==================== stm32_bus_master
<file path="src/rtl/stm32_bus_master.sv">
// Initiator end of the 8-bit DATA_SYNC/DATA_BUS link: sends a command byte, streams
// write bytes, turns the bus around to collect read bytes, then holds an idle gap.
module stm32_bus_master #(
    parameter int unsigned IDLE_GAP        = 1,
    parameter logic [7:0]  BUSTEST_PATTERN = 8'hA5
) (
    input  logic         clk_in,
    input  logic         rst,
    input  logic         cmd_valid,
    output logic         cmd_ready,
    input  logic [2:0]   cmd_code,
    input  logic [103:0] params_in,
    input  logic [31:0]  tx_i_in,
    input  logic [31:0]  tx_q_in,
    output logic         DATA_SYNC,
    output logic [7:0]   DATA_BUS_OUT,
    output logic         DATA_BUS_OE,
    input  logic [7:0]   DATA_BUS_IN,
    output logic         busy,
    output logic         rsp_valid,
    output logic [2:0]   rsp_cmd,
    output logic         cmd_error,
    output logic         adc_otr,
    output logic         dac_otr,
    output logic [15:0]  adc_min,
    output logic [15:0]  adc_max,
    output logic [31:0]  rx1_i,
    output logic [31:0]  rx1_q,
    output logic [31:0]  rx2_i,
    output logic [31:0]  rx2_q,
    output logic [7:0]   bustest_echo,
    output logic         bustest_ok
);

    localparam int unsigned SHIFT_W = 104;
    localparam int unsigned CNT_W   = 4;

    localparam logic [2:0] S_IDLE  = 3'd0;
    localparam logic [2:0] S_SYNC  = 3'd1;
    localparam logic [2:0] S_WRITE = 3'd2;
    localparam logic [2:0] S_TURN  = 3'd3;
    localparam logic [2:0] S_READ  = 3'd4;
    localparam logic [2:0] S_GAP   = 3'd5;

    logic [2:0]         state_q, state_d;
    logic [2:0]         code_q, code_d;
    logic [CNT_W-1:0]   cnt_q, cnt_d;
    logic [SHIFT_W-1:0] shift_q, shift_d;
    logic               sync_q, sync_d;
    logic               oe_q, oe_d;
    logic [7:0]         bus_q, bus_d;
    logic               ready_q, ready_d;
    logic               busy_q, busy_d;
    logic               rsp_valid_q, rsp_valid_d;
    logic [2:0]         rsp_cmd_q, rsp_cmd_d;
    logic               err_q, err_d;
    logic               adc_otr_q, adc_otr_d;
    logic               dac_otr_q, dac_otr_d;
    logic [15:0]        adc_min_q, adc_min_d;
    logic [15:0]        adc_max_q, adc_max_d;
    logic [31:0]        rx1_i_q, rx1_i_d;
    logic [31:0]        rx1_q_q, rx1_q_d;
    logic [31:0]        rx2_i_q, rx2_i_d;
    logic [31:0]        rx2_q_q, rx2_q_d;
    logic [7:0]         echo_q, echo_d;
    logic               ok_q, ok_d;

    // Index of the final byte in the write / read phase of each command.
    function automatic logic [CNT_W-1:0] write_last(input logic [2:0] code);
        case (code)
            3'd1:    return CNT_W'(12);
            3'd3:    return CNT_W'(7);
            default: return CNT_W'(0);
        endcase
    endfunction

    function automatic logic [CNT_W-1:0] read_last(input logic [2:0] code);
        case (code)
            3'd2:    return CNT_W'(4);
            3'd4:    return CNT_W'(15);
            default: return CNT_W'(0);
        endcase
    endfunction

    always_comb begin
        state_d     = state_q;
        code_d      = code_q;
        cnt_d       = cnt_q;
        shift_d     = shift_q;
        sync_d      = 1'b0;
        oe_d        = 1'b0;
        bus_d       = 8'h00;
        rsp_valid_d = 1'b0;
        rsp_cmd_d   = rsp_cmd_q;
        err_d       = 1'b0;
        adc_otr_d   = adc_otr_q;
        dac_otr_d   = dac_otr_q;
        adc_min_d   = adc_min_q;
        adc_max_d   = adc_max_q;
        rx1_i_d     = rx1_i_q;
        rx1_q_d     = rx1_q_q;
        rx2_i_d     = rx2_i_q;
        rx2_q_d     = rx2_q_q;
        echo_d      = echo_q;
        ok_d        = ok_q;

        case (state_q)
            S_IDLE: begin
                if (cmd_valid && ready_q) begin
                    code_d = cmd_code;
                    cnt_d  = '0;
                    if (cmd_code == 3'd7) begin
                        err_d   = 1'b1;
                        state_d = S_GAP;
                    end else begin
                        state_d = S_SYNC;
                        sync_d  = 1'b1;
                        oe_d    = 1'b1;
                        bus_d   = {5'b00000, cmd_code};
                        case (cmd_code)
                            3'd0:    shift_d = {BUSTEST_PATTERN, 96'h0};
                            3'd1:    shift_d = params_in;
                            3'd3:    shift_d = {tx_q_in, tx_i_in, 40'h0};
                            default: shift_d = '0;
                        endcase
                    end
                end
            end
            S_SYNC: begin
                case (code_q)
                    3'd0, 3'd1, 3'd3: begin
                        state_d = S_WRITE;
                        oe_d    = 1'b1;
                        bus_d   = shift_q[SHIFT_W-1 -: 8];
                        shift_d = {shift_q[SHIFT_W-9:0], 8'h00};
                        cnt_d   = '0;
                    end
                    3'd2, 3'd4: state_d = S_TURN;
                    default: begin
                        state_d     = S_GAP;
                        rsp_valid_d = 1'b1;
                        rsp_cmd_d   = code_q;
                        cnt_d       = '0;
                    end
                endcase
            end
            S_WRITE: begin
                if (cnt_q == write_last(code_q)) begin
                    cnt_d = '0;
                    // Bus test turns around after its single pattern byte to read the echo.
                    if (code_q == 3'd0) begin
                        state_d = S_READ;
                    end else begin
                        state_d     = S_GAP;
                        rsp_valid_d = 1'b1;
                        rsp_cmd_d   = code_q;
                    end
                end else begin
                    cnt_d   = CNT_W'(cnt_q + CNT_W'(1));
                    oe_d    = 1'b1;
                    bus_d   = shift_q[SHIFT_W-1 -: 8];
                    shift_d = {shift_q[SHIFT_W-9:0], 8'h00};
                end
            end
            S_TURN: begin
                state_d = S_READ;
                cnt_d   = '0;
            end
            S_READ: begin
                case (code_q)
                    3'd0: begin
                        echo_d = DATA_BUS_IN;
                        ok_d   = (DATA_BUS_IN == BUSTEST_PATTERN);
                    end
                    3'd2: begin
                        case (cnt_q)
                            4'd0: begin
                                adc_otr_d = DATA_BUS_IN[0];
                                dac_otr_d = DATA_BUS_IN[1];
                            end
                            4'd1, 4'd2: adc_min_d = {adc_min_q[7:0], DATA_BUS_IN};
                            4'd3, 4'd4: adc_max_d = {adc_max_q[7:0], DATA_BUS_IN};
                            default: ;
                        endcase
                    end
                    3'd4: begin
                        // Four 32-bit words, each shifted in MSB first.
                        case (cnt_q[3:2])
                            2'd0:    rx1_q_d = {rx1_q_q[23:0], DATA_BUS_IN};
                            2'd1:    rx1_i_d = {rx1_i_q[23:0], DATA_BUS_IN};
                            2'd2:    rx2_q_d = {rx2_q_q[23:0], DATA_BUS_IN};
                            default: rx2_i_d = {rx2_i_q[23:0], DATA_BUS_IN};
                        endcase
                    end
                    default: ;
                endcase
                if (cnt_q == read_last(code_q)) begin
                    state_d     = S_GAP;
                    rsp_valid_d = 1'b1;
                    rsp_cmd_d   = code_q;
                    cnt_d       = '0;
                end else begin
                    cnt_d = CNT_W'(cnt_q + CNT_W'(1));
                end
            end
            S_GAP: begin
                if (cnt_q == CNT_W'(IDLE_GAP - 1)) begin
                    state_d = S_IDLE;
                    cnt_d   = '0;
                end else begin
                    cnt_d = CNT_W'(cnt_q + CNT_W'(1));
                end
            end
            default: state_d = S_IDLE;
        endcase

        ready_d = (state_d == S_IDLE);
        busy_d  = (state_d != S_IDLE);
    end

    always_ff @(posedge clk_in) begin
        if (rst) begin
            state_q     <= S_IDLE;
            code_q      <= '0;
            cnt_q       <= '0;
            shift_q     <= '0;
            sync_q      <= 1'b0;
            oe_q        <= 1'b0;
            bus_q       <= '0;
            ready_q     <= 1'b0;
            busy_q      <= 1'b0;
            rsp_valid_q <= 1'b0;
            rsp_cmd_q   <= '0;
            err_q       <= 1'b0;
            adc_otr_q   <= 1'b0;
            dac_otr_q   <= 1'b0;
            adc_min_q   <= '0;
            adc_max_q   <= '0;
            rx1_i_q     <= '0;
            rx1_q_q     <= '0;
            rx2_i_q     <= '0;
            rx2_q_q     <= '0;
            echo_q      <= '0;
            ok_q        <= 1'b0;
        end else begin
            state_q     <= state_d;
            code_q      <= code_d;
            cnt_q       <= cnt_d;
            shift_q     <= shift_d;
            sync_q      <= sync_d;
            oe_q        <= oe_d;
            bus_q       <= bus_d;
            ready_q     <= ready_d;
            busy_q      <= busy_d;
            rsp_valid_q <= rsp_valid_d;
            rsp_cmd_q   <= rsp_cmd_d;
            err_q       <= err_d;
            adc_otr_q   <= adc_otr_d;
            dac_otr_q   <= dac_otr_d;
            adc_min_q   <= adc_min_d;
            adc_max_q   <= adc_max_d;
            rx1_i_q     <= rx1_i_d;
            rx1_q_q     <= rx1_q_d;
            rx2_i_q     <= rx2_i_d;
            rx2_q_q     <= rx2_q_d;
            echo_q      <= echo_d;
            ok_q        <= ok_d;
        end
    end

    assign cmd_ready    = ready_q;
    assign busy         = busy_q;
    assign DATA_SYNC    = sync_q;
    assign DATA_BUS_OE  = oe_q;
    assign DATA_BUS_OUT = bus_q;
    assign rsp_valid    = rsp_valid_q;
    assign rsp_cmd      = rsp_cmd_q;
    assign cmd_error    = err_q;
    assign adc_otr      = adc_otr_q;
    assign dac_otr      = dac_otr_q;
    assign adc_min      = adc_min_q;
    assign adc_max      = adc_max_q;
    assign rx1_i        = rx1_i_q;
    assign rx1_q        = rx1_q_q;
    assign rx2_i        = rx2_i_q;
    assign rx2_q        = rx2_q_q;
    assign bustest_echo = echo_q;
    assign bustest_ok   = ok_q;

endmodule

</file>
<file path="config.mk">
export PLATFORM = sky130hd
export DESIGN_NAME = stm32_bus_master
export DESIGN_NICKNAME = d
export VERILOG_FILES = /design/src/rtl/stm32_bus_master.sv
export SDC_FILE = /design/constraint.sdc
export NUM_CORES = 1
export LEC_CHECK = 0
export CORE_MARGIN = 3
export CORE_UTILIZATION = 40
export CTS_BUF_LIST = sky130_fd_sc_hd__clkbuf_4
export DETAILED_ROUTE_END_ITERATION = 12
export GPL_ROUTABILITY_DRIVEN = 0
export GPL_TIMING_DRIVEN = 0
export MAX_ROUTING_LAYER = met4
export PLACE_DENSITY = 0.69
export SYNTH_ARGS = -nofsm -noshare
export SYNTH_HDL_FRONTEND = slang
export SYNTH_SLANG_ARGS = --single-unit
</file>
<file path="constraint.sdc">
create_clock -name clk_in -period 2.6 [get_ports clk_in]
set_clock_uncertainty 0.1 [all_clocks]
set_input_delay 0.78 -clock clk_in [delete_from_list [all_inputs] [get_ports clk_in]]
set_output_delay 0.78 -clock clk_in [all_outputs]
set_load 0.01 [all_outputs]
</file>
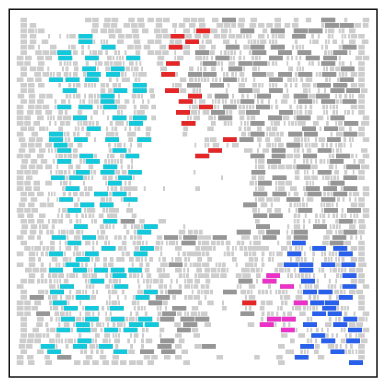
**Above:** stm32_bus_master (sequential cells grouped by signal name).
Scale: 2 px per µm. Other sequential cells in the stronger grey, the rest of the logic in the fainter grey.
[magenta] bustest_echo | placed flops: 8 | where: lower right
[cyan] shift_q | placed flops: 104 | where: a column on the left
[blue] rx1_i | placed flops: 32 | where: lower right
[red] adc_min | placed flops: 16 | where: top centre
not coloured: 142

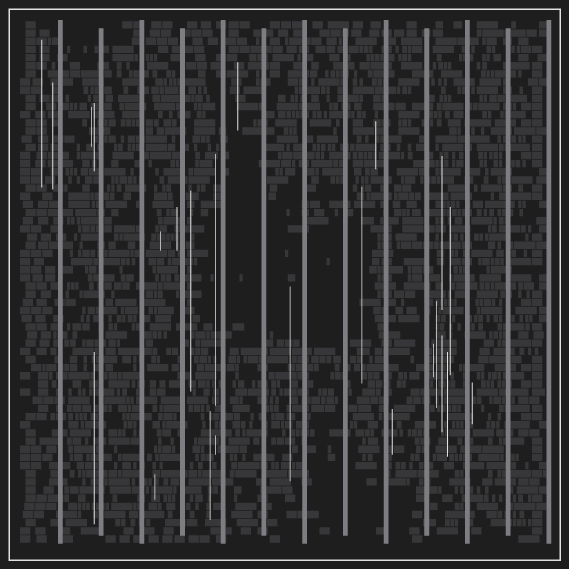
**Above:** stm32_bus_master (met4 routing).
Scale: 3 px per µm. Supply wires on this layer in grey.
wire length on this layer: 814 µm
longest straight run: 83.6 µm

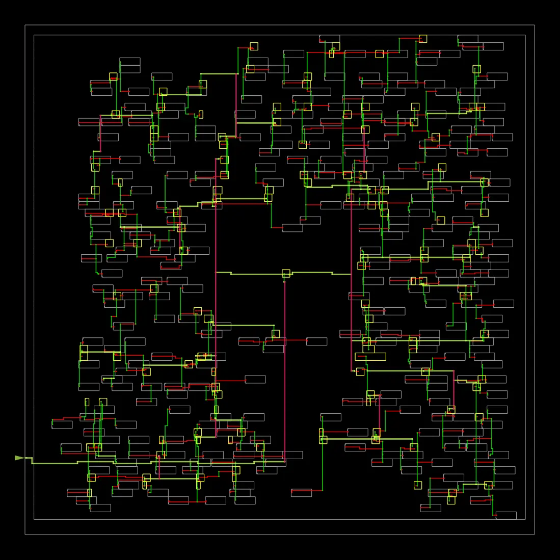
**Above:** stm32_bus_master (the clock network).
CTS buffer count: 80
P_clk: 0.00399 W
clock latency (worst-skew pair): 0.68 ns

==> impl_metrics.env <==
# yosys + openroad results
export IMPL_inverters_excl_clock=8
export IMPL_warnings=29
export IMPL_synth_chip_area_um2=12550
export IMPL_layout_drive_gt1_share_pct=10.15
export IMPL_outcome="finished, final reports clean"
export IMPL_hpwl_um=32800
export IMPL_lay_top_cells="clkdlybuf4s50_1 (343), nand2_1 (317), dfxtp_1 (301), nor2_1 (213), a21oi_1 (159)"
export IMPL_comb_share_pct=33.57
export IMPL_hp_start="rx1_i[1]$_SDFFE_PP0P_"
export IMPL_seqPwrFrac_pct=42.3
export IMPL_cap_violations=0
export IMPL_io_pins=370
export IMPL_rrSetupSlack_ns=0.10
export IMPL_nWellTaps=396
export IMPL_wl_per_cell_um=17.54
export IMPL_rr_endpoint="shift_q[35]$_SDFFE_PP0P_"
export IMPL_power_internal_w=0.009205
export IMPL_tritoncts="yes"
export IMPL_clockBufferDepth=3
export IMPL_hold_viol=0
export IMPL_fp_dieH_um=183.1
export IMPL_yosys_most_used_dff="dfxtp_1"
cell usage after synthesis (all sizes together) (5+ instances only):
master	count	area share (%)
nor3b	5	0.34
a31oi	6	0.30
nand3	56	2.2
a211oi	67	4.1
dfxtp	302	48
nor3	70	2.9
inv	8	0.24
nor2	214	6.4
and2	11	0.55
clkbuf	95	2.8
mux2i	99	7.9
nand2	317	9.5
nor2b	6	0.30
a311oi	32	2.2
a21oi	163	6.6
buf	45	2.1
sequential cells by signal, summed over array words and instances (netlist names), 3 cells and up:
name and count:
DATA_BUS_OUT 8, shift_q 104, rx2_i 32, code_q 3, rx1_q 32, rsp_cmd 3, adc_max 16, cnt_q 4
state_q 3, rx1_i 32, bustest_echo 8, rx2_q 32, adc_min 16
stage by stage:
step | setup slack (ns) | TNS, ns | area [µm²]
after floorplan | 0.1373 | 0 | 12550
after global placement | -0.7113 | -52.86 | 16650
after detailed placement | -0.7411 | -54.24 | 16650
after CTS | 0.0007157 | 0 | 17630
after global routing | -0.02150 | -0.03686 | 17780
final | 0.07561 | 0 | 17780

==================== rr_mux_arbiter_flat
**rr_mux_arbiter_flat: signal wires by layer**

Scale: 10 px per µm.
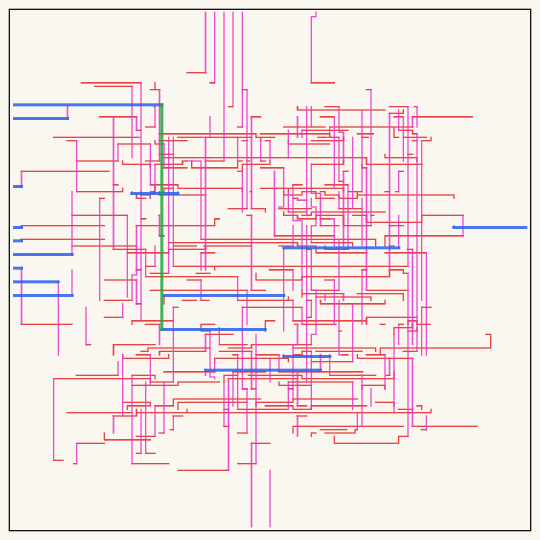
**rr_mux_arbiter_flat: sequential cells grouped by signal name**

Scale: 10 px per µm. Other sequential cells in the stronger grey, the rest of the logic in the fainter grey.
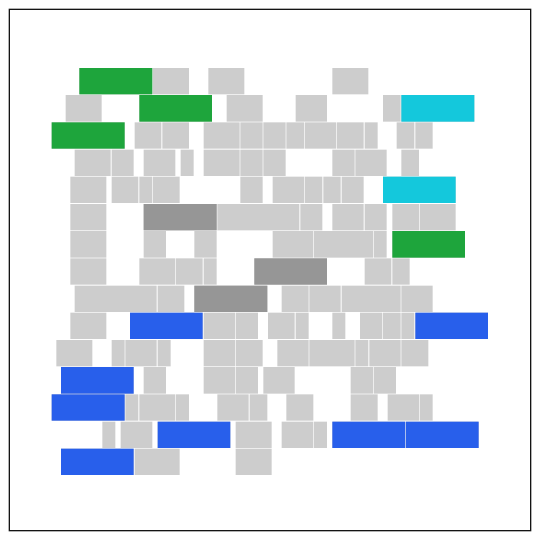
<file path="src/rtl/rr_mux_arbiter_if.sv">
// rtl/rr_mux_arbiter_if.sv - request/data/grant bundle between requesters and the shared-path arbiter
interface rr_mux_arbiter_if #(
    parameter int W = 1
);
    logic [3:0]   req;
    logic [W-1:0] a;
    logic [W-1:0] b;
    logic [W-1:0] c;
    logic [W-1:0] d;
    logic [3:0]   gnt;
    logic [1:0]   sel;
    logic         busy;
    logic [W-1:0] f;

    modport master (
        output req, a, b, c, d,
        input  gnt, sel, busy, f
    );

    modport slave (
        input  req, a, b, c, d,
        output gnt, sel, busy, f
    );
endinterface

</file>
<file path="src/rtl/rr_mux_arbiter.sv">
// rtl/rr_mux_arbiter.sv - round-robin arbiter with hold limit owning a registered 4:1 mux select
module rr_mux_arbiter #(
    parameter int W        = 1,
    parameter int MAX_HOLD = 8
) (
    input  logic             clk,
    input  logic             rst_n,
    rr_mux_arbiter_if.slave  bus
);
    typedef enum logic {IDLE, GRANT} state_t;

    state_t     state;
    logic [1:0] ptr;
    logic [7:0] cnt;

    logic [3:0] cand;
    logic [1:0] idx;
    logic [1:0] win;
    logic       found;
    logic       hold_max;
    logic       owner_req;
    logic       do_grant;
    logic       do_release;

    // The current owner is masked out, so forced rotation and release share one search.
    always_comb begin
        cand  = bus.req & ~bus.gnt;
        win   = ptr;
        found = 1'b0;
        idx   = ptr;
        for (int i = 3; i >= 0; i--) begin
            idx = ptr + 2'(i);
            if (cand[idx]) begin
                win   = idx;
                found = 1'b1;
            end
        end
    end

    always_comb begin
        hold_max   = (cnt == 8'(MAX_HOLD - 1));
        owner_req  = bus.req[bus.sel];
        do_grant   = found && ((state == IDLE) || !owner_req || hold_max);
        do_release = (state == GRANT) && !owner_req && !found;
    end

    always_ff @(posedge clk) begin
        if (!rst_n) begin
            state    <= IDLE;
            ptr      <= 2'd0;
            cnt      <= 8'd0;
            bus.gnt  <= 4'd0;
            bus.sel  <= 2'd0;
            bus.busy <= 1'b0;
        end else if (do_grant) begin
            state    <= GRANT;
            ptr      <= win + 2'd1;
            cnt      <= 8'd0;
            bus.gnt  <= 4'd1 << win;
            bus.sel  <= win;
            bus.busy <= 1'b1;
        end else if (do_release) begin
            state    <= IDLE;
            bus.gnt  <= 4'd0;
            bus.busy <= 1'b0;
        end else if (state == GRANT && !hold_max) begin
            cnt <= cnt + 8'd1;
        end
    end

    always_comb begin
        bus.f = '0;
        if (bus.busy) begin
            case (bus.sel)
                2'd0:    bus.f = bus.a;
                2'd1:    bus.f = bus.b;
                2'd2:    bus.f = bus.c;
                default: bus.f = bus.d;
            endcase
        end
    end

    a_gnt_onehot: assert property (@(posedge clk) $onehot0(bus.gnt));
    a_busy_or:    assert property (@(posedge clk) bus.busy == (|bus.gnt));
    a_sel_match:  assert property (@(posedge clk) bus.busy |-> bus.gnt[bus.sel]);
endmodule

</file>
<file path="src/flat_wrapper.sv">
// flat-port wrapper written by rule: the top's interface ports become plain ports
module rr_mux_arbiter_flat 
#(
    parameter int W        = 1,
    parameter int MAX_HOLD = 8
)
  (clk, rst_n, bus_req, bus_a, bus_b, bus_c, bus_d, bus_gnt, bus_sel, bus_busy, bus_f);
  rr_mux_arbiter_if #(.W(W)) bus_i ();
  input  logic clk;
  input  logic rst_n;
  input wire logic [$bits(bus_i.req)-1:0] bus_req;
  input wire logic [$bits(bus_i.a)-1:0] bus_a;
  input wire logic [$bits(bus_i.b)-1:0] bus_b;
  input wire logic [$bits(bus_i.c)-1:0] bus_c;
  input wire logic [$bits(bus_i.d)-1:0] bus_d;
  output wire logic [$bits(bus_i.gnt)-1:0] bus_gnt;
  output wire logic [$bits(bus_i.sel)-1:0] bus_sel;
  output wire logic [$bits(bus_i.busy)-1:0] bus_busy;
  output wire logic [$bits(bus_i.f)-1:0] bus_f;
  assign bus_i.req = bus_req;
  assign bus_i.a = bus_a;
  assign bus_i.b = bus_b;
  assign bus_i.c = bus_c;
  assign bus_i.d = bus_d;
  assign bus_gnt = bus_i.gnt;
  assign bus_sel = bus_i.sel;
  assign bus_busy = bus_i.busy;
  assign bus_f = bus_i.f;
  rr_mux_arbiter #(.W(W), .MAX_HOLD(MAX_HOLD)) u_core (.clk(clk), .rst_n(rst_n), .bus(bus_i));
endmodule
</file>
<file path="config.mk">
export PLATFORM = sky130hd
export DESIGN_NAME = rr_mux_arbiter_flat
export DESIGN_NICKNAME = d
export VERILOG_FILES = /design/src/rtl/rr_mux_arbiter_if.sv /design/src/rtl/rr_mux_arbiter.sv /design/src/flat_wrapper.sv
export SDC_FILE = /design/constraint.sdc
export NUM_CORES = 1
export LEC_CHECK = 0
export ABC_AREA = 0
export CORE_MARGIN = 4
export CORE_UTILIZATION = 49
export CTS_CLUSTER_DIAMETER = 80
export DETAILED_ROUTE_END_ITERATION = 12
export GPL_TIMING_DRIVEN = 0
export MAX_ROUTING_LAYER = met4
export PLACE_DENSITY_LB_ADDON = 0.1
export SYNTH_ARGS = -nofsm -noshare
export SYNTH_HDL_FRONTEND = slang
export SYNTH_SLANG_ARGS = --single-unit
</file>
<file path="constraint.sdc">
create_clock -name clk -period 4.9 [get_ports clk]
set_input_delay 1.47 -clock clk [delete_from_list [all_inputs] [get_ports clk]]
set_output_delay 1.47 -clock clk [all_outputs]
set_load 0.01 [all_outputs]
</file>
==> impl_metrics.env <==
# yosys + openroad results
export IMPL_insertion_delay_ns=0.29
export IMPL_synthArstFlopShare_pct=0
export IMPL_fin_nets=133
export IMPL_critPathSlowestCell="clkdlybuf4s50_1"
export IMPL_syn_area_um2=948.4
export IMPL_cap_violations=0
export IMPL_max_freq_mhz=225.0
export IMPL_signal_buffers=20
export IMPL_yosys_top_cells_area="dfxtp_1 (36%), xor2_1 (6.5%), mux4_2 (4.7%)"
export IMPL_fp_dieH_um=52.00
export IMPL_arrival_ns=2.97
export IMPL_dieWidth_um=52.00
export IMPL_top_cells_by_count="dfxtp_1 (17), nor2_1 (9), xor2_1 (7)"
export IMPL_comb_share_pct=48.99
export IMPL_vias=777
export IMPL_tns_ns=0
export IMPL_cpPeakStageDelay_ns=0.47
export IMPL_initCoreUtil_pct=53.19
export IMPL_clock_cell_area_share_pct=2.338
export IMPL_viasPerCell=5.322
export IMPL_cp_startpoint="bus_d"
export IMPL_synth_seq_cells=17
export IMPL_outcome="finished, final reports clean"
export IMPL_yosysWarnings=0
export IMPL_portBuffers=17
export IMPL_reg2reg_from="u_core.cnt[0]$_SDFFE_PP0P_"
export IMPL_warnings=26
export IMPL_drt_iter0_markers=14
export IMPL_globalplace_congestion=0.8564
export IMPL_critPathKind="input pin to output pin"
## Picture notes: 'signal wires by layer' of rr_mux_arbiter_flat
[blue] metal 3 | wire length: 100 µm
[red] metal 1 | wire length: 949 µm
[magenta] metal 2 | wire length: 838 µm
[green] metal 4 | wire length: 22.4 µm

## Picture notes: 'sequential cells grouped by signal name' of rr_mux_arbiter_flat
[cyan] u_core.ptr | placed flops: 2
[blue] u_core.cnt | placed flops: 8
[green] u_core.bus.gnt | placed flops: 4

-- logic make-up (layout without fill, tap and decap cells) --
family,after synthesis,after routing
and+or+nand+nor,39,39
AOI/OAI and AO/OA,26,26
DFF,17,17
xor gates and xnor gates,8,8
buffers and inverters,5,26
muxes,4,4
adders and majority gates,1,1
-- path summary, 6_finish.rpt --
kind	endpoint	cells past startpoint
worst max-delay path	bus_f	4
worst min-delay path	u_core.bus.gnt[2]$_SDFFE_PN0P_	2
worst max register to register	u_core.bus.gnt[0]$_SDFFE_PN0P_	6
worst min register to register	u_core.bus.gnt[2]$_SDFFE_PN0P_	2
-- through the flow --
step	total power [W]	area (µm²)	cells	hold WS (ns)	setup WS (ns)
finish	0.0004802	1177	146	0.5023	0.4557
CTS	0.0004853	1177	146	0.5061	0.4396
global route	0.0005161	1177	146	0.5393	0.4185
global placement	0.0004036	1150	142	0.4734	0.4653
floorplan	0.0003330	948.4	100	0.4802	1.337
detailed placement	0.0004081	1150	142	0.4911	0.4415
-- state kept, by name, summed over array words and instances, names as in the netlist --
| signal | flops |
|---|---|
| u_core.cnt | 8 |
| u_core.bus.gnt | 4 |
| u_core.bus.sel | 2 |
| u_core.ptr | 2 |
| u_core.bus.busy | 1 |

==================== gray_steer
File: config.mk
export PLATFORM = sky130hd
export DESIGN_NAME = gray_steer
export DESIGN_NICKNAME = d
export VERILOG_FILES = /design/src/rtl/gray_steer.sv
export SDC_FILE = /design/constraint.sdc
export NUM_CORES = 1
export LEC_CHECK = 0
export CORE_UTILIZATION = 45
export DETAILED_ROUTE_END_ITERATION = 12
export PLACE_DENSITY = 0.77
export SLEW_MARGIN = 5
export SYNTH_ARGS = -nofsm -noshare
export SYNTH_HDL_FRONTEND = slang
export SYNTH_SLANG_ARGS = --single-unit
File: constraint.sdc
create_clock -name clk -period 2.9 [get_ports clk]
set_input_delay 0.58 -clock clk [delete_from_list [all_inputs] [get_ports clk]]
set_output_delay 0.58 -clock clk [all_outputs]
set_load 0.02 [all_outputs]
File: src/rtl/gray_steer.sv
// -----------------------------------------------------------------------------
// gray_steer
//
// Steers an external 16-state Gray-coded FSM to a requested target state. The
// block cannot read the FSM state directly. It keeps a shadow copy of the FSM
// index and advances it every clock edge with the FSM's own next-state rule
// and the command driven that cycle. In STEER it issues route commands until
// the shadow reaches the target. It gives up with an error once HOP_LIMIT hops
// have been taken without a match.
//
// Parameters
//   HOP_LIMIT   maximum hops per request before abort (1..31)
//
// Ports
//   clk         single clock, rising edge
//   rst_n       asynchronous active-low reset
//   req_valid   steering request present
//   req_target  target state index 0..15 (sampled only on the accept edge)
//   req_ready   request accepted on an edge where req_valid & req_ready
//   obs_out     one-hot output observed from the Gray FSM
//   cmd         command driven to the Gray FSM every cycle
//   busy        high while steering
//   done        one-cycle pulse when a request finishes (normally or aborted)
//   done_hops   hops taken by the finished request, valid while done=1
//   err         sticky error flag (held until reset)
//
// Build option
//   GRAY_STEER_CHECK_EN  when defined, every cycle obs_out is compared with
//                        1 << gray(shadow)[2:0]. A mismatch raises err and
//                        parks the block in ERR. When it is not defined,
//                        obs_out is ignored and only HOP_LIMIT can raise err.
// -----------------------------------------------------------------------------
module gray_steer #(
  parameter int unsigned HOP_LIMIT = 31
) (
  input  logic       clk,
  input  logic       rst_n,
  input  logic       req_valid,
  input  logic [3:0] req_target,
  output logic       req_ready,
  input  logic [7:0] obs_out,
  output logic [3:0] cmd,
  output logic       busy,
  output logic       done,
  output logic [4:0] done_hops,
  output logic       err
);

  typedef enum logic [1:0] {
    ST_IDLE  = 2'd0,
    ST_STEER = 2'd1,
    ST_ERR   = 2'd2
  } state_t;

  localparam logic [4:0] HOP_MAX = 5'(HOP_LIMIT);

  state_t     state_q, state_d;
  logic [3:0] shadow_q, shadow_d;
  logic [3:0] target_q, target_d;
  logic [4:0] hop_q, hop_d;
  logic       obs_err;

  // Next-state rule of the external Gray FSM, indexed by its state number.
  function automatic logic [3:0] fsm_next(input logic [3:0] s, input logic [3:0] c);
    logic [3:0] n;
    n = 4'd0;
    case (s)
      4'd0:    n = c[0] ? 4'd1 : 4'd8;
      4'd1:    n = (c[1:0] == 2'b11) ? 4'd2 : 4'd0;
      4'd2:    n = 4'd3;
      4'd3:    n = c[2] ? 4'd4 : 4'd1;
      4'd4:    n = c[3] ? 4'd5 : 4'd12;
      4'd5:    n = 4'd6;
      4'd6:    n = (c != 4'd0) ? 4'd7 : 4'd4;
      4'd7:    n = 4'd0;
      4'd8:    n = (c[3:2] == 2'b01) ? 4'd9 : 4'd15;
      4'd9:    n = 4'd10;
      4'd10:   n = c[1] ? 4'd11 : 4'd9;
      4'd11:   n = 4'd12;
      4'd12:   n = (c[0] ^ c[1]) ? 4'd13 : 4'd14;
      4'd13:   n = 4'd0;
      4'd14:   n = 4'd15;
      default: n = 4'd0;
    endcase
    return n;
  endfunction

  // Command that moves the FSM one hop closer to target t from state s.
  // A zero command lets the FSM take its default branch. Where the default
  // branch already leads toward t, the route is zero.
  function automatic logic [3:0] route(input logic [3:0] s, input logic [3:0] t);
    logic [3:0] c;
    c = 4'b0000;
    case (s)
      4'd0:    if (t inside {[4'd1:4'd7]})                c = 4'b0001;
      4'd1:    if (t inside {[4'd2:4'd7]})                c = 4'b0011;
      4'd3:    if (t inside {[4'd4:4'd7], [4'd12:4'd14]}) c = 4'b0100;
      4'd4:    if (t inside {[4'd5:4'd7]})                c = 4'b1000;
      4'd6:    if (!(t inside {4'd4, 4'd5, [4'd12:4'd14]})) c = 4'b0001;
      4'd8:    if (t inside {[4'd9:4'd14]})               c = 4'b0100;
      4'd10:   if (t != 4'd9)                             c = 4'b0010;
      4'd12:   if (t == 4'd13)                            c = 4'b0001;
      default: c = 4'b0000;
    endcase
    return c;
  endfunction

`ifdef GRAY_STEER_CHECK_EN
  // Only the low three Gray bits select the one-hot observation bit.
  logic [2:0] gray_lo;
  logic [7:0] obs_exp;
  assign gray_lo = shadow_q[2:0] ^ shadow_q[3:1];
  assign obs_exp = 8'd1 << gray_lo;
  assign obs_err = (obs_out != obs_exp);
`else
  logic unused_obs;
  assign unused_obs = ^obs_out;
  assign obs_err    = 1'b0;
`endif

  always_comb begin
    // NOTE: every signal gets a default first so no path through the case
    // leaves one unassigned; an unassigned path would infer a latch.
    state_d   = state_q;
    target_d  = target_q;
    hop_d     = hop_q;
    req_ready = 1'b0;
    cmd       = 4'b0000;
    busy      = 1'b0;
    done      = 1'b0;
    done_hops = 5'd0;
    err       = 1'b0;

    case (state_q)
      ST_IDLE: begin
        if (obs_err) begin
          err     = 1'b1;
          state_d = ST_ERR;
        end else begin
          req_ready = 1'b1;
          if (req_valid) begin
            target_d = req_target;
            hop_d    = 5'd0;
            state_d  = ST_STEER;
          end
        end
      end
      ST_STEER: begin
        busy = 1'b1;
        if (obs_err || (shadow_q != target_q && hop_q == HOP_MAX)) begin
          done      = 1'b1;
          done_hops = hop_q;
          err       = 1'b1;
          state_d   = ST_ERR;
        end else if (shadow_q == target_q) begin
          done      = 1'b1;
          done_hops = hop_q;
          state_d   = ST_IDLE;
        end else begin
          cmd   = route(shadow_q, target_q);
          hop_d = hop_q + 5'd1;
        end
      end
      ST_ERR: begin
        err = 1'b1;
      end
      default: begin
        state_d = ST_IDLE;
      end
    endcase

    // The shadow follows the FSM in every state, including IDLE and ERR.
    shadow_d = fsm_next(shadow_q, cmd);
  end

  // NOTE: state registers use non-blocking assignments so that every flop
  // samples the values from before the edge, independent of statement order.
  always_ff @(posedge clk or negedge rst_n) begin
    if (!rst_n) begin
      state_q  <= ST_IDLE;
      shadow_q <= 4'd0;
      target_q <= 4'd0;
      hop_q    <= 5'd0;
    end else begin
      state_q  <= state_d;
      shadow_q <= shadow_d;
      target_q <= target_d;
      hop_q    <= hop_d;
    end
  end

endmodule

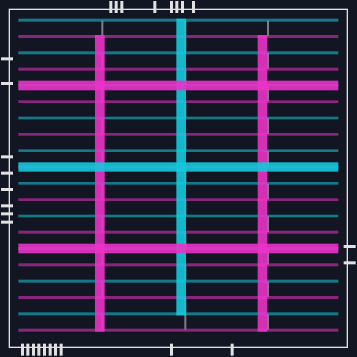
**Above:** gray_steer (PDN straps and rails).
Scale: 6 px per µm. Pins as bars on the die edge. Tap cells in grey.
[cyan] VDD
[magenta] VSS
met5 straps: 3
rows: 19
met1 rails: 20

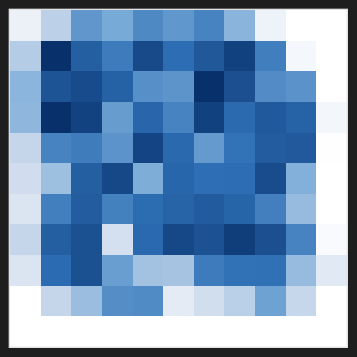
**Above:** gray_steer (cell density map).
Scale: 6 px per µm. 11 x 11 tiles, from white (low) to dark blue (high), 0 to 100% covered.
tiles over 75% full: 34%
mean over tiles: 51%
fullest tile: 100%

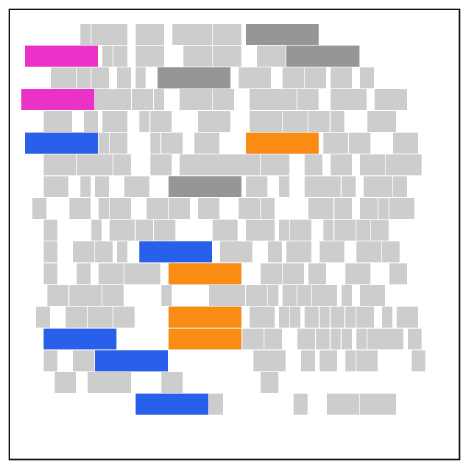
**Above:** gray_steer (sequential cells grouped by signal name).
Scale: 8 px per µm. Other sequential cells in the stronger grey, the rest of the logic in the fainter grey.
[magenta] state_q | placed flops: 2
[orange] shadow_q | placed flops: 4
[blue] hop_q | placed flops: 5

[flip-flops by register name, indices dropped and copies added (netlist names)]
signal	count
hop_q	5
shadow_q	4
target_q	4
state_q	2
[final cells by class]
type | count | share of cell area, %
Sequential cell | 15 | 22.74
Inverter | 13 | 2.957
Multi-Input combinational cell | 108 | 51.93
Tap cell | 31 | 2.350
Timing Repair Buffer | 41 | 18.42
Clock buffer | 4 | 1.592
[worst min-delay path, delay by kind of cell, from the launching register on]
family,cells,cell delay [ns]
flip-flops,1,0.38
AND-OR/OR-AND,2,0.17
[timing repair]
item,in CTS,in global routing
cloned,0,0
setup buffers,0,0
setup endpoints to repair,11,10
gates resized,26,16
pin swaps,0,4
[stage by stage]
step,total power (W),TNS (ns)
floorplan,0.001213,0
global placement,0.001564,-0.02705
detailed placement,0.001615,-0.1465
CTS,0.001747,-0.003102
global route,0.001910,0
finish,0.001775,0
[synthesized netlist by cell type (all sizes together) (3+ instances only)]
master	number
a22o	3
and3	7
nand3	5
xor2	4
o21ai	7
dfrtp	15
nor2	9
inv	13
nand2	6
a21oi	7
buf	8
a31oi	4
ha	7
mux2	6
nor2b	4
o2111ai	3
==> impl_metrics.env <==
# yosys + openroad results
export IMPL_routed_wl_um=3413
export IMPL_maxSlewHeadroom_pct=53.95
export IMPL_cpPeakStageDelay_ns=0.61
export IMPL_simple_gate_area_share_pct=25.19
export IMPL_p_comb_w=0.00125
export IMPL_outcome="finished, final reports clean"
export IMPL_ant_nets=0
export IMPL_yosysUniqueCellTypes=56
export IMPL_insertion_delay_ns=0.28
export IMPL_grt_overflow=0
export IMPL_fin_nets=204
export IMPL_firstDrtPassIters=4
export IMPL_layout_top_cell="buf_4"
export IMPL_synthToLayoutAreaGrowth_pct=25.38
export IMPL_route_met2_wl_um=1884

==================== menu_controller_flat
**menu_controller_flat: cell density map**

Scale: 2 px per µm. 17 x 17 tiles, from white (low) to dark blue (high), 0 to 100% covered.
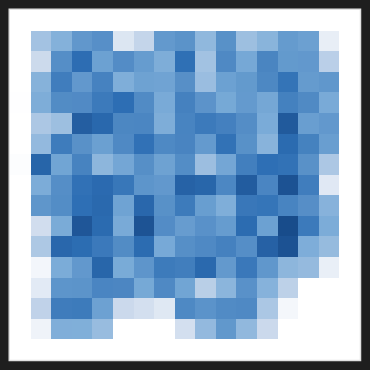
**menu_controller_flat: met4 routing**

Scale: 3 px per µm. Supply wires on this layer in grey.
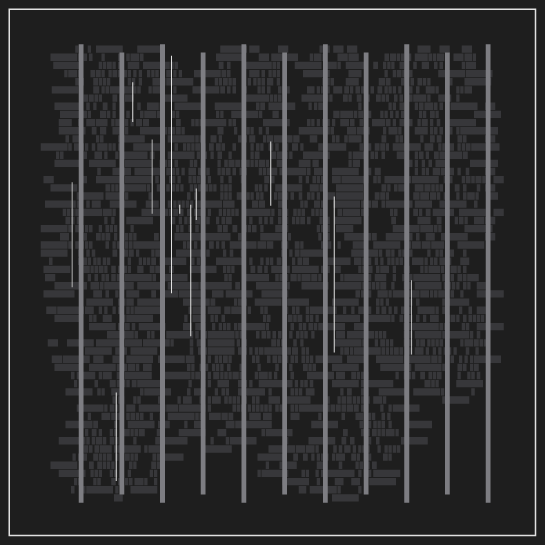
**menu_controller_flat: signal wires by layer**

Scale: 3 px per µm.
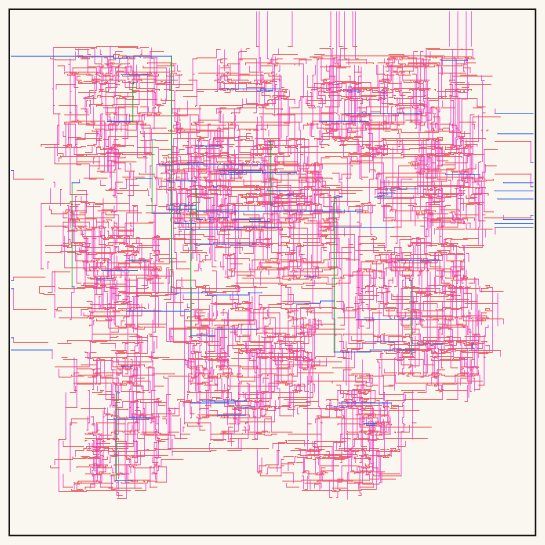
`config.mk`:
```
export PLATFORM = sky130hd
export DESIGN_NAME = menu_controller_flat
export DESIGN_NICKNAME = d
export VERILOG_FILES = /design/src/rtl/menu_controller_pkg.sv /design/src/rtl/menu_controller_if.sv /design/src/rtl/menu_controller_button_conditioner.sv /design/src/rtl/menu_controller.sv /design/src/flat_wrapper.sv
export SDC_FILE = /design/constraint.sdc
export NUM_CORES = 1
export LEC_CHECK = 0
export ABC_AREA = 1
export CAP_MARGIN = 20
export CORE_MARGIN = 10
export CORE_UTILIZATION = 50
export DETAILED_ROUTE_END_ITERATION = 10
export PLACE_DENSITY = 0.67
export SYNTH_ARGS = -nofsm -noshare
export SYNTH_HDL_FRONTEND = slang
export SYNTH_HIERARCHICAL = 1
export SYNTH_SLANG_ARGS = --single-unit
```
`constraint.sdc`:
```
create_clock -name clk -period 8.1 [get_ports clk]
set_input_delay 1.62 -clock clk [delete_from_list [all_inputs] [get_ports clk]]
set_output_delay 1.62 -clock clk [all_outputs]
set_load 0.03 [all_outputs]
```
`src/rtl/menu_controller_pkg.sv`:
```
// Shared state codes, default timing values and counter-width helper for the
// greenhouse front-panel menu controller.
package menu_controller_pkg;

    localparam logic [3:0] ST_TEMP_SEL = 4'd0;
    localparam logic [3:0] ST_HUM_SEL  = 4'd1;
    localparam logic [3:0] ST_IDLE     = 4'd2;

    localparam int DEF_DEBOUNCE_CYCLES = 250000;
    localparam int DEF_REPEAT_DELAY    = 25000000;
    localparam int DEF_REPEAT_PERIOD   = 5000000;
    localparam int DEF_IDLE_TIMEOUT    = 500000000;

    typedef struct packed {
        logic up;
        logic down;
        logic left;
        logic right;
    } btn_pulse_t;

    // Bits needed to hold a counter that must reach n.
    function automatic int cntWidth(input int n);
        return (n < 2) ? 1 : $clog2(n + 1);
    endfunction

endpackage

```
`src/rtl/menu_controller_if.sv`:
```
// Front-panel bundle: raw buttons in, menu selection and setpoints out.
interface menu_controller_if;
    logic       btn_up;
    logic       btn_down;
    logic       btn_left;
    logic       btn_right;
    logic [3:0] state;
    logic [11:0] set_temp;
    logic [7:0] set_hum;
    logic       settings_changed;

    modport master (
        output btn_up, btn_down, btn_left, btn_right,
        input  state, set_temp, set_hum, settings_changed
    );

    modport slave (
        input  btn_up, btn_down, btn_left, btn_right,
        output state, set_temp, set_hum, settings_changed
    );
endinterface

```
`src/rtl/menu_controller_button_conditioner.sv`:
```
// One push-button: 2-FF synchronizer, debounce, rising-edge press pulse and
// optional hold-to-repeat pulses merged onto a single pulse output.
module button_conditioner
    import menu_controller_pkg::*;
#(
    parameter int DEBOUNCE_CYCLES = DEF_DEBOUNCE_CYCLES,
    parameter int REPEAT_DELAY    = DEF_REPEAT_DELAY,
    parameter int REPEAT_PERIOD   = DEF_REPEAT_PERIOD,
    parameter bit REPEAT_EN       = 1'b1
) (
    input  logic clk,
    input  logic rst_n,
    input  logic btn_i,
    output logic pulse_o
);
    localparam int DW = cntWidth(DEBOUNCE_CYCLES);
    localparam int RW = cntWidth((REPEAT_DELAY > REPEAT_PERIOD) ? REPEAT_DELAY : REPEAT_PERIOD);
    localparam logic [DW-1:0] DEB_LAST   = DW'(DEBOUNCE_CYCLES - 1);
    localparam logic [RW-1:0] RPT_DELAY  = RW'(REPEAT_DELAY);
    localparam logic [RW-1:0] RPT_PERIOD = RW'(REPEAT_PERIOD);

    logic          syncMeta_q, syncOut_q;
    logic          level_q, level_d, levelPrev_q;
    logic [DW-1:0] debCnt_q, debCnt_d;
    logic [RW-1:0] rptCnt_q, rptCnt_d;
    logic          rptArmed_q, rptArmed_d;
    logic          press, repeatHit;

    // The accepted level flips only after DEBOUNCE_CYCLES consecutive differing samples.
    always_comb begin
        debCnt_d = '0;
        level_d  = level_q;
        if (syncOut_q != level_q) begin
            if (debCnt_q == DEB_LAST) begin
                level_d = syncOut_q;
            end else begin
                debCnt_d = debCnt_q + 1'b1;
            end
        end
    end

    assign press = level_q & ~levelPrev_q;

    always_comb begin
        rptCnt_d   = '0;
        rptArmed_d = 1'b0;
        repeatHit  = 1'b0;
        if (REPEAT_EN && level_q) begin
            repeatHit  = rptArmed_q ? (rptCnt_q == RPT_PERIOD) : (rptCnt_q == RPT_DELAY);
            rptArmed_d = rptArmed_q | repeatHit;
            rptCnt_d   = repeatHit ? RW'(1) : rptCnt_q + 1'b1;
        end
    end

    assign pulse_o = press | repeatHit;

    always_ff @(posedge clk or negedge rst_n) begin
        if (!rst_n) begin
            syncMeta_q  <= 1'b0;
            syncOut_q   <= 1'b0;
            level_q     <= 1'b0;
            levelPrev_q <= 1'b0;
            debCnt_q    <= '0;
            rptCnt_q    <= '0;
            rptArmed_q  <= 1'b0;
        end else begin
            syncMeta_q  <= btn_i;
            syncOut_q   <= syncMeta_q;
            level_q     <= level_d;
            levelPrev_q <= level_q;
            debCnt_q    <= debCnt_d;
            rptCnt_q    <= rptCnt_d;
            rptArmed_q  <= rptArmed_d;
        end
    end

endmodule

```
`src/rtl/menu_controller.sv`:
```
// Front-panel menu controller: field selection FSM with inactivity timeout and
// two saturating setpoint registers driven by conditioned push-buttons.
module menu_controller
    import menu_controller_pkg::*;
#(
    parameter int DEBOUNCE_CYCLES = DEF_DEBOUNCE_CYCLES,
    parameter int REPEAT_DELAY    = DEF_REPEAT_DELAY,
    parameter int REPEAT_PERIOD   = DEF_REPEAT_PERIOD,
    parameter int IDLE_TIMEOUT    = DEF_IDLE_TIMEOUT,
    parameter int TEMP_MIN        = 32,
    parameter int TEMP_MAX        = 120,
    parameter int TEMP_RESET      = 72,
    parameter int HUM_MIN         = 0,
    parameter int HUM_MAX         = 99,
    parameter int HUM_RESET       = 50
) (
    input logic             clk,
    input logic             rst_n,
    menu_controller_if.slave bus
);
    localparam int IW = cntWidth(IDLE_TIMEOUT);
    localparam logic [IW-1:0] IDLE_LAST = IW'(IDLE_TIMEOUT - 1);
    localparam logic [11:0] T_MIN = 12'(TEMP_MIN);
    localparam logic [11:0] T_MAX = 12'(TEMP_MAX);
    localparam logic [11:0] T_RST = 12'(TEMP_RESET);
    localparam logic [7:0]  H_MIN = 8'(HUM_MIN);
    localparam logic [7:0]  H_MAX = 8'(HUM_MAX);
    localparam logic [7:0]  H_RST = 8'(HUM_RESET);

    logic          rstMeta_q, rstSync_n;
    btn_pulse_t    pulse;
    logic [3:0]    state_q, state_d, lastSel_q, lastSel_d;
    logic [IW-1:0] idleCnt_q, idleCnt_d;
    logic [11:0]   temp_q, temp_d;
    logic [7:0]    hum_q, hum_d;
    logic          changed_q, changed_d;
    logic          anyPulse, navAny, navHit, incHit, decHit;

    // Reset asserts immediately but releases two clocks later, aligned to clk.
    always_ff @(posedge clk or negedge rst_n) begin
        if (!rst_n) begin
            rstMeta_q <= 1'b0;
            rstSync_n <= 1'b0;
        end else begin
            rstMeta_q <= 1'b1;
            rstSync_n <= rstMeta_q;
        end
    end

    button_conditioner #(.DEBOUNCE_CYCLES(DEBOUNCE_CYCLES), .REPEAT_DELAY(REPEAT_DELAY),
        .REPEAT_PERIOD(REPEAT_PERIOD), .REPEAT_EN(1'b1))
        uUp    (.clk(clk), .rst_n(rstSync_n), .btn_i(bus.btn_up),    .pulse_o(pulse.up));
    button_conditioner #(.DEBOUNCE_CYCLES(DEBOUNCE_CYCLES), .REPEAT_DELAY(REPEAT_DELAY),
        .REPEAT_PERIOD(REPEAT_PERIOD), .REPEAT_EN(1'b1))
        uDown  (.clk(clk), .rst_n(rstSync_n), .btn_i(bus.btn_down),  .pulse_o(pulse.down));
    button_conditioner #(.DEBOUNCE_CYCLES(DEBOUNCE_CYCLES), .REPEAT_DELAY(REPEAT_DELAY),
        .REPEAT_PERIOD(REPEAT_PERIOD), .REPEAT_EN(1'b0))
        uLeft  (.clk(clk), .rst_n(rstSync_n), .btn_i(bus.btn_left),  .pulse_o(pulse.left));
    button_conditioner #(.DEBOUNCE_CYCLES(DEBOUNCE_CYCLES), .REPEAT_DELAY(REPEAT_DELAY),
        .REPEAT_PERIOD(REPEAT_PERIOD), .REPEAT_EN(1'b0))
        uRight (.clk(clk), .rst_n(rstSync_n), .btn_i(bus.btn_right), .pulse_o(pulse.right));

    // Any nav pulse drops a concurrent adjust; opposing pulses cancel each other.
    always_comb begin
        state_d   = state_q;
        lastSel_d = lastSel_q;
        idleCnt_d = idleCnt_q;
        temp_d    = temp_q;
        hum_d     = hum_q;
        changed_d = 1'b0;
        anyPulse  = |pulse;
        navAny    = pulse.left | pulse.right;
        navHit    = pulse.left ^ pulse.right;
        incHit    = pulse.up & ~pulse.down & ~navAny;
        decHit    = pulse.down & ~pulse.up & ~navAny;
        if (state_q == ST_IDLE) begin
            if (anyPulse) begin
                state_d   = lastSel_q;
                idleCnt_d = '0;
            end
        end else if (!anyPulse && idleCnt_q == IDLE_LAST) begin
            state_d   = ST_IDLE;
            lastSel_d = state_q;
            idleCnt_d = '0;
        end else begin
            idleCnt_d = anyPulse ? '0 : idleCnt_q + 1'b1;
            if (navHit) begin
                state_d = (state_q == ST_TEMP_SEL) ? ST_HUM_SEL : ST_TEMP_SEL;
            end else if (state_q == ST_TEMP_SEL) begin
                if (incHit && temp_q < T_MAX) begin
                    temp_d    = temp_q + 1'b1;
                    changed_d = 1'b1;
                end else if (decHit && temp_q > T_MIN) begin
                    temp_d    = temp_q - 1'b1;
                    changed_d = 1'b1;
                end
            end else begin
                if (incHit && hum_q < H_MAX) begin
                    hum_d     = hum_q + 1'b1;
                    changed_d = 1'b1;
                end else if (decHit && hum_q > H_MIN) begin
                    hum_d     = hum_q - 1'b1;
                    changed_d = 1'b1;
                end
            end
        end
    end

    always_ff @(posedge clk or negedge rstSync_n) begin
        if (!rstSync_n) begin
            state_q   <= ST_TEMP_SEL;
            lastSel_q <= ST_TEMP_SEL;
            idleCnt_q <= '0;
            temp_q    <= T_RST;
            hum_q     <= H_RST;
            changed_q <= 1'b0;
        end else begin
            state_q   <= state_d;
            lastSel_q <= lastSel_d;
            idleCnt_q <= idleCnt_d;
            temp_q    <= temp_d;
            hum_q     <= hum_d;
            changed_q <= changed_d;
        end
    end

    assign bus.state            = state_q;
    assign bus.set_temp         = temp_q;
    assign bus.set_hum          = hum_q;
    assign bus.settings_changed = changed_q;

endmodule

```
`src/flat_wrapper.sv`:
```
// flat-port wrapper written by rule: the top's interface ports become plain ports
module menu_controller_flat import menu_controller_pkg::*;
#(
    parameter int DEBOUNCE_CYCLES = DEF_DEBOUNCE_CYCLES,
    parameter int REPEAT_DELAY    = DEF_REPEAT_DELAY,
    parameter int REPEAT_PERIOD   = DEF_REPEAT_PERIOD,
    parameter int IDLE_TIMEOUT    = DEF_IDLE_TIMEOUT,
    parameter int TEMP_MIN        = 32,
    parameter int TEMP_MAX        = 120,
    parameter int TEMP_RESET      = 72,
    parameter int HUM_MIN         = 0,
    parameter int HUM_MAX         = 99,
    parameter int HUM_RESET       = 50
)
  (clk, rst_n, bus_btn_up, bus_btn_down, bus_btn_left, bus_btn_right, bus_state, bus_set_temp, bus_set_hum, bus_settings_changed);
  menu_controller_if bus_i ();
  input logic clk;
  input logic rst_n;
  input wire logic [$bits(bus_i.btn_up)-1:0] bus_btn_up;
  input wire logic [$bits(bus_i.btn_down)-1:0] bus_btn_down;
  input wire logic [$bits(bus_i.btn_left)-1:0] bus_btn_left;
  input wire logic [$bits(bus_i.btn_right)-1:0] bus_btn_right;
  output wire logic [$bits(bus_i.state)-1:0] bus_state;
  output wire logic [$bits(bus_i.set_temp)-1:0] bus_set_temp;
  output wire logic [$bits(bus_i.set_hum)-1:0] bus_set_hum;
  output wire logic [$bits(bus_i.settings_changed)-1:0] bus_settings_changed;
  assign bus_i.btn_up = bus_btn_up;
  assign bus_i.btn_down = bus_btn_down;
  assign bus_i.btn_left = bus_btn_left;
  assign bus_i.btn_right = bus_btn_right;
  assign bus_state = bus_i.state;
  assign bus_set_temp = bus_i.set_temp;
  assign bus_set_hum = bus_i.set_hum;
  assign bus_settings_changed = bus_i.settings_changed;
  menu_controller #(.DEBOUNCE_CYCLES(DEBOUNCE_CYCLES), .REPEAT_DELAY(REPEAT_DELAY), .REPEAT_PERIOD(REPEAT_PERIOD), .IDLE_TIMEOUT(IDLE_TIMEOUT), .TEMP_MIN(TEMP_MIN), .TEMP_MAX(TEMP_MAX), .TEMP_RESET(TEMP_RESET), .HUM_MIN(HUM_MIN), .HUM_MAX(HUM_MAX), .HUM_RESET(HUM_RESET)) u_core (.clk(clk), .rst_n(rst_n), .bus(bus_i));
endmodule
```
==> impl_metrics.env <==
# yosys + openroad results
export IMPL_outcome="finished, final reports clean"
export IMPL_yosys_top_cells_area="dfrtp_1 (41%), nand2_1 (15%), nor2_1 (10%)"
export IMPL_viasPerCell=5.012
export IMPL_flops=200
export IMPL_maxSlewHeadroom_pct=47.74
export IMPL_tritoncts="yes"
export IMPL_synth_cells=1646
export IMPL_top_area_cell="dfrtp_1"
export IMPL_nClkBuffers=18
export IMPL_r2r_cells=20
export IMPL_max_freq_mhz=258.6
export IMPL_rrSetupSlack_ns=4.23
export IMPL_io_pins=31
export IMPL_dieWidth_um=174.9
export IMPL_hpwl_um=18250
export IMPL_edf_count=0
export IMPL_crit_path_end="u_core/bus.set_temp[11]$_DFFE_PN0P_"
export IMPL_synth_chip_area_um2=11990
export IMPL_cp_depth=20
export IMPL_clk_pin_slew_ns=0.08
export IMPL_fin_skew_ns=0.01300
export IMPL_hold_slack_ns=0.2906
export IMPL_setup_violations=0
export IMPL_layout_top_cell="nand2_1"
export IMPL_rsz0062_at_grt="false"
export IMPL_dpl_cell_area_um2=12620
export IMPL_top_area_share_pct=40.68
export IMPL_synth_seq_cells=200
About 'cell density map' of menu_controller_flat:
nearly empty tiles: 26%
mean over tiles: 42%
tiles over 75% full: 8.7%

About 'met4 routing' of menu_controller_flat:
nets with wire on the layer: 8
longest straight run: 78.9 µm
share of all routed wire: 1.3%
main direction: vertical
wire length on this layer: 334 µm

About 'signal wires by layer' of menu_controller_flat:
[red] metal 1 | wire length: 12300 µm
[blue] metal 3 | wire length: 929 µm
[green] metal 4 | wire length: 334 µm
[magenta] metal 2 | wire length: 11800 µm

worst reg2reg max path: cells and delay by family, from the launching register on:
family	cells	cell delay, ns
flops	1	0.42
compound gates	2	0.79
simple gates	15	1.78
fa+ha+maj	2	0.69
buf+inv	1	0.08
registers in the layout (all words and copies together) (netlist names), 4 cells and up:
| name | flops |
|---|---|
| u_core/uUp/rptCnt_q | 25 |
| u_core/uLeft/debCnt_q | 18 |
| u_core/uDown/debCnt_q | 18 |
| u_core/uUp/debCnt_q | 18 |
| u_core/bus.set_temp | 12 |
| u_core/bus.state | 4 |
| u_core/uDown/rptCnt_q | 25 |
| u_core/uRight/debCnt_q | 18 |
| u_core/lastSel_q | 4 |
| u_core/bus.set_hum | 8 |
| u_core/idleCnt_q | 29 |
power breakdown:
group	leakage [nW]	internal (W)	switching, W	total [W]
registers	2.73	0.00101	0.00000979	0.00101
clock network	0.277	0.000409	0.000414	0.000823
logic	2.86	0.0000101	0.0000280	0.0000381
total	5.87	0.00142	0.000452	0.00188
layer usage:
metal | up-vias | global-route usage [%]
li1 | 5204 | -
met1 | 4725 | 23.06
met5 | - | 0
met2 | 159 | 27.84
met3 | 26 | 2.910
met4 | 0 | 4.698

==================== conv2d_window_engine_flat
--- config.mk ---
export PLATFORM = sky130hd
export DESIGN_NAME = conv2d_window_engine_flat
export DESIGN_NICKNAME = d
export VERILOG_FILES = /design/src/rtl/conv_pkg.sv /design/src/rtl/conv2d_window_engine_if.sv /design/src/rtl/conv_mac_window.sv /design/src/rtl/conv2d_window_engine.sv /design/src/flat_wrapper.sv
export SDC_FILE = /design/constraint.sdc
export NUM_CORES = 1
export LEC_CHECK = 0
export ABC_AREA = 1
export CELL_PAD_IN_SITES_DETAIL_PLACEMENT = 1
export CELL_PAD_IN_SITES_GLOBAL_PLACEMENT = 2
export CORE_MARGIN = 1
export CORE_UTILIZATION = 38
export DETAILED_ROUTE_END_ITERATION = 16
export GPL_ROUTABILITY_DRIVEN = 0
export PLACE_DENSITY_LB_ADDON = 0.1
export SETUP_SLACK_MARGIN = 0.1
export SLEW_MARGIN = 0
export SYNTH_ARGS = -nofsm -noshare
export SYNTH_HDL_FRONTEND = slang
export SYNTH_HIERARCHICAL = 1
export SYNTH_SLANG_ARGS = --single-unit
--- constraint.sdc ---
create_clock -name clk -period 21.4 [get_ports clk]
set_input_delay 5.35 -clock clk [delete_from_list [all_inputs] [get_ports clk]]
set_output_delay 5.35 -clock clk [all_outputs]
set_load 0.005 [all_outputs]
--- src/rtl/conv_pkg.sv ---
// Shared definitions for conv2d_window_engine: FSM state encoding and width helpers.
package conv_pkg;

  typedef enum logic [1:0] {
    StLoad = 2'd0,
    StConv = 2'd1,
    StDone = 2'd2
  } state_e;

  // Accumulator width: pixel + coefficient product plus growth for K*K terms and a sign bit.
  function automatic int unsigned acc_w(int unsigned pix_w, int unsigned coef_w,
                                        int unsigned ker_k);
    return pix_w + coef_w + $clog2(ker_k * ker_k) + 1;
  endfunction

  // Index width that never collapses to zero bits.
  function automatic int unsigned idx_w(int unsigned n);
    return (n <= 1) ? 1 : $clog2(n);
  endfunction

endpackage

--- src/rtl/conv2d_window_engine_if.sv ---
// Load/stream bus of conv2d_window_engine.
// master: row loader and output consumer. slave: the engine.
interface conv2d_window_engine_if #(
  parameter int unsigned IMG_N  = 6,
  parameter int unsigned PIX_W  = 1,
  parameter int unsigned KER_K  = 3,
  parameter int unsigned COEF_W = 4
) ();
  import conv_pkg::*;

  localparam int unsigned OUT_N = IMG_N - KER_K + 1;
  localparam int unsigned ACC_W = acc_w(PIX_W, COEF_W, KER_K);
  localparam int unsigned IDX_W = idx_w(OUT_N);
  localparam int unsigned ROW_W = idx_w(IMG_N + 1);

  logic                            clear;
  logic [IMG_N*PIX_W-1:0]          row_data;
  logic                            row_strobe;
  logic [KER_K*KER_K*COEF_W-1:0]   kernel_in;
  logic signed [ACC_W-1:0]         out_data;
  logic [IDX_W-1:0]                out_row;
  logic [IDX_W-1:0]                out_col;
  logic                            out_valid;
  logic                            out_ready;
  logic [ROW_W-1:0]                rows_loaded;
  logic                            busy;
  logic                            done;

  modport master (
    output clear, row_data, row_strobe, kernel_in, out_ready,
    input  out_data, out_row, out_col, out_valid, rows_loaded, busy, done
  );

  modport slave (
    input  clear, row_data, row_strobe, kernel_in, out_ready,
    output out_data, out_row, out_col, out_valid, rows_loaded, busy, done
  );

endinterface

--- src/rtl/conv_mac_window.sv ---
// Combinational KxK dot product of the image window whose top-left corner is (row_i, col_i).
// Pixels are zero-extended, coefficients sign-extended to ACC_W.
module conv_mac_window #(
  parameter int unsigned IMG_N  = 6,
  parameter int unsigned PIX_W  = 1,
  parameter int unsigned KER_K  = 3,
  parameter int unsigned COEF_W = 4,
  parameter int unsigned ACC_W  = 10,
  parameter int unsigned IDX_W  = 2
) (
  input  logic [IMG_N*IMG_N*PIX_W-1:0]  img_i,
  input  logic [KER_K*KER_K*COEF_W-1:0] coef_i,
  input  logic [IDX_W-1:0]              row_i,
  input  logic [IDX_W-1:0]              col_i,
  output logic signed [ACC_W-1:0]       sum_o
);

  logic signed [ACC_W-1:0]  acc;
  logic signed [ACC_W-1:0]  pix_ext;
  logic signed [ACC_W-1:0]  coef_ext;
  logic signed [COEF_W-1:0] coef_raw;

  // Sum of products over the window.
  always_comb begin
    acc      = '0;
    pix_ext  = '0;
    coef_ext = '0;
    coef_raw = '0;
    for (int unsigned i = 0; i < KER_K; i++) begin
      for (int unsigned j = 0; j < KER_K; j++) begin
        pix_ext = '0;
        pix_ext[PIX_W-1:0] = img_i[((row_i + i) * IMG_N + col_i + j) * PIX_W +: PIX_W];
        coef_raw = coef_i[(i * KER_K + j) * COEF_W +: COEF_W];
        coef_ext = ACC_W'(coef_raw);
        acc      = acc + pix_ext * coef_ext;
      end
    end
  end

  assign sum_o = acc;

endmodule

--- src/rtl/conv2d_window_engine.sv ---
// Windowed 2-D convolution engine: loads an IMG_N x IMG_N image row by row, latches a KxK
// signed kernel, then streams every valid-window sum in raster order over valid/ready.
// Optional feature macro: RELU_EN (clamp negative sums to zero).
module conv2d_window_engine
  import conv_pkg::*;
#(
  parameter int unsigned IMG_N  = 6,
  parameter int unsigned PIX_W  = 1,
  parameter int unsigned KER_K  = 3,
  parameter int unsigned COEF_W = 4
) (
  input logic                   clk,
  input logic                   rst,
  conv2d_window_engine_if.slave bus
);

  localparam int unsigned OUT_N = IMG_N - KER_K + 1;
  localparam int unsigned ACC_W = acc_w(PIX_W, COEF_W, KER_K);
  localparam int unsigned IDX_W = idx_w(OUT_N);
  localparam int unsigned ROW_W = idx_w(IMG_N + 1);

  state_e                        state_q, state_d;
  logic                          strobe_q;
  logic [ROW_W-1:0]              rows_q, rows_d;
  logic [IDX_W-1:0]              row_q, row_d, col_q, col_d;
  logic                          valid_q, valid_d;
  logic signed [ACC_W-1:0]       data_q, data_d, sum;
  logic [IMG_N*IMG_N*PIX_W-1:0]  img_q;
  logic [KER_K*KER_K*COEF_W-1:0] coef_q;
  logic                          strobe_rise, row_we, coef_we, load_data, accept, last_beat;

  assign strobe_rise = bus.row_strobe & ~strobe_q;
  assign accept      = valid_q & bus.out_ready;
  assign last_beat   = (row_q == IDX_W'(OUT_N - 1)) && (col_q == IDX_W'(OUT_N - 1));

  // Window for the beat being registered next: the MAC sees the next-state index.
  conv_mac_window #(
    .IMG_N (IMG_N),
    .PIX_W (PIX_W),
    .KER_K (KER_K),
    .COEF_W(COEF_W),
    .ACC_W (ACC_W),
    .IDX_W (IDX_W)
  ) u_mac (
    .img_i (img_q),
    .coef_i(coef_q),
    .row_i (row_d),
    .col_i (col_d),
    .sum_o (sum)
  );

  // Next-state logic: row loading, raster stepping and the clear override.
  always_comb begin
    state_d   = state_q;
    rows_d    = rows_q;
    row_d     = row_q;
    col_d     = col_q;
    valid_d   = valid_q;
    data_d    = data_q;
    row_we    = 1'b0;
    coef_we   = 1'b0;
    load_data = 1'b0;
    unique case (state_q)
      StLoad: begin
        if (strobe_rise) begin
          row_we = 1'b1;
          rows_d = rows_q + 1'b1;
          if (rows_q == ROW_W'(IMG_N - 1)) begin
            state_d = StConv;
            coef_we = 1'b1;
            row_d   = '0;
            col_d   = '0;
            valid_d = 1'b0;
          end
        end
      end
      StConv: begin
        if (!valid_q) begin
          valid_d   = 1'b1;
          load_data = 1'b1;
        end else if (accept) begin
          if (last_beat) begin
            state_d = StDone;
            valid_d = 1'b0;
            rows_d  = '0;
          end else begin
            load_data = 1'b1;
            if (col_q == IDX_W'(OUT_N - 1)) begin
              col_d = '0;
              row_d = row_q + 1'b1;
            end else begin
              col_d = col_q + 1'b1;
            end
          end
        end
      end
      StDone: begin
        state_d = StLoad;
      end
      default: begin
        state_d = StLoad;
      end
    endcase

    if (bus.clear) begin
      state_d   = StLoad;
      rows_d    = '0;
      valid_d   = 1'b0;
      row_we    = 1'b0;
      coef_we   = 1'b0;
      load_data = 1'b0;
    end

    if (load_data) begin
`ifdef RELU_EN
      data_d = sum[ACC_W-1] ? '0 : sum;
`else
      data_d = sum;
`endif
    end
  end

  // Control and output registers.
  always_ff @(posedge clk or posedge rst) begin
    if (rst) begin
      state_q  <= StLoad;
      strobe_q <= 1'b0;
      rows_q   <= '0;
      row_q    <= '0;
      col_q    <= '0;
      valid_q  <= 1'b0;
      data_q   <= '0;
    end else begin
      state_q  <= state_d;
      strobe_q <= bus.row_strobe;
      rows_q   <= rows_d;
      row_q    <= row_d;
      col_q    <= col_d;
      valid_q  <= valid_d;
      data_q   <= data_d;
    end
  end

  // Image and coefficient storage; contents survive reset.
  always_ff @(posedge clk) begin
    if (row_we) begin
      img_q[rows_q * IMG_N * PIX_W +: IMG_N * PIX_W] <= bus.row_data;
    end
    if (coef_we) begin
      coef_q <= bus.kernel_in;
    end
  end

  assign bus.out_data    = data_q;
  assign bus.out_row     = row_q;
  assign bus.out_col     = col_q;
  assign bus.out_valid   = valid_q;
  assign bus.rows_loaded = rows_q;
  assign bus.busy        = (state_q == StConv);
  assign bus.done        = (state_q == StDone);

endmodule

--- src/flat_wrapper.sv ---
// flat-port wrapper written by rule: the top's interface ports become plain ports
module conv2d_window_engine_flat import conv_pkg::*;
#(
  parameter int unsigned IMG_N  = 6,
  parameter int unsigned PIX_W  = 1,
  parameter int unsigned KER_K  = 3,
  parameter int unsigned COEF_W = 4
)
  (clk, rst, bus_clear, bus_row_data, bus_row_strobe, bus_kernel_in, bus_out_ready, bus_out_data, bus_out_row, bus_out_col, bus_out_valid, bus_rows_loaded, bus_busy, bus_done);
  conv2d_window_engine_if #(.IMG_N(IMG_N), .PIX_W(PIX_W), .KER_K(KER_K), .COEF_W(COEF_W)) bus_i ();
  input logic clk;
  input logic rst;
  input wire logic [$bits(bus_i.clear)-1:0] bus_clear;
  input wire logic [$bits(bus_i.row_data)-1:0] bus_row_data;
  input wire logic [$bits(bus_i.row_strobe)-1:0] bus_row_strobe;
  input wire logic [$bits(bus_i.kernel_in)-1:0] bus_kernel_in;
  input wire logic [$bits(bus_i.out_ready)-1:0] bus_out_ready;
  output wire logic [$bits(bus_i.out_data)-1:0] bus_out_data;
  output wire logic [$bits(bus_i.out_row)-1:0] bus_out_row;
  output wire logic [$bits(bus_i.out_col)-1:0] bus_out_col;
  output wire logic [$bits(bus_i.out_valid)-1:0] bus_out_valid;
  output wire logic [$bits(bus_i.rows_loaded)-1:0] bus_rows_loaded;
  output wire logic [$bits(bus_i.busy)-1:0] bus_busy;
  output wire logic [$bits(bus_i.done)-1:0] bus_done;
  assign bus_i.clear = bus_clear;
  assign bus_i.row_data = bus_row_data;
  assign bus_i.row_strobe = bus_row_strobe;
  assign bus_i.kernel_in = bus_kernel_in;
  assign bus_i.out_ready = bus_out_ready;
  assign bus_out_data = bus_i.out_data;
  assign bus_out_row = bus_i.out_row;
  assign bus_out_col = bus_i.out_col;
  assign bus_out_valid = bus_i.out_valid;
  assign bus_rows_loaded = bus_i.rows_loaded;
  assign bus_busy = bus_i.busy;
  assign bus_done = bus_i.done;
  conv2d_window_engine #(.IMG_N(IMG_N), .PIX_W(PIX_W), .KER_K(KER_K), .COEF_W(COEF_W)) u_core (.clk(clk), .rst(rst), .bus(bus_i));
endmodule
==> impl_metrics.env <==
# yosys + openroad results
export IMPL_ant_nets=0
export IMPL_fin_nets=1366
export IMPL_critPathKind="input pin to flip-flop"
export IMPL_synthToLayoutAreaGrowth_pct=13.00
export IMPL_crit_path_end="u_core/bus.out_data[8]$_DFFE_PP0P_"
export IMPL_rrSetupSlack_ns=12.06
export IMPL_min_to="u_core/bus.out_data[6]$_DFFE_PP0P_"
export IMPL_top_layer_used="met4"
export IMPL_crit_family="adder cells"
export IMPL_fp_nets=1315
export IMPL_maxSlewHeadroom_pct=27.68
export IMPL_io_pins=67
export IMPL_outcome="finished, final reports clean"
export IMPL_rsz0062_at_grt="false"
export IMPL_top_area_share_pct=24.47
export IMPL_xor_share_pct=1.076
export IMPL_hold_slack_ns=0.5153
export IMPL_r2r_cells=34
export IMPL_layout_drive_gt1_share_pct=8.313
export IMPL_dp_cells=1496
export IMPL_setup_violations=0
export IMPL_top_area_cell="edfxtp_1"
export IMPL_vias=7897
-- power breakdown --
group	total [W]	internal, W	switching [W]
combinational	0.00131	0.000514	0.000799
clock	0.000165	0.0000920	0.0000732
sequential	0.000214	0.000206	0.00000783
-- cells in the mapped netlist (all sizes together) --
cell and number:
nand2 329, inv 195, nand3 174, nor2 99, edfxtp 72, ha 62
o21ai 47, fa 35, a21oi 27, buf 24, dfrtp 21, nand4 14
mux2 10, nor3 9, a21boi 8, xor2 6, nand3b 5, o211ai 5
o22ai 5, or2 5, clkbuf 4, xnor2 4, clkinv 3, o31ai 2
a31oi 1, nor4 1, o2111ai 1, o21a 1, o21bai 1, o41ai 1
-- flip-flops by register name (all words and copies together), names as in the netlist --
signal and count:
u_core/state_q 2, u_core/bus.out_row 2, u_core/strobe_q 1, u_core/coef_q 36
u_core/bus.rows_loaded 3, u_core/bus.out_data 10, u_core/bus.out_col 2, u_core/img_q 36
u_core/bus.out_valid 1
-- layout make-up --
cell class	instances	area (µm²)
fill	2863	12720
multi-input combinational	852	5218
sequential	93	2688
inverter	198	748.2
timing repair buffer	68	675.6
tap	285	356.6
clock buffer	10	229.0
clock inverter	6	71.32
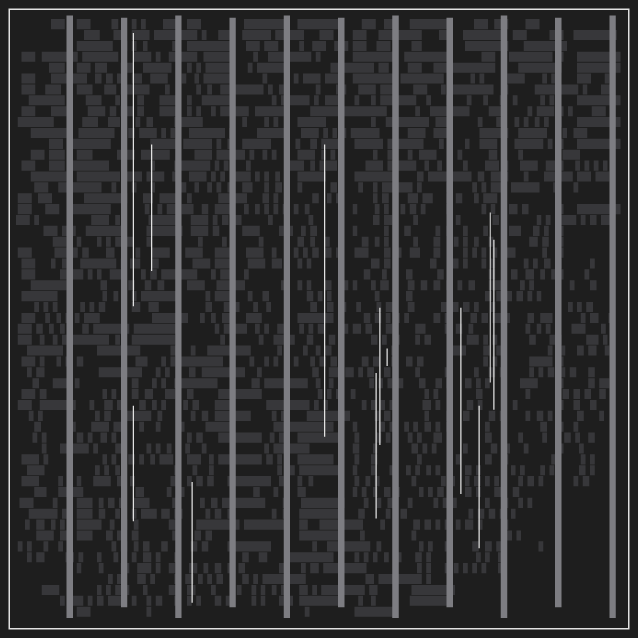
**Above:** conv2d_window_engine_flat (met4 routing).
Scale: 4 px per µm. Supply wires on this layer in grey.
wire length on this layer: 471 µm
nets with wire on the layer: 11
main direction: vertical
share of all routed wire: 1.7%
longest straight run: 72.8 µm

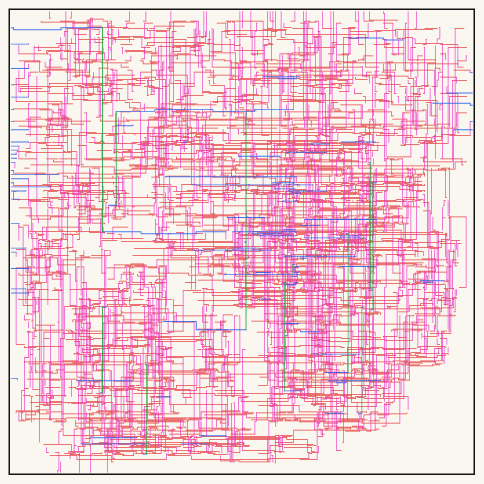
**Above:** conv2d_window_engine_flat (signal wires by layer).
Scale: 3 px per µm.
[magenta] metal 2 | wire length: 12700 µm
[red] metal 1 | wire length: 13700 µm
[blue] metal 3 | wire length: 915 µm
[green] metal 4 | wire length: 471 µm


==================== prog_loader_flat
**prog_loader_flat: the clock network**

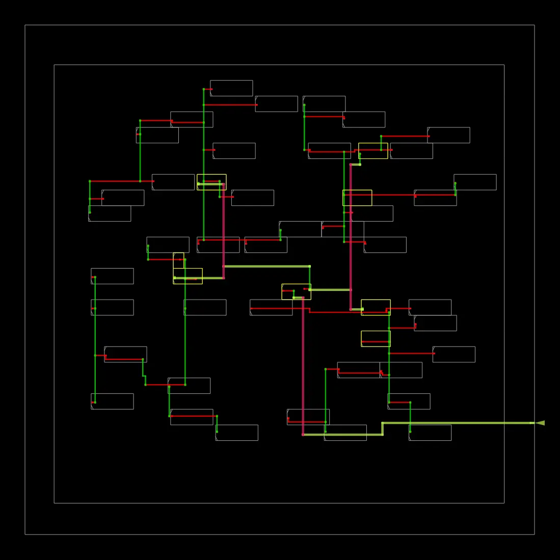
### src/rtl/loader_pkg.sv
// Shared types and constants for the program loader.
// State encoding, length decode rule and default widths.
package loader_pkg;

  localparam int ADDR_W_DEF = 8;
  localparam int DATA_W_DEF = 8;
  localparam bit LEN_ZERO_MEANS_256 = 1'b1;

  typedef enum logic [2:0] {
    ST_IDLE,
    ST_LEN,
    ST_DATA,
    ST_CSUM,
    ST_DONE,
    ST_ERR
  } state_t;

  function automatic logic [8:0] len_decode(input logic [7:0] b);
    if (b == 8'd0 && LEN_ZERO_MEANS_256)
      return 9'd256;
    return {1'b0, b};
  endfunction

endpackage

### src/rtl/prog_loader_if.sv
// Byte-stream input and memory write port of the program loader.
// master = source/memory side, slave = loader.
interface prog_loader_if
  import loader_pkg::*;
#(
  parameter int ADDR_W = ADDR_W_DEF,
  parameter int DATA_W = DATA_W_DEF
);

  logic              in_valid;
  logic [DATA_W-1:0] in_data;
  logic              in_ready;
  logic [ADDR_W-1:0] mem_addr;
  logic [DATA_W-1:0] mem_din;
  logic              mem_we;

  modport master (
    output in_valid, in_data,
    input  in_ready, mem_addr, mem_din, mem_we
  );

  modport slave (
    input  in_valid, in_data,
    output in_ready, mem_addr, mem_din, mem_we
  );

endinterface

### src/rtl/ld_csum.sv
// 8-bit running-sum accumulator with clear and add-enable.
// Used only when LOADER_CHECKSUM_EN is defined.
module ld_csum #(
  parameter int W = 8
) (
  input  logic         clk,
  input  logic         rst,
  input  logic         clr,
  input  logic         add,
  input  logic [W-1:0] din,
  output logic [W-1:0] sum
);

  always_ff @(posedge clk) begin
    if (rst || clr)
      sum <= '0;
    else if (add)
      sum <= sum + din;
  end

endmodule

### src/rtl/prog_loader.sv
// Program loader: length byte, N data bytes, optional checksum.
// Optional trailing checksum byte under `define LOADER_CHECKSUM_EN.
module prog_loader
  import loader_pkg::*;
#(
  parameter int ADDR_W = ADDR_W_DEF,
  parameter int DATA_W = DATA_W_DEF
) (
  input  logic       clk,
  input  logic       rst,
  input  logic       start,
  prog_loader_if.slave bus,
  output logic       cpu_hold,
  output logic       done,
  output logic       error,
  output logic [8:0] count
);

  state_t            state;
  logic [8:0]        len;
  logic [DATA_W-1:0] byte_in;
  logic              acc;
  logic              last;

  assign byte_in = bus.in_data;
  assign acc     = bus.in_valid && bus.in_ready;
  assign last    = (count + 9'd1) == len;

`ifdef LOADER_CHECKSUM_EN
  logic [DATA_W-1:0] sum;
  logic              csum_clr;
  logic              err_q;

  assign csum_clr = start &&
    (state == ST_IDLE || state == ST_DONE || state == ST_ERR);

  ld_csum #(.W(DATA_W)) u_csum (
    .clk (clk),
    .rst (rst),
    .clr (csum_clr),
    .add (acc && state == ST_DATA),
    .din (byte_in),
    .sum (sum)
  );

  assign error = err_q;
`else
  assign error = 1'b0;
`endif

  always_ff @(posedge clk) begin
    if (rst) begin
      state        <= ST_IDLE;
      len          <= '0;
      count        <= '0;
      cpu_hold     <= 1'b1;
      done         <= 1'b0;
      bus.in_ready <= 1'b0;
      bus.mem_we   <= 1'b0;
      bus.mem_addr <= '0;
      bus.mem_din  <= '0;
`ifdef LOADER_CHECKSUM_EN
      err_q        <= 1'b0;
`endif
    end else begin
      bus.mem_we <= 1'b0;
      unique case (state)
        ST_IDLE: begin
          if (start) begin
            state        <= ST_LEN;
            bus.in_ready <= 1'b1;
          end
        end
        ST_LEN: begin
          if (acc) begin
            len   <= len_decode(byte_in);
            count <= '0;
            state <= ST_DATA;
          end
        end
        ST_DATA: begin
          if (acc) begin
            bus.mem_we   <= 1'b1;
            bus.mem_addr <= ADDR_W'(count);
            bus.mem_din  <= byte_in;
            count        <= count + 9'd1;
`ifdef LOADER_CHECKSUM_EN
            if (last)
              state <= ST_CSUM;
`else
            // done is raised by DONE itself, after the last mem_we cycle
            if (last) begin
              state        <= ST_DONE;
              bus.in_ready <= 1'b0;
            end
`endif
          end
        end
        ST_CSUM: begin
`ifdef LOADER_CHECKSUM_EN
          if (acc) begin
            bus.in_ready <= 1'b0;
            if (byte_in == sum) begin
              state    <= ST_DONE;
              done     <= 1'b1;
              cpu_hold <= 1'b0;
            end else begin
              state <= ST_ERR;
              err_q <= 1'b1;
            end
          end
`else
          state <= ST_IDLE;
`endif
        end
        ST_DONE: begin
          if (start) begin
            state        <= ST_LEN;
            bus.in_ready <= 1'b1;
            cpu_hold     <= 1'b1;
            done         <= 1'b0;
          end else begin
            cpu_hold <= 1'b0;
            done     <= 1'b1;
          end
        end
        ST_ERR: begin
          if (start) begin
            state        <= ST_LEN;
            bus.in_ready <= 1'b1;
`ifdef LOADER_CHECKSUM_EN
            err_q        <= 1'b0;
`endif
          end
        end
      endcase
    end
  end

endmodule
### src/flat_wrapper.sv
// flat-port wrapper written by rule: the top's interface ports become plain ports
module prog_loader_flat import loader_pkg::*;
#(
  parameter int ADDR_W = ADDR_W_DEF,
  parameter int DATA_W = DATA_W_DEF
)
  (clk, rst, start, cpu_hold, done, error, count, bus_in_valid, bus_in_data, bus_in_ready, bus_mem_addr, bus_mem_din, bus_mem_we);
  prog_loader_if #(.ADDR_W(ADDR_W), .DATA_W(DATA_W)) bus_i ();
  input  logic clk;
  input  logic rst;
  input  logic start;
  output logic cpu_hold;
  output logic done;
  output logic error;
  output logic [8:0] count;
  input wire logic [$bits(bus_i.in_valid)-1:0] bus_in_valid;
  input wire logic [$bits(bus_i.in_data)-1:0] bus_in_data;
  output wire logic [$bits(bus_i.in_ready)-1:0] bus_in_ready;
  output wire logic [$bits(bus_i.mem_addr)-1:0] bus_mem_addr;
  output wire logic [$bits(bus_i.mem_din)-1:0] bus_mem_din;
  output wire logic [$bits(bus_i.mem_we)-1:0] bus_mem_we;
  assign bus_i.in_valid = bus_in_valid;
  assign bus_i.in_data = bus_in_data;
  assign bus_in_ready = bus_i.in_ready;
  assign bus_mem_addr = bus_i.mem_addr;
  assign bus_mem_din = bus_i.mem_din;
  assign bus_mem_we = bus_i.mem_we;
  prog_loader #(.ADDR_W(ADDR_W), .DATA_W(DATA_W)) u_core (.clk(clk), .rst(rst), .start(start), .bus(bus_i), .cpu_hold(cpu_hold), .done(done), .error(error), .count(count));
endmodule
### config.mk
export PLATFORM = sky130hd
export DESIGN_NAME = prog_loader_flat
export DESIGN_NICKNAME = d
export VERILOG_FILES = /design/src/rtl/loader_pkg.sv /design/src/rtl/prog_loader_if.sv /design/src/rtl/ld_csum.sv /design/src/rtl/prog_loader.sv /design/src/flat_wrapper.sv
export SDC_FILE = /design/constraint.sdc
export NUM_CORES = 1
export LEC_CHECK = 0
export CAP_MARGIN = 30
export CORE_MARGIN = 5
export CORE_UTILIZATION = 30
export CTS_CLUSTER_SIZE = 25
export DETAILED_ROUTE_END_ITERATION = 8
export PLACE_DENSITY = 0.57
export REMOVE_ABC_BUFFERS = 1
export SYNTH_ARGS = -nofsm -noshare
export SYNTH_HDL_FRONTEND = slang
export SYNTH_SLANG_ARGS = --single-unit
### constraint.sdc
create_clock -name clk -period 2.2 [get_ports clk]
set_input_delay 0.22 -clock clk [delete_from_list [all_inputs] [get_ports clk]]
set_output_delay 0.22 -clock clk [all_outputs]
set_load 0.1 [all_outputs]
==> impl_metrics.env <==
# yosys + openroad results
export IMPL_core_area_um2=5956
export IMPL_vias=1656
export IMPL_drc=0
export IMPL_synthToLayoutAreaGrowth_pct=28.96
export IMPL_synth_seq_cells=41
export IMPL_r2r_cells=7
export IMPL_yosysWarnings=0
export IMPL_synth_avg_cell_area_um2=8.330
export IMPL_cp_depth=7
export IMPL_p_leak_nw=0.8999
export IMPL_fin_nets=280
export IMPL_ys_seq_share_pct=44.38
export IMPL_top_area_share_pct=44.38
export IMPL_top_area_cell="dfxtp_1"
export IMPL_grt_pass1_wl_um=7493
export IMPL_h_tree_depth=2
export IMPL_cts_repair_resized=0
export IMPL_rrSetupSlack_ns=0.25
export IMPL_outcome="finished, final reports clean"
export IMPL_routed_wl_um=4540
## Picture notes: 'the clock network' of prog_loader_flat
Clock Buffer Count: 7
P_clk: 0.000537 W

==> layout make-up <==
| class | count | area, µm² | area share [%] |
|---|---|---|---|
| clock buffer | 7 | 96.34 | 4.040 |
| clock inverter | 1 | 5.005 | 0.2099 |
| inverter | 3 | 11.26 | 0.4722 |
| multi-input combinational | 164 | 939.7 | 39.40 |
| sequential | 41 | 820.8 | 34.42 |
| tap | 75 | 93.84 | 3.935 |
| timing repair buffer | 52 | 417.9 | 17.52 |
==> flip-flops by register name (all words and copies together) (netlist names) <==
register / flops
u_core.count: 9
u_core.len: 9
u_core.bus.mem_addr: 8
u_core.bus.mem_din: 8
u_core.state: 3
u_core.bus.in_ready: 1
u_core.bus.mem_we: 1
u_core.cpu_hold: 1
u_core.done: 1
==> per-stage QoR <==
stage / util, % / instances / worst slack, ns
after floorplan: - / 208 / -0.9602
after global placement: 38.34 / 335 / 0.3671
after detailed placement: 38.34 / 335 / 0.2779
after CTS: 40.04 / 343 / 0.2602
after global routing: 40.04 / 343 / 0.1039
final: 40.04 / 343 / 0.2479

==================== mem_access_ctrl
**mem_access_ctrl: cell density map**

Scale: 1 px per µm. 40 x 40 tiles, from white (low) to dark blue (high), 0 to 100% covered.
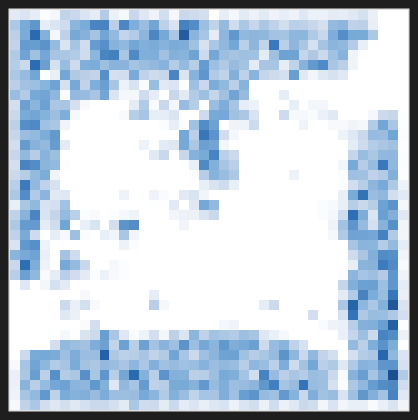
**mem_access_ctrl: sequential cells grouped by signal name**

Scale: 1 px per µm. Other sequential cells in the stronger grey, the rest of the logic in the fainter grey.
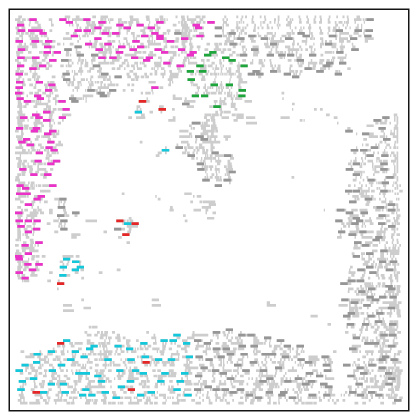
**mem_access_ctrl: signal wires by layer**

Scale: 1 px per µm.
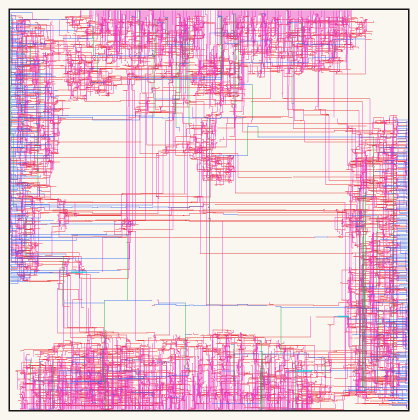
### src/rtl/mem_access_ctrl_pkg.sv
// Shared definitions for the memory access sequencer: default widths,
// block-offset width and the sequencer state encoding.
package mem_access_ctrl_pkg;
  localparam int ADDR_W_DEF = 10;
  localparam int DATA_W_DEF = 64;
  localparam int BLK_W_DEF  = 128;
  localparam int OFS_W      = 2;

  typedef enum logic [2:0] {
    S_IDLE,
    S_LOOKUP,
    S_WB,
    S_FILL,
    S_REPLAY,
    S_RESP
  } state_t;
endpackage

### src/rtl/mem_access_ctrl_rr_arbiter2.sv
// Two-way round-robin grant; on every accepted grant the preference
// moves to the port that was not granted.
module rr_arbiter2 (
  input  logic       clk,
  input  logic       rst_n,
  input  logic [1:0] req,
  input  logic       accept,
  output logic [1:0] gnt
);
  logic ptr;

  always_comb begin
    gnt = req;
    if (req == 2'b11) gnt = ptr ? 2'b10 : 2'b01;
  end

  // gnt[0] set means port 0 won, so port 1 is preferred next time
  always_ff @(posedge clk) begin
    if (!rst_n)      ptr <= 1'b0;
    else if (accept) ptr <= gnt[0];
  end
endmodule

### src/rtl/mem_access_ctrl.sv
// Sequencer/arbiter for the TLB->cache->memory path: one request at a time
// through lookup, optional victim write-back, refill and replay.
module mem_access_ctrl
  import mem_access_ctrl_pkg::*;
#(
  parameter int ADDR_W  = ADDR_W_DEF,
  parameter int DATA_W  = DATA_W_DEF,
  parameter int BLK_W   = BLK_W_DEF,
  parameter int TIMEOUT = 255,
  parameter int CNT_W   = 16
) (
  input  logic              clk,
  input  logic              rst_n,
  input  logic              req0_valid,
  input  logic              req0_isRead,
  input  logic [ADDR_W-1:0] req0_addr,
  input  logic [DATA_W-1:0] req0_wdata,
  output logic              req0_ready,
  input  logic              req1_valid,
  input  logic              req1_isRead,
  input  logic [ADDR_W-1:0] req1_addr,
  input  logic [DATA_W-1:0] req1_wdata,
  output logic              req1_ready,
  output logic              resp0_valid,
  output logic [DATA_W-1:0] resp0_rdata,
  output logic              resp0_err,
  output logic              resp1_valid,
  output logic [DATA_W-1:0] resp1_rdata,
  output logic              resp1_err,
  output logic              cache_en,
  output logic              cache_isRead,
  output logic [ADDR_W-1:0] cache_addr,
  output logic [DATA_W-1:0] cache_wdata,
  input  logic [DATA_W-1:0] cache_rdata,
  input  logic              cache_hit,
  input  logic              cache_vDirty,
  input  logic [ADDR_W-1:0] cache_vAddr,
  input  logic [BLK_W-1:0]  cache_vData,
  input  logic [ADDR_W-1:0] cache_pAddr,
  output logic              cache_fill,
  output logic [BLK_W-1:0]  cache_fillData,
  output logic              mem_req,
  output logic              mem_we,
  output logic [ADDR_W-1:0] mem_addr,
  output logic [BLK_W-1:0]  mem_wdata,
  input  logic [BLK_W-1:0]  mem_rdata,
  input  logic              mem_ack,
  output logic [CNT_W-1:0]  hitCount,
  output logic [CNT_W-1:0]  missCount
);
  localparam int TW = $clog2(TIMEOUT + 1);
  localparam logic [ADDR_W-1:0] BLK_MASK = ~ADDR_W'((1 << OFS_W) - 1);

  state_t            state, state_nx;
  logic [1:0]        gnt;
  logic              accept, owner, lat_rd, fill_pend, err, wait_last;
  logic [ADDR_W-1:0] lat_addr, p_addr, v_addr;
  logic [DATA_W-1:0] lat_wdata, rdata;
  logic [BLK_W-1:0]  v_data, fill_data;
  logic [TW-1:0]     wait_cnt;

  rr_arbiter2 u_arb (
    .clk   (clk),
    .rst_n (rst_n),
    .req   ({req1_valid, req0_valid}),
    .accept(accept),
    .gnt   (gnt)
  );

  assign accept     = rst_n && (state == S_IDLE) && (req0_valid || req1_valid);
  assign req0_ready = accept && gnt[0];
  assign req1_ready = accept && gnt[1];
  assign wait_last  = (wait_cnt == TW'(TIMEOUT - 1));

  always_ff @(posedge clk) begin
    if (!rst_n) state <= S_IDLE;
    else        state <= state_nx;
  end

  // FILL spends one extra cycle (fill_pend) pulsing cache_fill after the ack
  always_comb begin
    state_nx   = state;
    cache_en   = 1'b0;
    cache_fill = 1'b0;
    mem_req    = 1'b0;
    mem_we     = 1'b0;
    mem_addr   = '0;
    mem_wdata  = '0;
    unique case (state)
      S_IDLE:   if (accept) state_nx = S_LOOKUP;
      S_LOOKUP: begin
        cache_en = 1'b1;
        if (cache_hit)         state_nx = S_RESP;
        else if (cache_vDirty) state_nx = S_WB;
        else                   state_nx = S_FILL;
      end
      S_WB: begin
        mem_req   = 1'b1;
        mem_we    = 1'b1;
        mem_addr  = v_addr & BLK_MASK;
        mem_wdata = v_data;
        if (mem_ack)        state_nx = S_FILL;
        else if (wait_last) state_nx = S_RESP;
      end
      S_FILL: begin
        if (fill_pend) begin
          cache_fill = 1'b1;
          state_nx   = S_REPLAY;
        end else begin
          mem_req  = 1'b1;
          mem_addr = p_addr & BLK_MASK;
          if (!mem_ack && wait_last) state_nx = S_RESP;
        end
      end
      S_REPLAY: begin
        cache_en = 1'b1;
        state_nx = S_RESP;
      end
      S_RESP:   state_nx = S_IDLE;
      default:  state_nx = S_IDLE;
    endcase
  end

  always_ff @(posedge clk) begin
    if (!rst_n) begin
      owner     <= 1'b0;
      lat_rd    <= 1'b0;
      lat_addr  <= '0;
      lat_wdata <= '0;
      p_addr    <= '0;
      v_addr    <= '0;
      v_data    <= '0;
      fill_data <= '0;
      rdata     <= '0;
      err       <= 1'b0;
      fill_pend <= 1'b0;
      wait_cnt  <= '0;
      hitCount  <= '0;
      missCount <= '0;
    end else begin
      case (state)
        S_IDLE: if (accept) begin
          owner     <= gnt[1];
          lat_rd    <= gnt[1] ? req1_isRead : req0_isRead;
          lat_addr  <= gnt[1] ? req1_addr   : req0_addr;
          lat_wdata <= gnt[1] ? req1_wdata  : req0_wdata;
          err       <= 1'b0;
          fill_pend <= 1'b0;
        end
        S_LOOKUP: begin
          wait_cnt <= '0;
          if (cache_hit) begin
            rdata <= cache_rdata;
            if (hitCount != '1) hitCount <= hitCount + 1'b1;
          end else begin
            if (missCount != '1) missCount <= missCount + 1'b1;
            p_addr <= cache_pAddr;
            if (cache_vDirty) begin
              v_addr <= cache_vAddr;
              v_data <= cache_vData;
            end
          end
        end
        S_WB: begin
          if (mem_ack) wait_cnt <= '0;
          else if (wait_last) begin
            err   <= 1'b1;
            rdata <= '0;
          end else wait_cnt <= wait_cnt + 1'b1;
        end
        S_FILL: begin
          if (fill_pend) fill_pend <= 1'b0;
          else if (mem_ack) begin
            fill_data <= mem_rdata;
            fill_pend <= 1'b1;
          end else if (wait_last) begin
            err   <= 1'b1;
            rdata <= '0;
          end else wait_cnt <= wait_cnt + 1'b1;
        end
        S_REPLAY: rdata <= cache_rdata;
        default: ;
      endcase
    end
  end

  assign cache_isRead   = lat_rd;
  assign cache_addr     = lat_addr;
  assign cache_wdata    = lat_wdata;
  assign cache_fillData = fill_data;

  assign resp0_valid = (state == S_RESP) && !owner;
  assign resp1_valid = (state == S_RESP) && owner;
  assign resp0_rdata = resp0_valid ? rdata : '0;
  assign resp1_rdata = resp1_valid ? rdata : '0;
  assign resp0_err   = resp0_valid && err;
  assign resp1_err   = resp1_valid && err;
endmodule
### config.mk
export PLATFORM = sky130hd
export DESIGN_NAME = mem_access_ctrl
export DESIGN_NICKNAME = d
export VERILOG_FILES = /design/src/rtl/mem_access_ctrl_pkg.sv /design/src/rtl/mem_access_ctrl_rr_arbiter2.sv /design/src/rtl/mem_access_ctrl.sv
export SDC_FILE = /design/constraint.sdc
export NUM_CORES = 1
export LEC_CHECK = 0
export ABC_AREA = 1
export ABC_CLOCK_PERIOD_IN_PS = 1900
export CAP_MARGIN = 20
export CORE_AREA = 5 5 393 395
export DETAILED_ROUTE_END_ITERATION = 8
export DIE_AREA = 0 0 398 400
export GPL_ROUTABILITY_DRIVEN = 0
export PLACE_DENSITY_LB_ADDON = 0.25
export SLEW_MARGIN = 20
export SYNTH_ARGS = -nofsm -noshare
export SYNTH_HDL_FRONTEND = slang
export SYNTH_SLANG_ARGS = --single-unit
### constraint.sdc
create_clock -name clk -period 1.9 [get_ports clk]
set_input_delay 0.38 -clock clk [delete_from_list [all_inputs] [get_ports clk]]
set_output_delay 0.38 -clock clk [all_outputs]
set_load 0.01 [all_outputs]
==> impl_metrics.env <==
# yosys + openroad results
export IMPL_seq_area_um2=9178
export IMPL_viasPerCell=3.631
export IMPL_hpwl_um=83090
export IMPL_dp_cells=5805
export IMPL_yosysUniqueCellTypes=33
export IMPL_top_area_cell="dfxtp_1"
export IMPL_nWellTaps=2030
export IMPL_simple_gate_area_share_pct=22.58
export IMPL_combGateArea_um2=8436
export IMPL_seqPwrFrac_pct=35.1
export IMPL_layout_cells_non_filler=5947
export IMPL_critPathKind="flip-flop to output pin"
export IMPL_pg_clk_w=0.0121
export IMPL_synth_seq_cells=458
export IMPL_power_density_nw_per_um2=983.6
export IMPL_rrSetupSlack_ns=0.03
export IMPL_outcome="finished with violations"
export IMPL_slew_violations=0
export IMPL_violations="negative setup slack"
export IMPL_fin_nets=4357
export IMPL_utilization_pct=23.06
export IMPL_antennaDiodeCount=11
export IMPL_setup_violations=505
export IMPL_post_route_worst_setup_slack_ns=-0.5310
## Picture notes: 'cell density map' of mem_access_ctrl
mean over tiles: 20%
emptiest ninth of the die: centre
tiles over 75% full: 0.60%
fullest tile: 88%
densest ninth of the die: upper left
nearly empty tiles: 39%

## Picture notes: 'sequential cells grouped by signal name' of mem_access_ctrl
[cyan] cache_wdata | placed flops: 64 | where: lower left
[green] hitCount | placed flops: 16 | where: top centre
[magenta] cache_fillData | placed flops: 128
[red] cache_addr | placed flops: 10
not coloured: 240

## Picture notes: 'signal wires by layer' of mem_access_ctrl
[magenta] metal 2 | wire length: 52.6 mm
[cyan] metal 5 | wire length: 36.8 µm
[green] metal 4 | wire length: 3620 µm
[blue] metal 3 | wire length: 8840 µm
[red] metal 1 | wire length: 44.0 mm

synth_stat cells:
master,number
a21oi_1,232
a22o_1,8
buf_1,9
buf_2,52
buf_4,11
buf_6,27
clkbuf_1,73
clkbuf_2,12
clkbuf_8,4
clkinv_1,2
conb_1,1
dfxtp_1,458
ha_1,4
inv_1,313
inv_2,6
nand2_1,364
nand2_2,3
nand3_1,97
nand3_4,3
nand3b_1,3
nand3b_2,1
nand4_1,7
nor2_1,611
nor2_2,3
nor2_4,4
nor2_8,1
nor3_1,3
o21ai_0,403
o21ai_1,41
o21ai_2,2
o21bai_1,1
xnor2_1,6
xor2_1,4
critical path: cells and delay by family (launching register included):
kind	cells	cell delay [ns]
buf+inv	6	0.70
flops	1	0.33
simple gates	3	0.32
metal layers:
layer	share of wire, %	GRT usage, %	vias up	routed length (µm)
met5	0.033	0	-	36
met3	8.1	4.463	135	8837
li1	-	-	10940	-
met2	48	21.46	641	52620
met4	3.3	4.213	6	3623
met1	40	14.43	9875	44000
repair_timing:
item	4_1_cts	5_1_grt
setup endpoints to repair	661	739
pin swaps	6	6
hold buffers	0	0
setup buffers	7	2
cloned	1	9
gates resized	639	523

==================== mountaincar_step_check
`config.mk`:
```
export PLATFORM = sky130hd
export DESIGN_NAME = mountaincar_step_check
export DESIGN_NICKNAME = d
export VERILOG_FILES = /design/src/rtl/mountaincar_step_check.sv
export SDC_FILE = /design/constraint.sdc
export NUM_CORES = 1
export LEC_CHECK = 0
export CAP_MARGIN = 20
export CORE_MARGIN = 10
export CORE_UTILIZATION = 42
export DETAILED_ROUTE_END_ITERATION = 7
export PLACE_DENSITY = 0.81
export REMOVE_ABC_BUFFERS = 1
export SLEW_MARGIN = 40
export SYNTH_ARGS = -nofsm -noshare
export SYNTH_HDL_FRONTEND = slang
export SYNTH_SLANG_ARGS = --single-unit
```
`constraint.sdc`:
```
create_clock -name i_clk -period 2.6 [get_ports i_clk]
set_clock_uncertainty 0.2 [all_clocks]
set_input_delay 0.65 -clock i_clk [delete_from_list [all_inputs] [get_ports i_clk]]
set_output_delay 0.65 -clock i_clk [all_outputs]
set_load 0.005 [all_outputs]
```
`src/rtl/mountaincar_step_check.sv`:
```
// MountainCar step result stage: left-wall velocity reset, reward, goal/step-limit
// detection and episode step counting, registered with one cycle of latency.
module mountaincar_step_check #(
  parameter int VEL_WL    = 32,
  parameter int POS_WL    = 32,
  parameter int STEP_WL   = 8,
  parameter int MAX_STEPS = 200
) (
  input  logic               i_clk,
  input  logic               i_rst,
  input  logic               i_episode_start,
  input  logic               i_pos_valid,
  input  logic [POS_WL-1:0]  i_pos,
  input  logic [VEL_WL-1:0]  i_vel,
  output logic               o_valid,
  output logic [POS_WL-1:0]  o_pos,
  output logic [VEL_WL-1:0]  o_vel,
  output logic [31:0]        o_reward,
  output logic               o_terminated,
  output logic               o_truncated,
  output logic               o_done,
  output logic [STEP_WL-1:0] o_step_cnt,
  output logic               o_busy
);

  localparam logic [1:0] ST_IDLE = 2'd0;
  localparam logic [1:0] ST_RUN  = 2'd1;
  localparam logic [1:0] ST_DONE = 2'd2;

  localparam logic [31:0]        REWARD_NEG_ONE = 32'hbf800000;
  localparam logic [30:0]        POS_LEFT_MAG   = 31'h3f99999a;  // |-1.2|
  localparam logic [30:0]        POS_GOAL_MAG   = 31'h3f000000;  // 0.5
  localparam logic [STEP_WL-1:0] STEP_LIMIT     = STEP_WL'(MAX_STEPS);

  logic [1:0]         state_reg, state_next;
  logic [STEP_WL-1:0] step_cnt_reg, step_cnt_next;
  logic [STEP_WL-1:0] cnt_base, cnt_new;
  logic               accept, vel_neg, at_left, goal, trunc, done_now;

  // A start in the same cycle as a sample is applied first, so the sample is step 1.
  assign accept   = i_pos_valid && ((state_reg == ST_RUN) || i_episode_start);
  assign cnt_base = i_episode_start ? '0 : step_cnt_reg;
  assign cnt_new  = cnt_base + STEP_WL'(1);

  // Sign/magnitude compares; -0.0 never counts as a negative velocity.
  assign vel_neg  = i_vel[VEL_WL-1] && (i_vel[VEL_WL-2:0] != '0);
  assign at_left  = i_pos[POS_WL-1] && (i_pos[POS_WL-2:0] >= POS_LEFT_MAG);
  assign goal     = !i_pos[POS_WL-1] && (i_pos[POS_WL-2:0] >= POS_GOAL_MAG) && !vel_neg;
  assign trunc    = (cnt_new == STEP_LIMIT);
  assign done_now = goal || trunc;

  always_comb begin
    state_next    = state_reg;
    step_cnt_next = step_cnt_reg;
    if (i_episode_start) begin
      state_next    = ST_RUN;
      step_cnt_next = '0;
    end
    if (accept) begin
      step_cnt_next = cnt_new;
      if (done_now) state_next = ST_DONE;
    end
  end

  always_ff @(posedge i_clk) begin
    if (i_rst) begin
      state_reg    <= ST_IDLE;
      step_cnt_reg <= '0;
      o_valid      <= 1'b0;
      o_pos        <= '0;
      o_vel        <= '0;
      o_reward     <= '0;
      o_terminated <= 1'b0;
      o_truncated  <= 1'b0;
      o_done       <= 1'b0;
    end else begin
      state_reg    <= state_next;
      step_cnt_reg <= step_cnt_next;
      o_valid      <= accept;
      o_terminated <= accept && goal;
      o_truncated  <= accept && trunc;
      o_done       <= accept && done_now;
      if (accept) begin
        o_pos    <= i_pos;
        o_vel    <= (at_left && vel_neg) ? '0 : i_vel;
        o_reward <= REWARD_NEG_ONE;
      end
    end
  end

  assign o_step_cnt = step_cnt_reg;
  assign o_busy     = (state_reg == ST_RUN);

endmodule

```
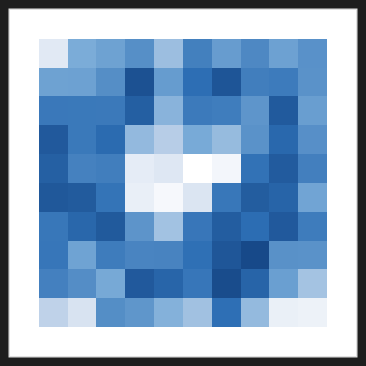
**Above:** mountaincar_step_check (cell density map).
Scale: 3 px per µm. 12 x 12 tiles, from white (low) to dark blue (high), 0 to 100% covered.
tiles over 75% full: 17%
mean over tiles: 41%
fullest tile: 90%
nearly empty tiles: 31%

==> impl_metrics.env <==
# yosys + openroad results
export IMPL_outcome="finished, final reports clean"
export IMPL_met3_length_um=1192
export IMPL_grt_pass1_vias=3624
export IMPL_r2r_cells=6
export IMPL_fin_nets=681
export IMPL_use_met2_pct=27.93
export IMPL_signal_buffers=178
export IMPL_io_pins=177
export IMPL_synthArstFlopShare_pct=0
export IMPL_adder_share_pct=0.3278
export IMPL_cpPeakStageDelay_ns=0.47
export IMPL_mux_area_share_pct=0.2950
export IMPL_seq_area_share_pct=28.14
export IMPL_crit_chain="clkdlybuf4s50_1 -> nor4_1 -> and4_1 -> a21boi_1 -> or4_1 -> o211a_1"
export IMPL_lay_top_cells="clkdlybuf4s50_1 (151), dfxtp_1 (79), nand2_1 (78), a21oi_1 (37), inv_1 (36)"
export IMPL_comb_multi_input_count=308
export IMPL_hold_depth=2
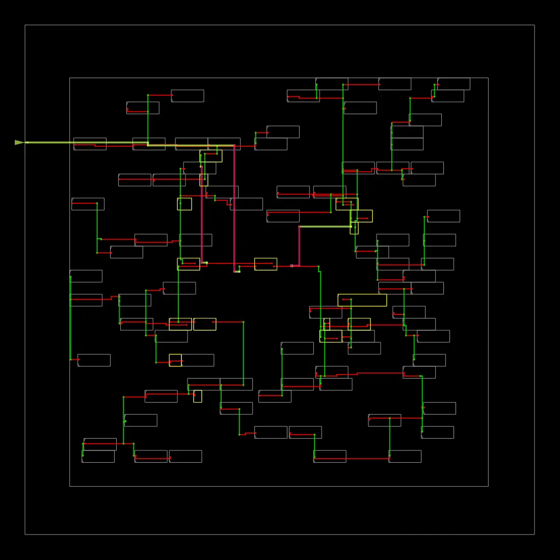
**Above:** mountaincar_step_check (the clock network).
seq_cells: 79
P_clk: 0.000891 W
CTS buffer count: 9

cells by family after synthesis:
logic type      Yosys count
buf+inv                 102
xor+xnor                  6
compound gates          116
fa+ha+maj                 1
simple gates            160
flops                    79
mux                       1
other cells               1
report_power, final:
part           internal [W]  total (W)  leakage [nW]  switching, W
clock network      0.000441   0.000891        0.0960      0.000450
logic              0.000345   0.000598          1.33      0.000253
registers           0.00129    0.00133         0.648     0.0000411
metrics by stage:
| step | util, % | cell area [µm²] | std cells | worst slack (ns) | hold slack [ns] |
|---|---|---|---|---|---|
| 6_report | 64.13 | 5620 | 725 | 0.1357 | 0.2568 |
| 2_1_floorplan | - | 3503 | 423 | -0.9485 | 0.2467 |
| 5_1_grt | 64.13 | 5620 | 725 | 0.03954 | 0.2738 |
| 3_3_place_gp | 61.98 | 5431 | 709 | -0.1947 | 0.2420 |
| 4_1_cts | 64.13 | 5620 | 725 | 0.1095 | 0.2581 |
| 3_5_place_dp | 61.98 | 5431 | 709 | -0.2595 | 0.2457 |

==================== maxpool_engine_flat
===== config.mk =====
export PLATFORM = sky130hd
export DESIGN_NAME = maxpool_engine_flat
export DESIGN_NICKNAME = d
export VERILOG_FILES = /design/src/rtl/maxpool_engine_if.sv /design/src/rtl/maxpool_engine.sv /design/src/flat_wrapper.sv
export SDC_FILE = /design/constraint.sdc
export NUM_CORES = 1
export LEC_CHECK = 0
export ABC_AREA = 1
export ABC_CLOCK_PERIOD_IN_PS = 4330
export CAP_MARGIN = 20
export CORE_MARGIN = 2
export CORE_UTILIZATION = 54
export DETAILED_ROUTE_END_ITERATION = 10
export GPL_ROUTABILITY_DRIVEN = 0
export MAX_ROUTING_LAYER = met4
export PLACE_DENSITY = 0.79
export SYNTH_ARGS = -nofsm -noshare
export SYNTH_HDL_FRONTEND = slang
export SYNTH_SLANG_ARGS = --single-unit

===== constraint.sdc =====
create_clock -name clk -period 4.33 [get_ports clk]
set_clock_uncertainty 0.15 [all_clocks]
set_input_delay 1.299 -clock clk [delete_from_list [all_inputs] [get_ports clk]]
set_output_delay 1.299 -clock clk [all_outputs]
set_load 0.05 [all_outputs]

===== src/rtl/maxpool_engine_if.sv =====
// Bus bundle for the 2x2 max-pooling stage: start/done handshake, feature-map
// read port and pooled-result write port.
interface maxpool_engine_if #(
    parameter int DATA_W = 32,
    parameter int RD_AW  = 6,
    parameter int WR_AW  = 4
);
    logic              start;
    logic              busy;
    logic              done;
    logic              fm_rd_en;
    logic [RD_AW-1:0]  fm_rd_addr;
    logic [DATA_W-1:0] fm_rd_data;
    logic              pool_wr_en;
    logic [WR_AW-1:0]  pool_wr_addr;
    logic [DATA_W-1:0] pool_wr_data;

    // The pooling engine drives the memory ports and status.
    modport master (
        input  start, fm_rd_data,
        output busy, done, fm_rd_en, fm_rd_addr,
               pool_wr_en, pool_wr_addr, pool_wr_data
    );

    modport slave (
        output start, fm_rd_data,
        input  busy, done, fm_rd_en, fm_rd_addr,
               pool_wr_en, pool_wr_addr, pool_wr_data
    );
endinterface


===== src/rtl/maxpool_engine.sv =====
// 2x2 stride-2 max-pooling engine: reads each window from a synchronous
// feature-map port, tracks the signed maximum and writes one word per window.
module maxpool_engine #(
    parameter int FM_WIDTH  = 6,
    parameter int FM_HEIGHT = 6,
    parameter int DATA_W    = 32,
    parameter int RD_AW     = 6,
    parameter int WR_AW     = 4
) (
    input logic             clk,
    input logic             rst,
    maxpool_engine_if.master bus
);
    localparam int PW = FM_WIDTH / 2;
    localparam int PH = FM_HEIGHT / 2;
    localparam logic [WR_AW-1:0] PC_LAST = WR_AW'(PW - 1);
    localparam logic [WR_AW-1:0] PR_LAST = WR_AW'(PH - 1);

    typedef enum logic [2:0] {IDLE, ISSUE, LAST, WRITE, DONE} state_t;

    state_t                    state, state_n;
    logic [1:0]                rd_cnt, rd_cnt_n;
    logic [WR_AW-1:0]          pr, pc, pr_n, pc_n;
    logic signed [DATA_W-1:0]  max_reg, max_n, data_in;
    logic                      rd_en_n, wr_en_n, busy_n, done_n;
    logic [RD_AW-1:0]          rd_addr_n;
    logic [WR_AW-1:0]          wr_addr_n;
    logic [DATA_W-1:0]         wr_data_n;

    assign data_in = bus.fm_rd_data;

    // Read k of window (r,c): k[0] selects the column, k[1] the row.
    function automatic logic [RD_AW-1:0] win_addr(input logic [WR_AW-1:0] r,
                                                  input logic [WR_AW-1:0] c,
                                                  input logic [1:0]       k);
        int a;
        a = 2 * int'(r) * FM_WIDTH + 2 * int'(c)
          + (k[1] ? FM_WIDTH : 0) + int'(k[0]);
        return RD_AW'(a);
    endfunction

    // NOTE: every signal assigned here gets a default first, so no path leaves
    // one unassigned and no latch is inferred.
    always_comb begin
        state_n   = state;
        rd_cnt_n  = rd_cnt;
        pr_n      = pr;
        pc_n      = pc;
        max_n     = max_reg;
        rd_en_n   = 1'b0;
        rd_addr_n = bus.fm_rd_addr;
        wr_en_n   = 1'b0;
        wr_addr_n = bus.pool_wr_addr;
        wr_data_n = bus.pool_wr_data;
        busy_n    = bus.busy;
        done_n    = bus.done;

        // Data returns one cycle after each read; the first sample loads outright.
        if ((state == ISSUE && rd_cnt != 2'd0) || state == LAST) begin
            if (state == ISSUE && rd_cnt == 2'd1)
                max_n = data_in;
            else if (data_in > max_reg)
                max_n = data_in;
        end

        case (state)
            IDLE, DONE: begin
                if (bus.start) begin
                    state_n   = ISSUE;
                    rd_cnt_n  = 2'd0;
                    pr_n      = '0;
                    pc_n      = '0;
                    rd_en_n   = 1'b1;
                    rd_addr_n = win_addr('0, '0, 2'd0);
                    busy_n    = 1'b1;
                    done_n    = 1'b0;
                end
            end
            ISSUE: begin
                if (rd_cnt == 2'd3) begin
                    state_n  = LAST;
                    rd_cnt_n = 2'd0;
                end else begin
                    rd_cnt_n  = rd_cnt + 2'd1;
                    rd_en_n   = 1'b1;
                    rd_addr_n = win_addr(pr, pc, rd_cnt + 2'd1);
                end
            end
            LAST: begin
                state_n   = WRITE;
                wr_en_n   = 1'b1;
                wr_addr_n = WR_AW'(int'(pr) * PW + int'(pc));
                wr_data_n = max_n;
            end
            WRITE: begin
                if (pr == PR_LAST && pc == PC_LAST) begin
                    state_n = DONE;
                    busy_n  = 1'b0;
                    done_n  = 1'b1;
                end else begin
                    if (pc == PC_LAST) begin
                        pc_n = '0;
                        pr_n = pr + WR_AW'(1);
                    end else begin
                        pc_n = pc + WR_AW'(1);
                    end
                    state_n   = ISSUE;
                    rd_en_n   = 1'b1;
                    rd_addr_n = win_addr(pr_n, pc_n, 2'd0);
                end
            end
            default: state_n = IDLE;
        endcase
    end

    // NOTE: state uses non-blocking assignments so every register samples the
    // pre-edge values regardless of statement order.
    always_ff @(posedge clk) begin
        if (rst) begin
            state            <= IDLE;
            rd_cnt           <= '0;
            pr               <= '0;
            pc               <= '0;
            max_reg          <= '0;
            bus.fm_rd_en     <= 1'b0;
            bus.fm_rd_addr   <= '0;
            bus.pool_wr_en   <= 1'b0;
            bus.pool_wr_addr <= '0;
            bus.pool_wr_data <= '0;
            bus.busy         <= 1'b0;
            bus.done         <= 1'b0;
        end else begin
            state            <= state_n;
            rd_cnt           <= rd_cnt_n;
            pr               <= pr_n;
            pc               <= pc_n;
            max_reg          <= max_n;
            bus.fm_rd_en     <= rd_en_n;
            bus.fm_rd_addr   <= rd_addr_n;
            bus.pool_wr_en   <= wr_en_n;
            bus.pool_wr_addr <= wr_addr_n;
            bus.pool_wr_data <= wr_data_n;
            bus.busy         <= busy_n;
            bus.done         <= done_n;
        end
    end
endmodule


===== src/flat_wrapper.sv =====
// flat-port wrapper written by rule: the top's interface ports become plain ports
module maxpool_engine_flat 
#(
    parameter int FM_WIDTH  = 6,
    parameter int FM_HEIGHT = 6,
    parameter int DATA_W    = 32,
    parameter int RD_AW     = 6,
    parameter int WR_AW     = 4
)
  (clk, rst, bus_start, bus_fm_rd_data, bus_busy, bus_done, bus_fm_rd_en, bus_fm_rd_addr, bus_pool_wr_en, bus_pool_wr_addr, bus_pool_wr_data);
  maxpool_engine_if #(.DATA_W(DATA_W), .RD_AW(RD_AW), .WR_AW(WR_AW)) bus_i ();
  input logic clk;
  input logic rst;
  input wire logic [$bits(bus_i.start)-1:0] bus_start;
  input wire logic [$bits(bus_i.fm_rd_data)-1:0] bus_fm_rd_data;
  output wire logic [$bits(bus_i.busy)-1:0] bus_busy;
  output wire logic [$bits(bus_i.done)-1:0] bus_done;
  output wire logic [$bits(bus_i.fm_rd_en)-1:0] bus_fm_rd_en;
  output wire logic [$bits(bus_i.fm_rd_addr)-1:0] bus_fm_rd_addr;
  output wire logic [$bits(bus_i.pool_wr_en)-1:0] bus_pool_wr_en;
  output wire logic [$bits(bus_i.pool_wr_addr)-1:0] bus_pool_wr_addr;
  output wire logic [$bits(bus_i.pool_wr_data)-1:0] bus_pool_wr_data;
  assign bus_i.start = bus_start;
  assign bus_i.fm_rd_data = bus_fm_rd_data;
  assign bus_busy = bus_i.busy;
  assign bus_done = bus_i.done;
  assign bus_fm_rd_en = bus_i.fm_rd_en;
  assign bus_fm_rd_addr = bus_i.fm_rd_addr;
  assign bus_pool_wr_en = bus_i.pool_wr_en;
  assign bus_pool_wr_addr = bus_i.pool_wr_addr;
  assign bus_pool_wr_data = bus_i.pool_wr_data;
  maxpool_engine #(.FM_WIDTH(FM_WIDTH), .FM_HEIGHT(FM_HEIGHT), .DATA_W(DATA_W), .RD_AW(RD_AW), .WR_AW(WR_AW)) u_core (.clk(clk), .rst(rst), .bus(bus_i));
endmodule

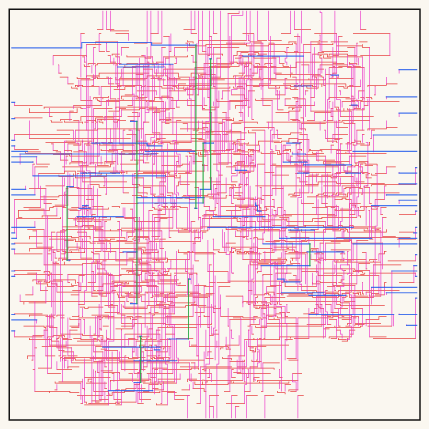
**Above:** maxpool_engine_flat (signal wires by layer).
Scale: 4 px per µm.
[green] metal 4 | wire length: 184 µm
[red] metal 1 | wire length: 5370 µm
[blue] metal 3 | wire length: 681 µm
[magenta] metal 2 | wire length: 5770 µm

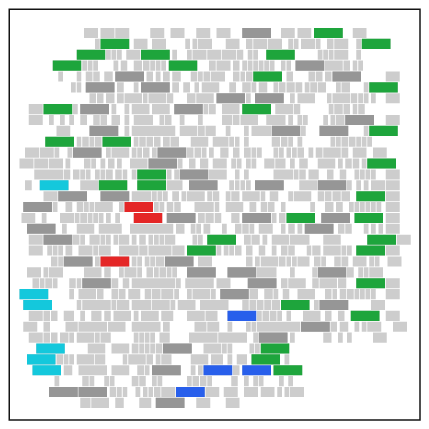
**Above:** maxpool_engine_flat (sequential cells grouped by signal name).
Scale: 4 px per µm. Other sequential cells in the stronger grey, the rest of the logic in the fainter grey.
[cyan] u_core.bus.fm_rd_addr | placed flops: 6 | where: lower left
[blue] u_core.bus.pool_wr_addr | placed flops: 4 | where: bottom centre
[red] u_core.state | placed flops: 3
[green] u_core.bus.pool_wr_data | placed flops: 32 | where: all over the die

==> impl_metrics.env <==
# yosys + openroad results
export IMPL_outcome="finished, final reports clean"
export IMPL_postCtsSetupBuffers=0
export IMPL_yosys_cells=706
export IMPL_cp_startpoint="bus_fm_rd_data[15]"
export IMPL_mux_area_share_pct=0
export IMPL_yosysUniqueCellTypes=35
export IMPL_edf_count=0
export IMPL_n_fill_cell=798
export IMPL_hpwl_um=8569
export IMPL_slew_violations=0
export IMPL_adder_share_pct=15.78
export IMPL_viasPerCell=5.156
export IMPL_synth_seq_cells=91
export IMPL_maxSlewHeadroom_pct=36.21
export IMPL_aoi_share_pct=10.43
export IMPL_seq_power_w=0.00112
export IMPL_ant_nets=0
export IMPL_cts_repair_resized=0
export IMPL_p_leak_nw=2.770
export IMPL_endpoint_kind="flip-flop"
export IMPL_cpMostUsedCell="nand2_1"
export IMPL_syn_area_um2=5219
export IMPL_cts_hold_buf=0
export IMPL_grt_pass1_vias=4551
export IMPL_crit_family="simple AND/OR/NAND/NOR gates"
export IMPL_critPathSlowestCell="clkdlybuf4s50_1"
-- cells in the final DEF, fill, tap and decap left out, types with 3 or more instances in the layout --
cell             count
inv_1              105
xor2_1               5
a21o_1               3
nand2_2             30
a211oi_1             3
bufinv_16            4
dfxtp_1             91
nor2_1              95
clkbuf_8            10
a22oi_1              3
xnor2_1              7
nand4_1              4
nand2_1             93
clkdlybuf4s50_1     79
fa_1                 8
nor2_2               3
ha_1                53
a21oi_1             67
nand3_1             72
o21ai_0             16
inv_2                6
-- metal layers --
metal / track usage (%) / up-vias / share of wire (%)
li1: - / 2377 / -
met1: 31.26 / 2145 / 45
met2: 40.74 / 142 / 48
met3: 3.830 / 18 / 5.7
met4: 7.590 / 0 / 1.5
met5: - / - / 0
-- through the flow --
stage                     utilization (%)  hold WS, ns
final                               68.08       0.3210
after global routing                68.08       0.3496
after CTS                           68.08       0.3261
after detailed placement            65.14       0.3098
after global placement              65.14       0.3025
after floorplan                         -       0.3067
-- final cells by class --
type                    instances  area, µm²  area share (%)
clock inverters                 6      136.4           2.148
clock buffers                  10      137.6           2.167
flip-flops and latches         91       1822           28.69
multi-input cells             477       2841           44.75
well taps                     129      161.4           2.542
inverters                     112      420.4           6.621
repair buffers                 83      830.8           13.08

==================== mem_access_unit
**src/rtl/mem_access_unit.sv**
```systemverilog
// Load/store unit between a CPU request port and a single-cycle word memory.
// Aligns store data into byte lanes, extracts and extends load data, and rejects bad requests.
module mem_access_unit #(
    parameter int unsigned MEM_BYTES = 256
) (
    input  logic        iwClk,
    input  logic        iwRst,
    input  logic        iwReqValid,
    output logic        owReqReady,
    input  logic        iwReqWrite,
    input  logic [1:0]  iwReqSize,
    input  logic        iwReqSigned,
    input  logic [31:0] iwReqAddr,
    input  logic [31:0] iwReqData,
    output logic        owRespValid,
    input  logic        iwRespReady,
    output logic [31:0] owRespData,
    output logic        owRespFault,
    output logic [31:0] owMemReadAddr,
    output logic [31:0] owMemWriteAddr,
    output logic [31:0] owMemWriteData,
    output logic [3:0]  owMemWstrb,
    input  logic [31:0] iwMemReadData
);

    // state       | meaning
    // S_IDLE      | ready for a request
    // S_WRITE     | write strobes driven to memory for one cycle
    // S_LOAD_ADDR | read address presented, memory fetching
    // S_LOAD_DATA | read data valid, captured at the end of this cycle
    // S_RESP      | response held until the CPU accepts it
    typedef enum logic [2:0] {
        S_IDLE,
        S_WRITE,
        S_LOAD_ADDR,
        S_LOAD_DATA,
        S_RESP
    } state_t;

    localparam logic [1:0]  SZ_BYTE  = 2'b00;
    localparam logic [1:0]  SZ_HALF  = 2'b01;
    localparam logic [1:0]  SZ_WORD  = 2'b10;
    localparam logic [31:0] MEM_SIZE = 32'(MEM_BYTES);

    state_t      state_q, state_d;
    logic [31:0] addr_q, addr_d;
    logic [1:0]  lane_q, lane_d;
    logic [1:0]  size_q, size_d;
    logic        signed_q, signed_d;
    logic [31:0] wdata_q, wdata_d;
    logic [3:0]  wstrb_q, wstrb_d;
    logic [31:0] resp_data_q, resp_data_d;
    logic        resp_fault_q, resp_fault_d;

    logic        req_fault;
    logic [31:0] st_data;
    logic [3:0]  st_strb;
    logic [31:0] ld_data;
    logic [7:0]  ld_byte;
    logic [15:0] ld_half;

    always_comb begin
        req_fault = 1'b0;
        case (iwReqSize)
            SZ_BYTE: req_fault = 1'b0;
            SZ_HALF: req_fault = iwReqAddr[0];
            SZ_WORD: req_fault = (iwReqAddr[1:0] != 2'b00);
            default: req_fault = 1'b1;
        endcase
        if (iwReqAddr >= MEM_SIZE) begin
            req_fault = 1'b1;
        end
    end

    always_comb begin
        st_data = iwReqData;
        st_strb = 4'b1111;
        case (iwReqSize)
            SZ_BYTE: begin
                st_data = {4{iwReqData[7:0]}};
                st_strb = 4'b0001 << iwReqAddr[1:0];
            end
            SZ_HALF: begin
                st_data = {2{iwReqData[15:0]}};
                st_strb = iwReqAddr[1] ? 4'b1100 : 4'b0011;
            end
            default: begin
                st_data = iwReqData;
                st_strb = 4'b1111;
            end
        endcase
    end

    always_comb begin
        ld_byte = iwMemReadData[8*lane_q +: 8];
        ld_half = lane_q[1] ? iwMemReadData[31:16] : iwMemReadData[15:0];
        case (size_q)
            SZ_BYTE: ld_data = {{24{signed_q & ld_byte[7]}}, ld_byte};
            SZ_HALF: ld_data = {{16{signed_q & ld_half[15]}}, ld_half};
            default: ld_data = iwMemReadData;
        endcase
    end

    always_comb begin
        state_d      = state_q;
        addr_d       = addr_q;
        lane_d       = lane_q;
        size_d       = size_q;
        signed_d     = signed_q;
        wdata_d      = wdata_q;
        wstrb_d      = wstrb_q;
        resp_data_d  = resp_data_q;
        resp_fault_d = resp_fault_q;
        case (state_q)
            S_IDLE: begin
                if (iwReqValid) begin
                    addr_d       = {iwReqAddr[31:2], 2'b00};
                    lane_d       = iwReqAddr[1:0];
                    size_d       = iwReqSize;
                    signed_d     = iwReqSigned;
                    resp_data_d  = 32'h0;
                    resp_fault_d = req_fault;
                    wdata_d      = req_fault ? 32'h0 : st_data;
                    wstrb_d      = req_fault ? 4'h0 : st_strb;
                    if (req_fault) begin
                        state_d = S_RESP;
                    end else if (iwReqWrite) begin
                        state_d = S_WRITE;
                    end else begin
                        state_d = S_LOAD_ADDR;
                    end
                end
            end
            S_WRITE:     state_d = S_RESP;
            S_LOAD_ADDR: state_d = S_LOAD_DATA;
            S_LOAD_DATA: begin
                resp_data_d = ld_data;
                state_d     = S_RESP;
            end
            S_RESP: begin
                if (iwRespReady) begin
                    state_d = S_IDLE;
                end
            end
            default: state_d = S_IDLE;
        endcase
    end

    always_ff @(posedge iwClk) begin
        if (iwRst) begin
            state_q      <= S_IDLE;
            addr_q       <= 32'h0;
            lane_q       <= 2'b00;
            size_q       <= 2'b00;
            signed_q     <= 1'b0;
            wdata_q      <= 32'h0;
            wstrb_q      <= 4'h0;
            resp_data_q  <= 32'h0;
            resp_fault_q <= 1'b0;
        end else begin
            state_q      <= state_d;
            addr_q       <= addr_d;
            lane_q       <= lane_d;
            size_q       <= size_d;
            signed_q     <= signed_d;
            wdata_q      <= wdata_d;
            wstrb_q      <= wstrb_d;
            resp_data_q  <= resp_data_d;
            resp_fault_q <= resp_fault_d;
        end
    end

    assign owReqReady     = (state_q == S_IDLE);
    assign owRespValid    = (state_q == S_RESP);
    assign owRespData     = resp_data_q;
    assign owRespFault    = resp_fault_q;
    assign owMemReadAddr  = addr_q;
    assign owMemWriteAddr = addr_q;
    assign owMemWriteData = wdata_q;
    // Reset gates the strobes combinationally so a write in flight never lands.
    assign owMemWstrb     = (state_q == S_WRITE && !iwRst) ? wstrb_q : 4'h0;

endmodule

```
**config.mk**
```make
export PLATFORM = sky130hd
export DESIGN_NAME = mem_access_unit
export DESIGN_NICKNAME = d
export VERILOG_FILES = /design/src/rtl/mem_access_unit.sv
export SDC_FILE = /design/constraint.sdc
export NUM_CORES = 1
export LEC_CHECK = 0
export CORE_UTILIZATION = 40
export DETAILED_ROUTE_END_ITERATION = 7
export PLACE_DENSITY = 0.78
export SYNTH_ARGS = -nofsm -noshare
export SYNTH_HDL_FRONTEND = slang
export SYNTH_SLANG_ARGS = --single-unit
```
**constraint.sdc**
```tcl
create_clock -name iwClk -period 4.95 [get_ports iwClk]
set_input_delay 0.495 -clock iwClk [delete_from_list [all_inputs] [get_ports iwClk]]
set_output_delay 0.495 -clock iwClk [all_outputs]
set_load 0.03 [all_outputs]
```
==> impl_metrics.env <==
# yosys + openroad results
export IMPL_outcome="finished, final reports clean"
export IMPL_finalCriticalPeriod_ns=3.150
export IMPL_crit_chain="clkdlybuf4s50_1 -> a21oi_1 -> o211ai_1 -> or2_1 -> o31ai_1"
export IMPL_fp_dieH_um=115.5
export IMPL_cp_startpoint="iwReqSize[0]"
export IMPL_firstDrtPassIters=4
export IMPL_power_density_nw_per_um2=270.1
export IMPL_grt_pass1_wl_um=23380
export IMPL_hold_class="flip-flop to flip-flop"
export IMPL_grt_busiest_layer="met2"
export IMPL_core_area_um2=12570
export IMPL_rrSetupSlack_ns=2.74
export IMPL_initCoreUtil_pct=40.99
export IMPL_viasPerCell=5.229
export IMPL_layout_drive_gt1_share_pct=4.749
export IMPL_seqPwrFrac_pct=44.1
export IMPL_insertion_delay_ns=0.34
export IMPL_top_cells_by_count="dfxtp_1 (107), nand2_1 (92), a21oi_1 (67)"
final cells by class:
class	instances	area, µm²
sequential	107	2142
multi-input combinational	387	2477
clock buffer	10	229.0
clock inverter	6	87.58
tap	172	215.2
inverter	11	41.29
fill	1088	5016
timing repair buffer	237	2360
state kept, by name, summed over array words and instances, names as in the netlist:
| register | count |
|---|---|
| signed_q | 1 |
| owRespFault | 1 |
| state_q | 3 |
| lane_q | 2 |
| owMemReadAddr | 30 |
| owRespData | 32 |
| wstrb_q | 4 |
| owMemWriteData | 32 |
| size_q | 2 |
cells by family after synthesis:
group	count (synthesis)
flip-flops	107
buffers and inverters	96
AND-OR/OR-AND	150
other	1
multiplexers	35
AND/OR/NAND/NOR	198
critical path: cells and delay by family:
family / cells / cell delay, ns
AOI/OAI and AO/OA: 3 / 0.91
and+or+nand+nor: 1 / 0.96
buffers and inverters: 1 / 0.95
power by group through the flow:
stage                     registers (W)  clock network, W  logic [W]
after global placement         0.000919                 0   0.000365
after floorplan                0.000941                 0   0.000186
final                          0.000900          0.000771   0.000370
after detailed placement       0.000920                 0   0.000369
after CTS                      0.000900          0.000779   0.000371
after global routing           0.000903          0.000817   0.000395
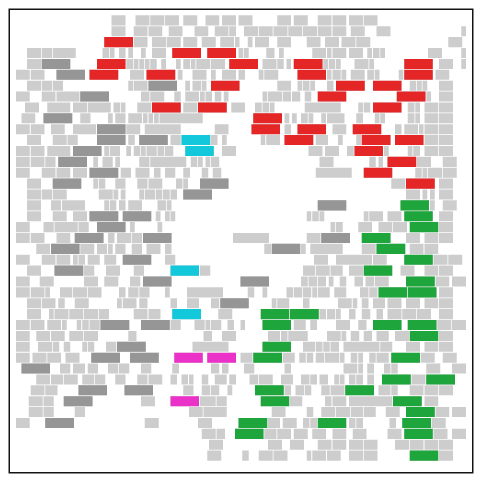
**Above:** mem_access_unit (sequential cells grouped by signal name).
Scale: 4 px per µm. Other sequential cells in the stronger grey, the rest of the logic in the fainter grey.
[cyan] wstrb_q | placed flops: 4 | where: centre
[magenta] state_q | placed flops: 3
[red] owMemReadAddr | placed flops: 30
[green] owRespData | placed flops: 32

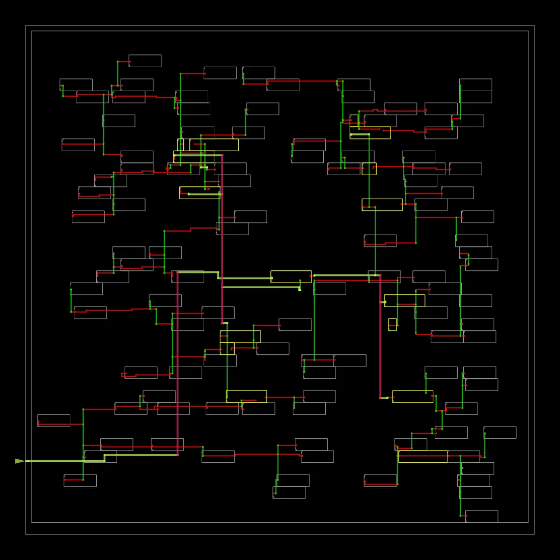
**Above:** mem_access_unit (the clock network).
CTS buffer count: 9
Clock Buffer Count: 10



==> screenshots <==
Signal wires by layer.
image #1
Scale: 6 px per µm.
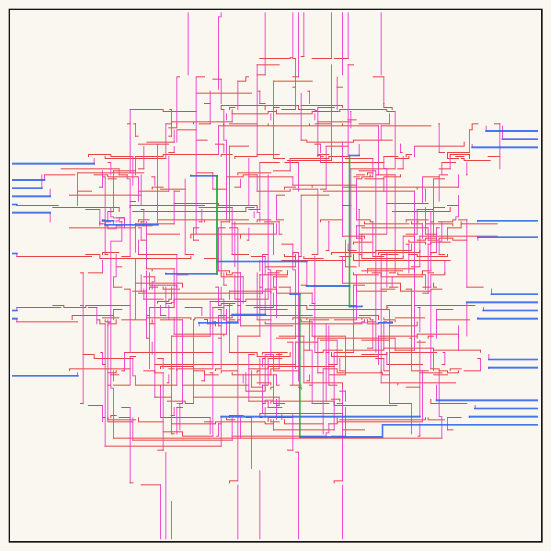
image #2
Scale: 4 px per µm.
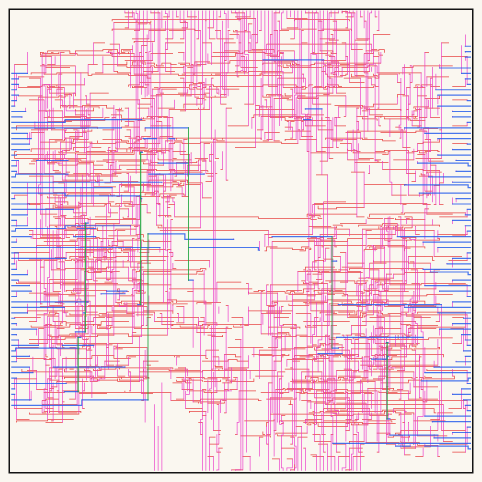
image #3
Scale: 2 px per µm.
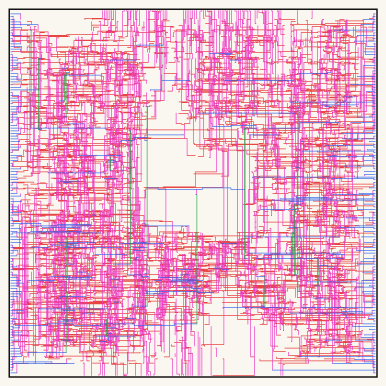
image #4
Scale: 8 px per µm.
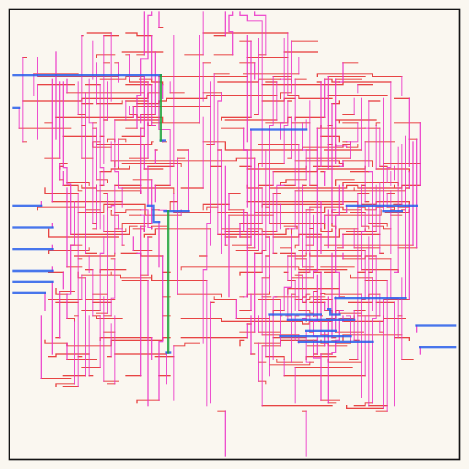
image #5
Scale: 4 px per µm.
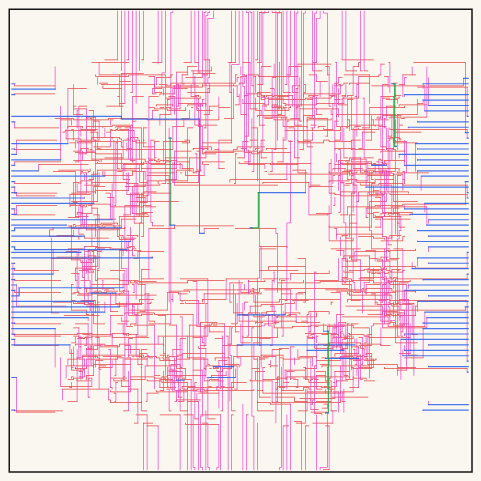
Of these, most wire: image #3
Of these, largest die: image #3
mem_access_unit -> image #2
prog_loader_flat -> image #1
mountaincar_step_check -> image #5
stm32_bus_master -> image #3
gray_steer -> image #4

Key to image #3:
[magenta] metal 2 | wire length: 21.0 mm
[blue] metal 3 | wire length: 3090 µm
[green] metal 4 | wire length: 814 µm
[red] metal 1 | wire length: 17800 µm


==> gallery <==
Sequential cells grouped by signal name.
shot_01.png
Scale: 4 px per µm. Other sequential cells in the stronger grey, the rest of the logic in the fainter grey.
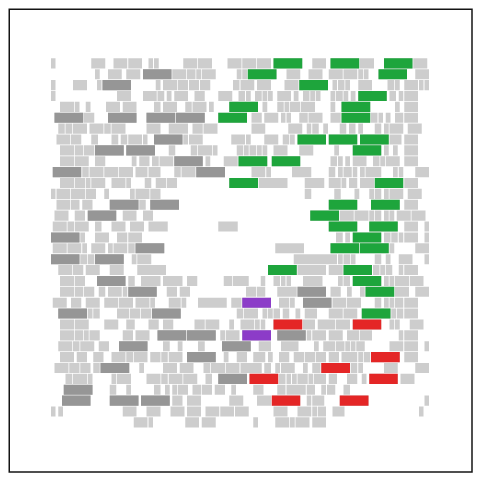
shot_02.png
Scale: 6 px per µm. Other sequential cells in the stronger grey, the rest of the logic in the fainter grey.
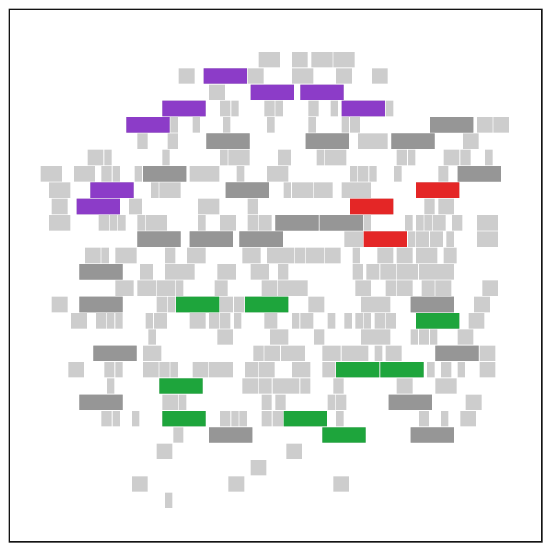
shot_03.png
Scale: 3 px per µm. Other sequential cells in the stronger grey, the rest of the logic in the fainter grey.
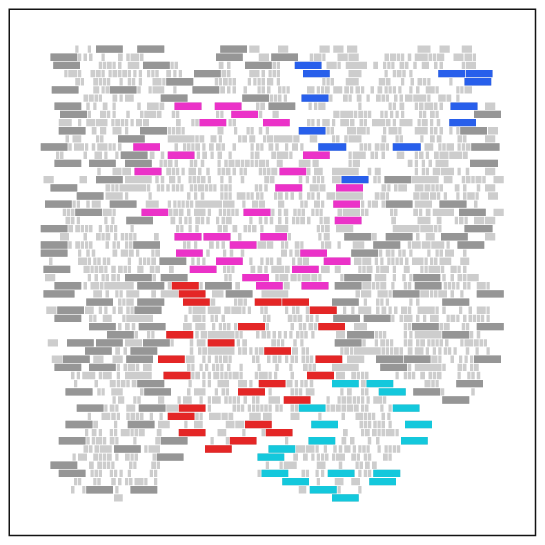
shot_04.png
Scale: 3 px per µm. Other sequential cells in the stronger grey, the rest of the logic in the fainter grey.
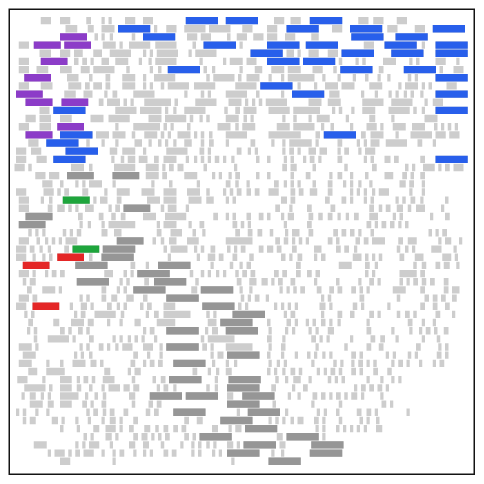
shot_03.png is menu_controller_flat.
shot_01.png is mountaincar_step_check.
shot_04.png is conv2d_window_engine_flat.
shot_02.png is prog_loader_flat.
- largest die: shot_03.png
- most sequential cells: shot_03.png

Key to shot_03.png:
[magenta] u_core/idleCnt_q | placed flops: 29
[cyan] u_core/uUp/debCnt_q | placed flops: 18
[blue] u_core/bus.set_temp | placed flops: 12
[red] u_core/uDown/rptCnt_q | placed flops: 25

Power and IR drop assume default switching activity.
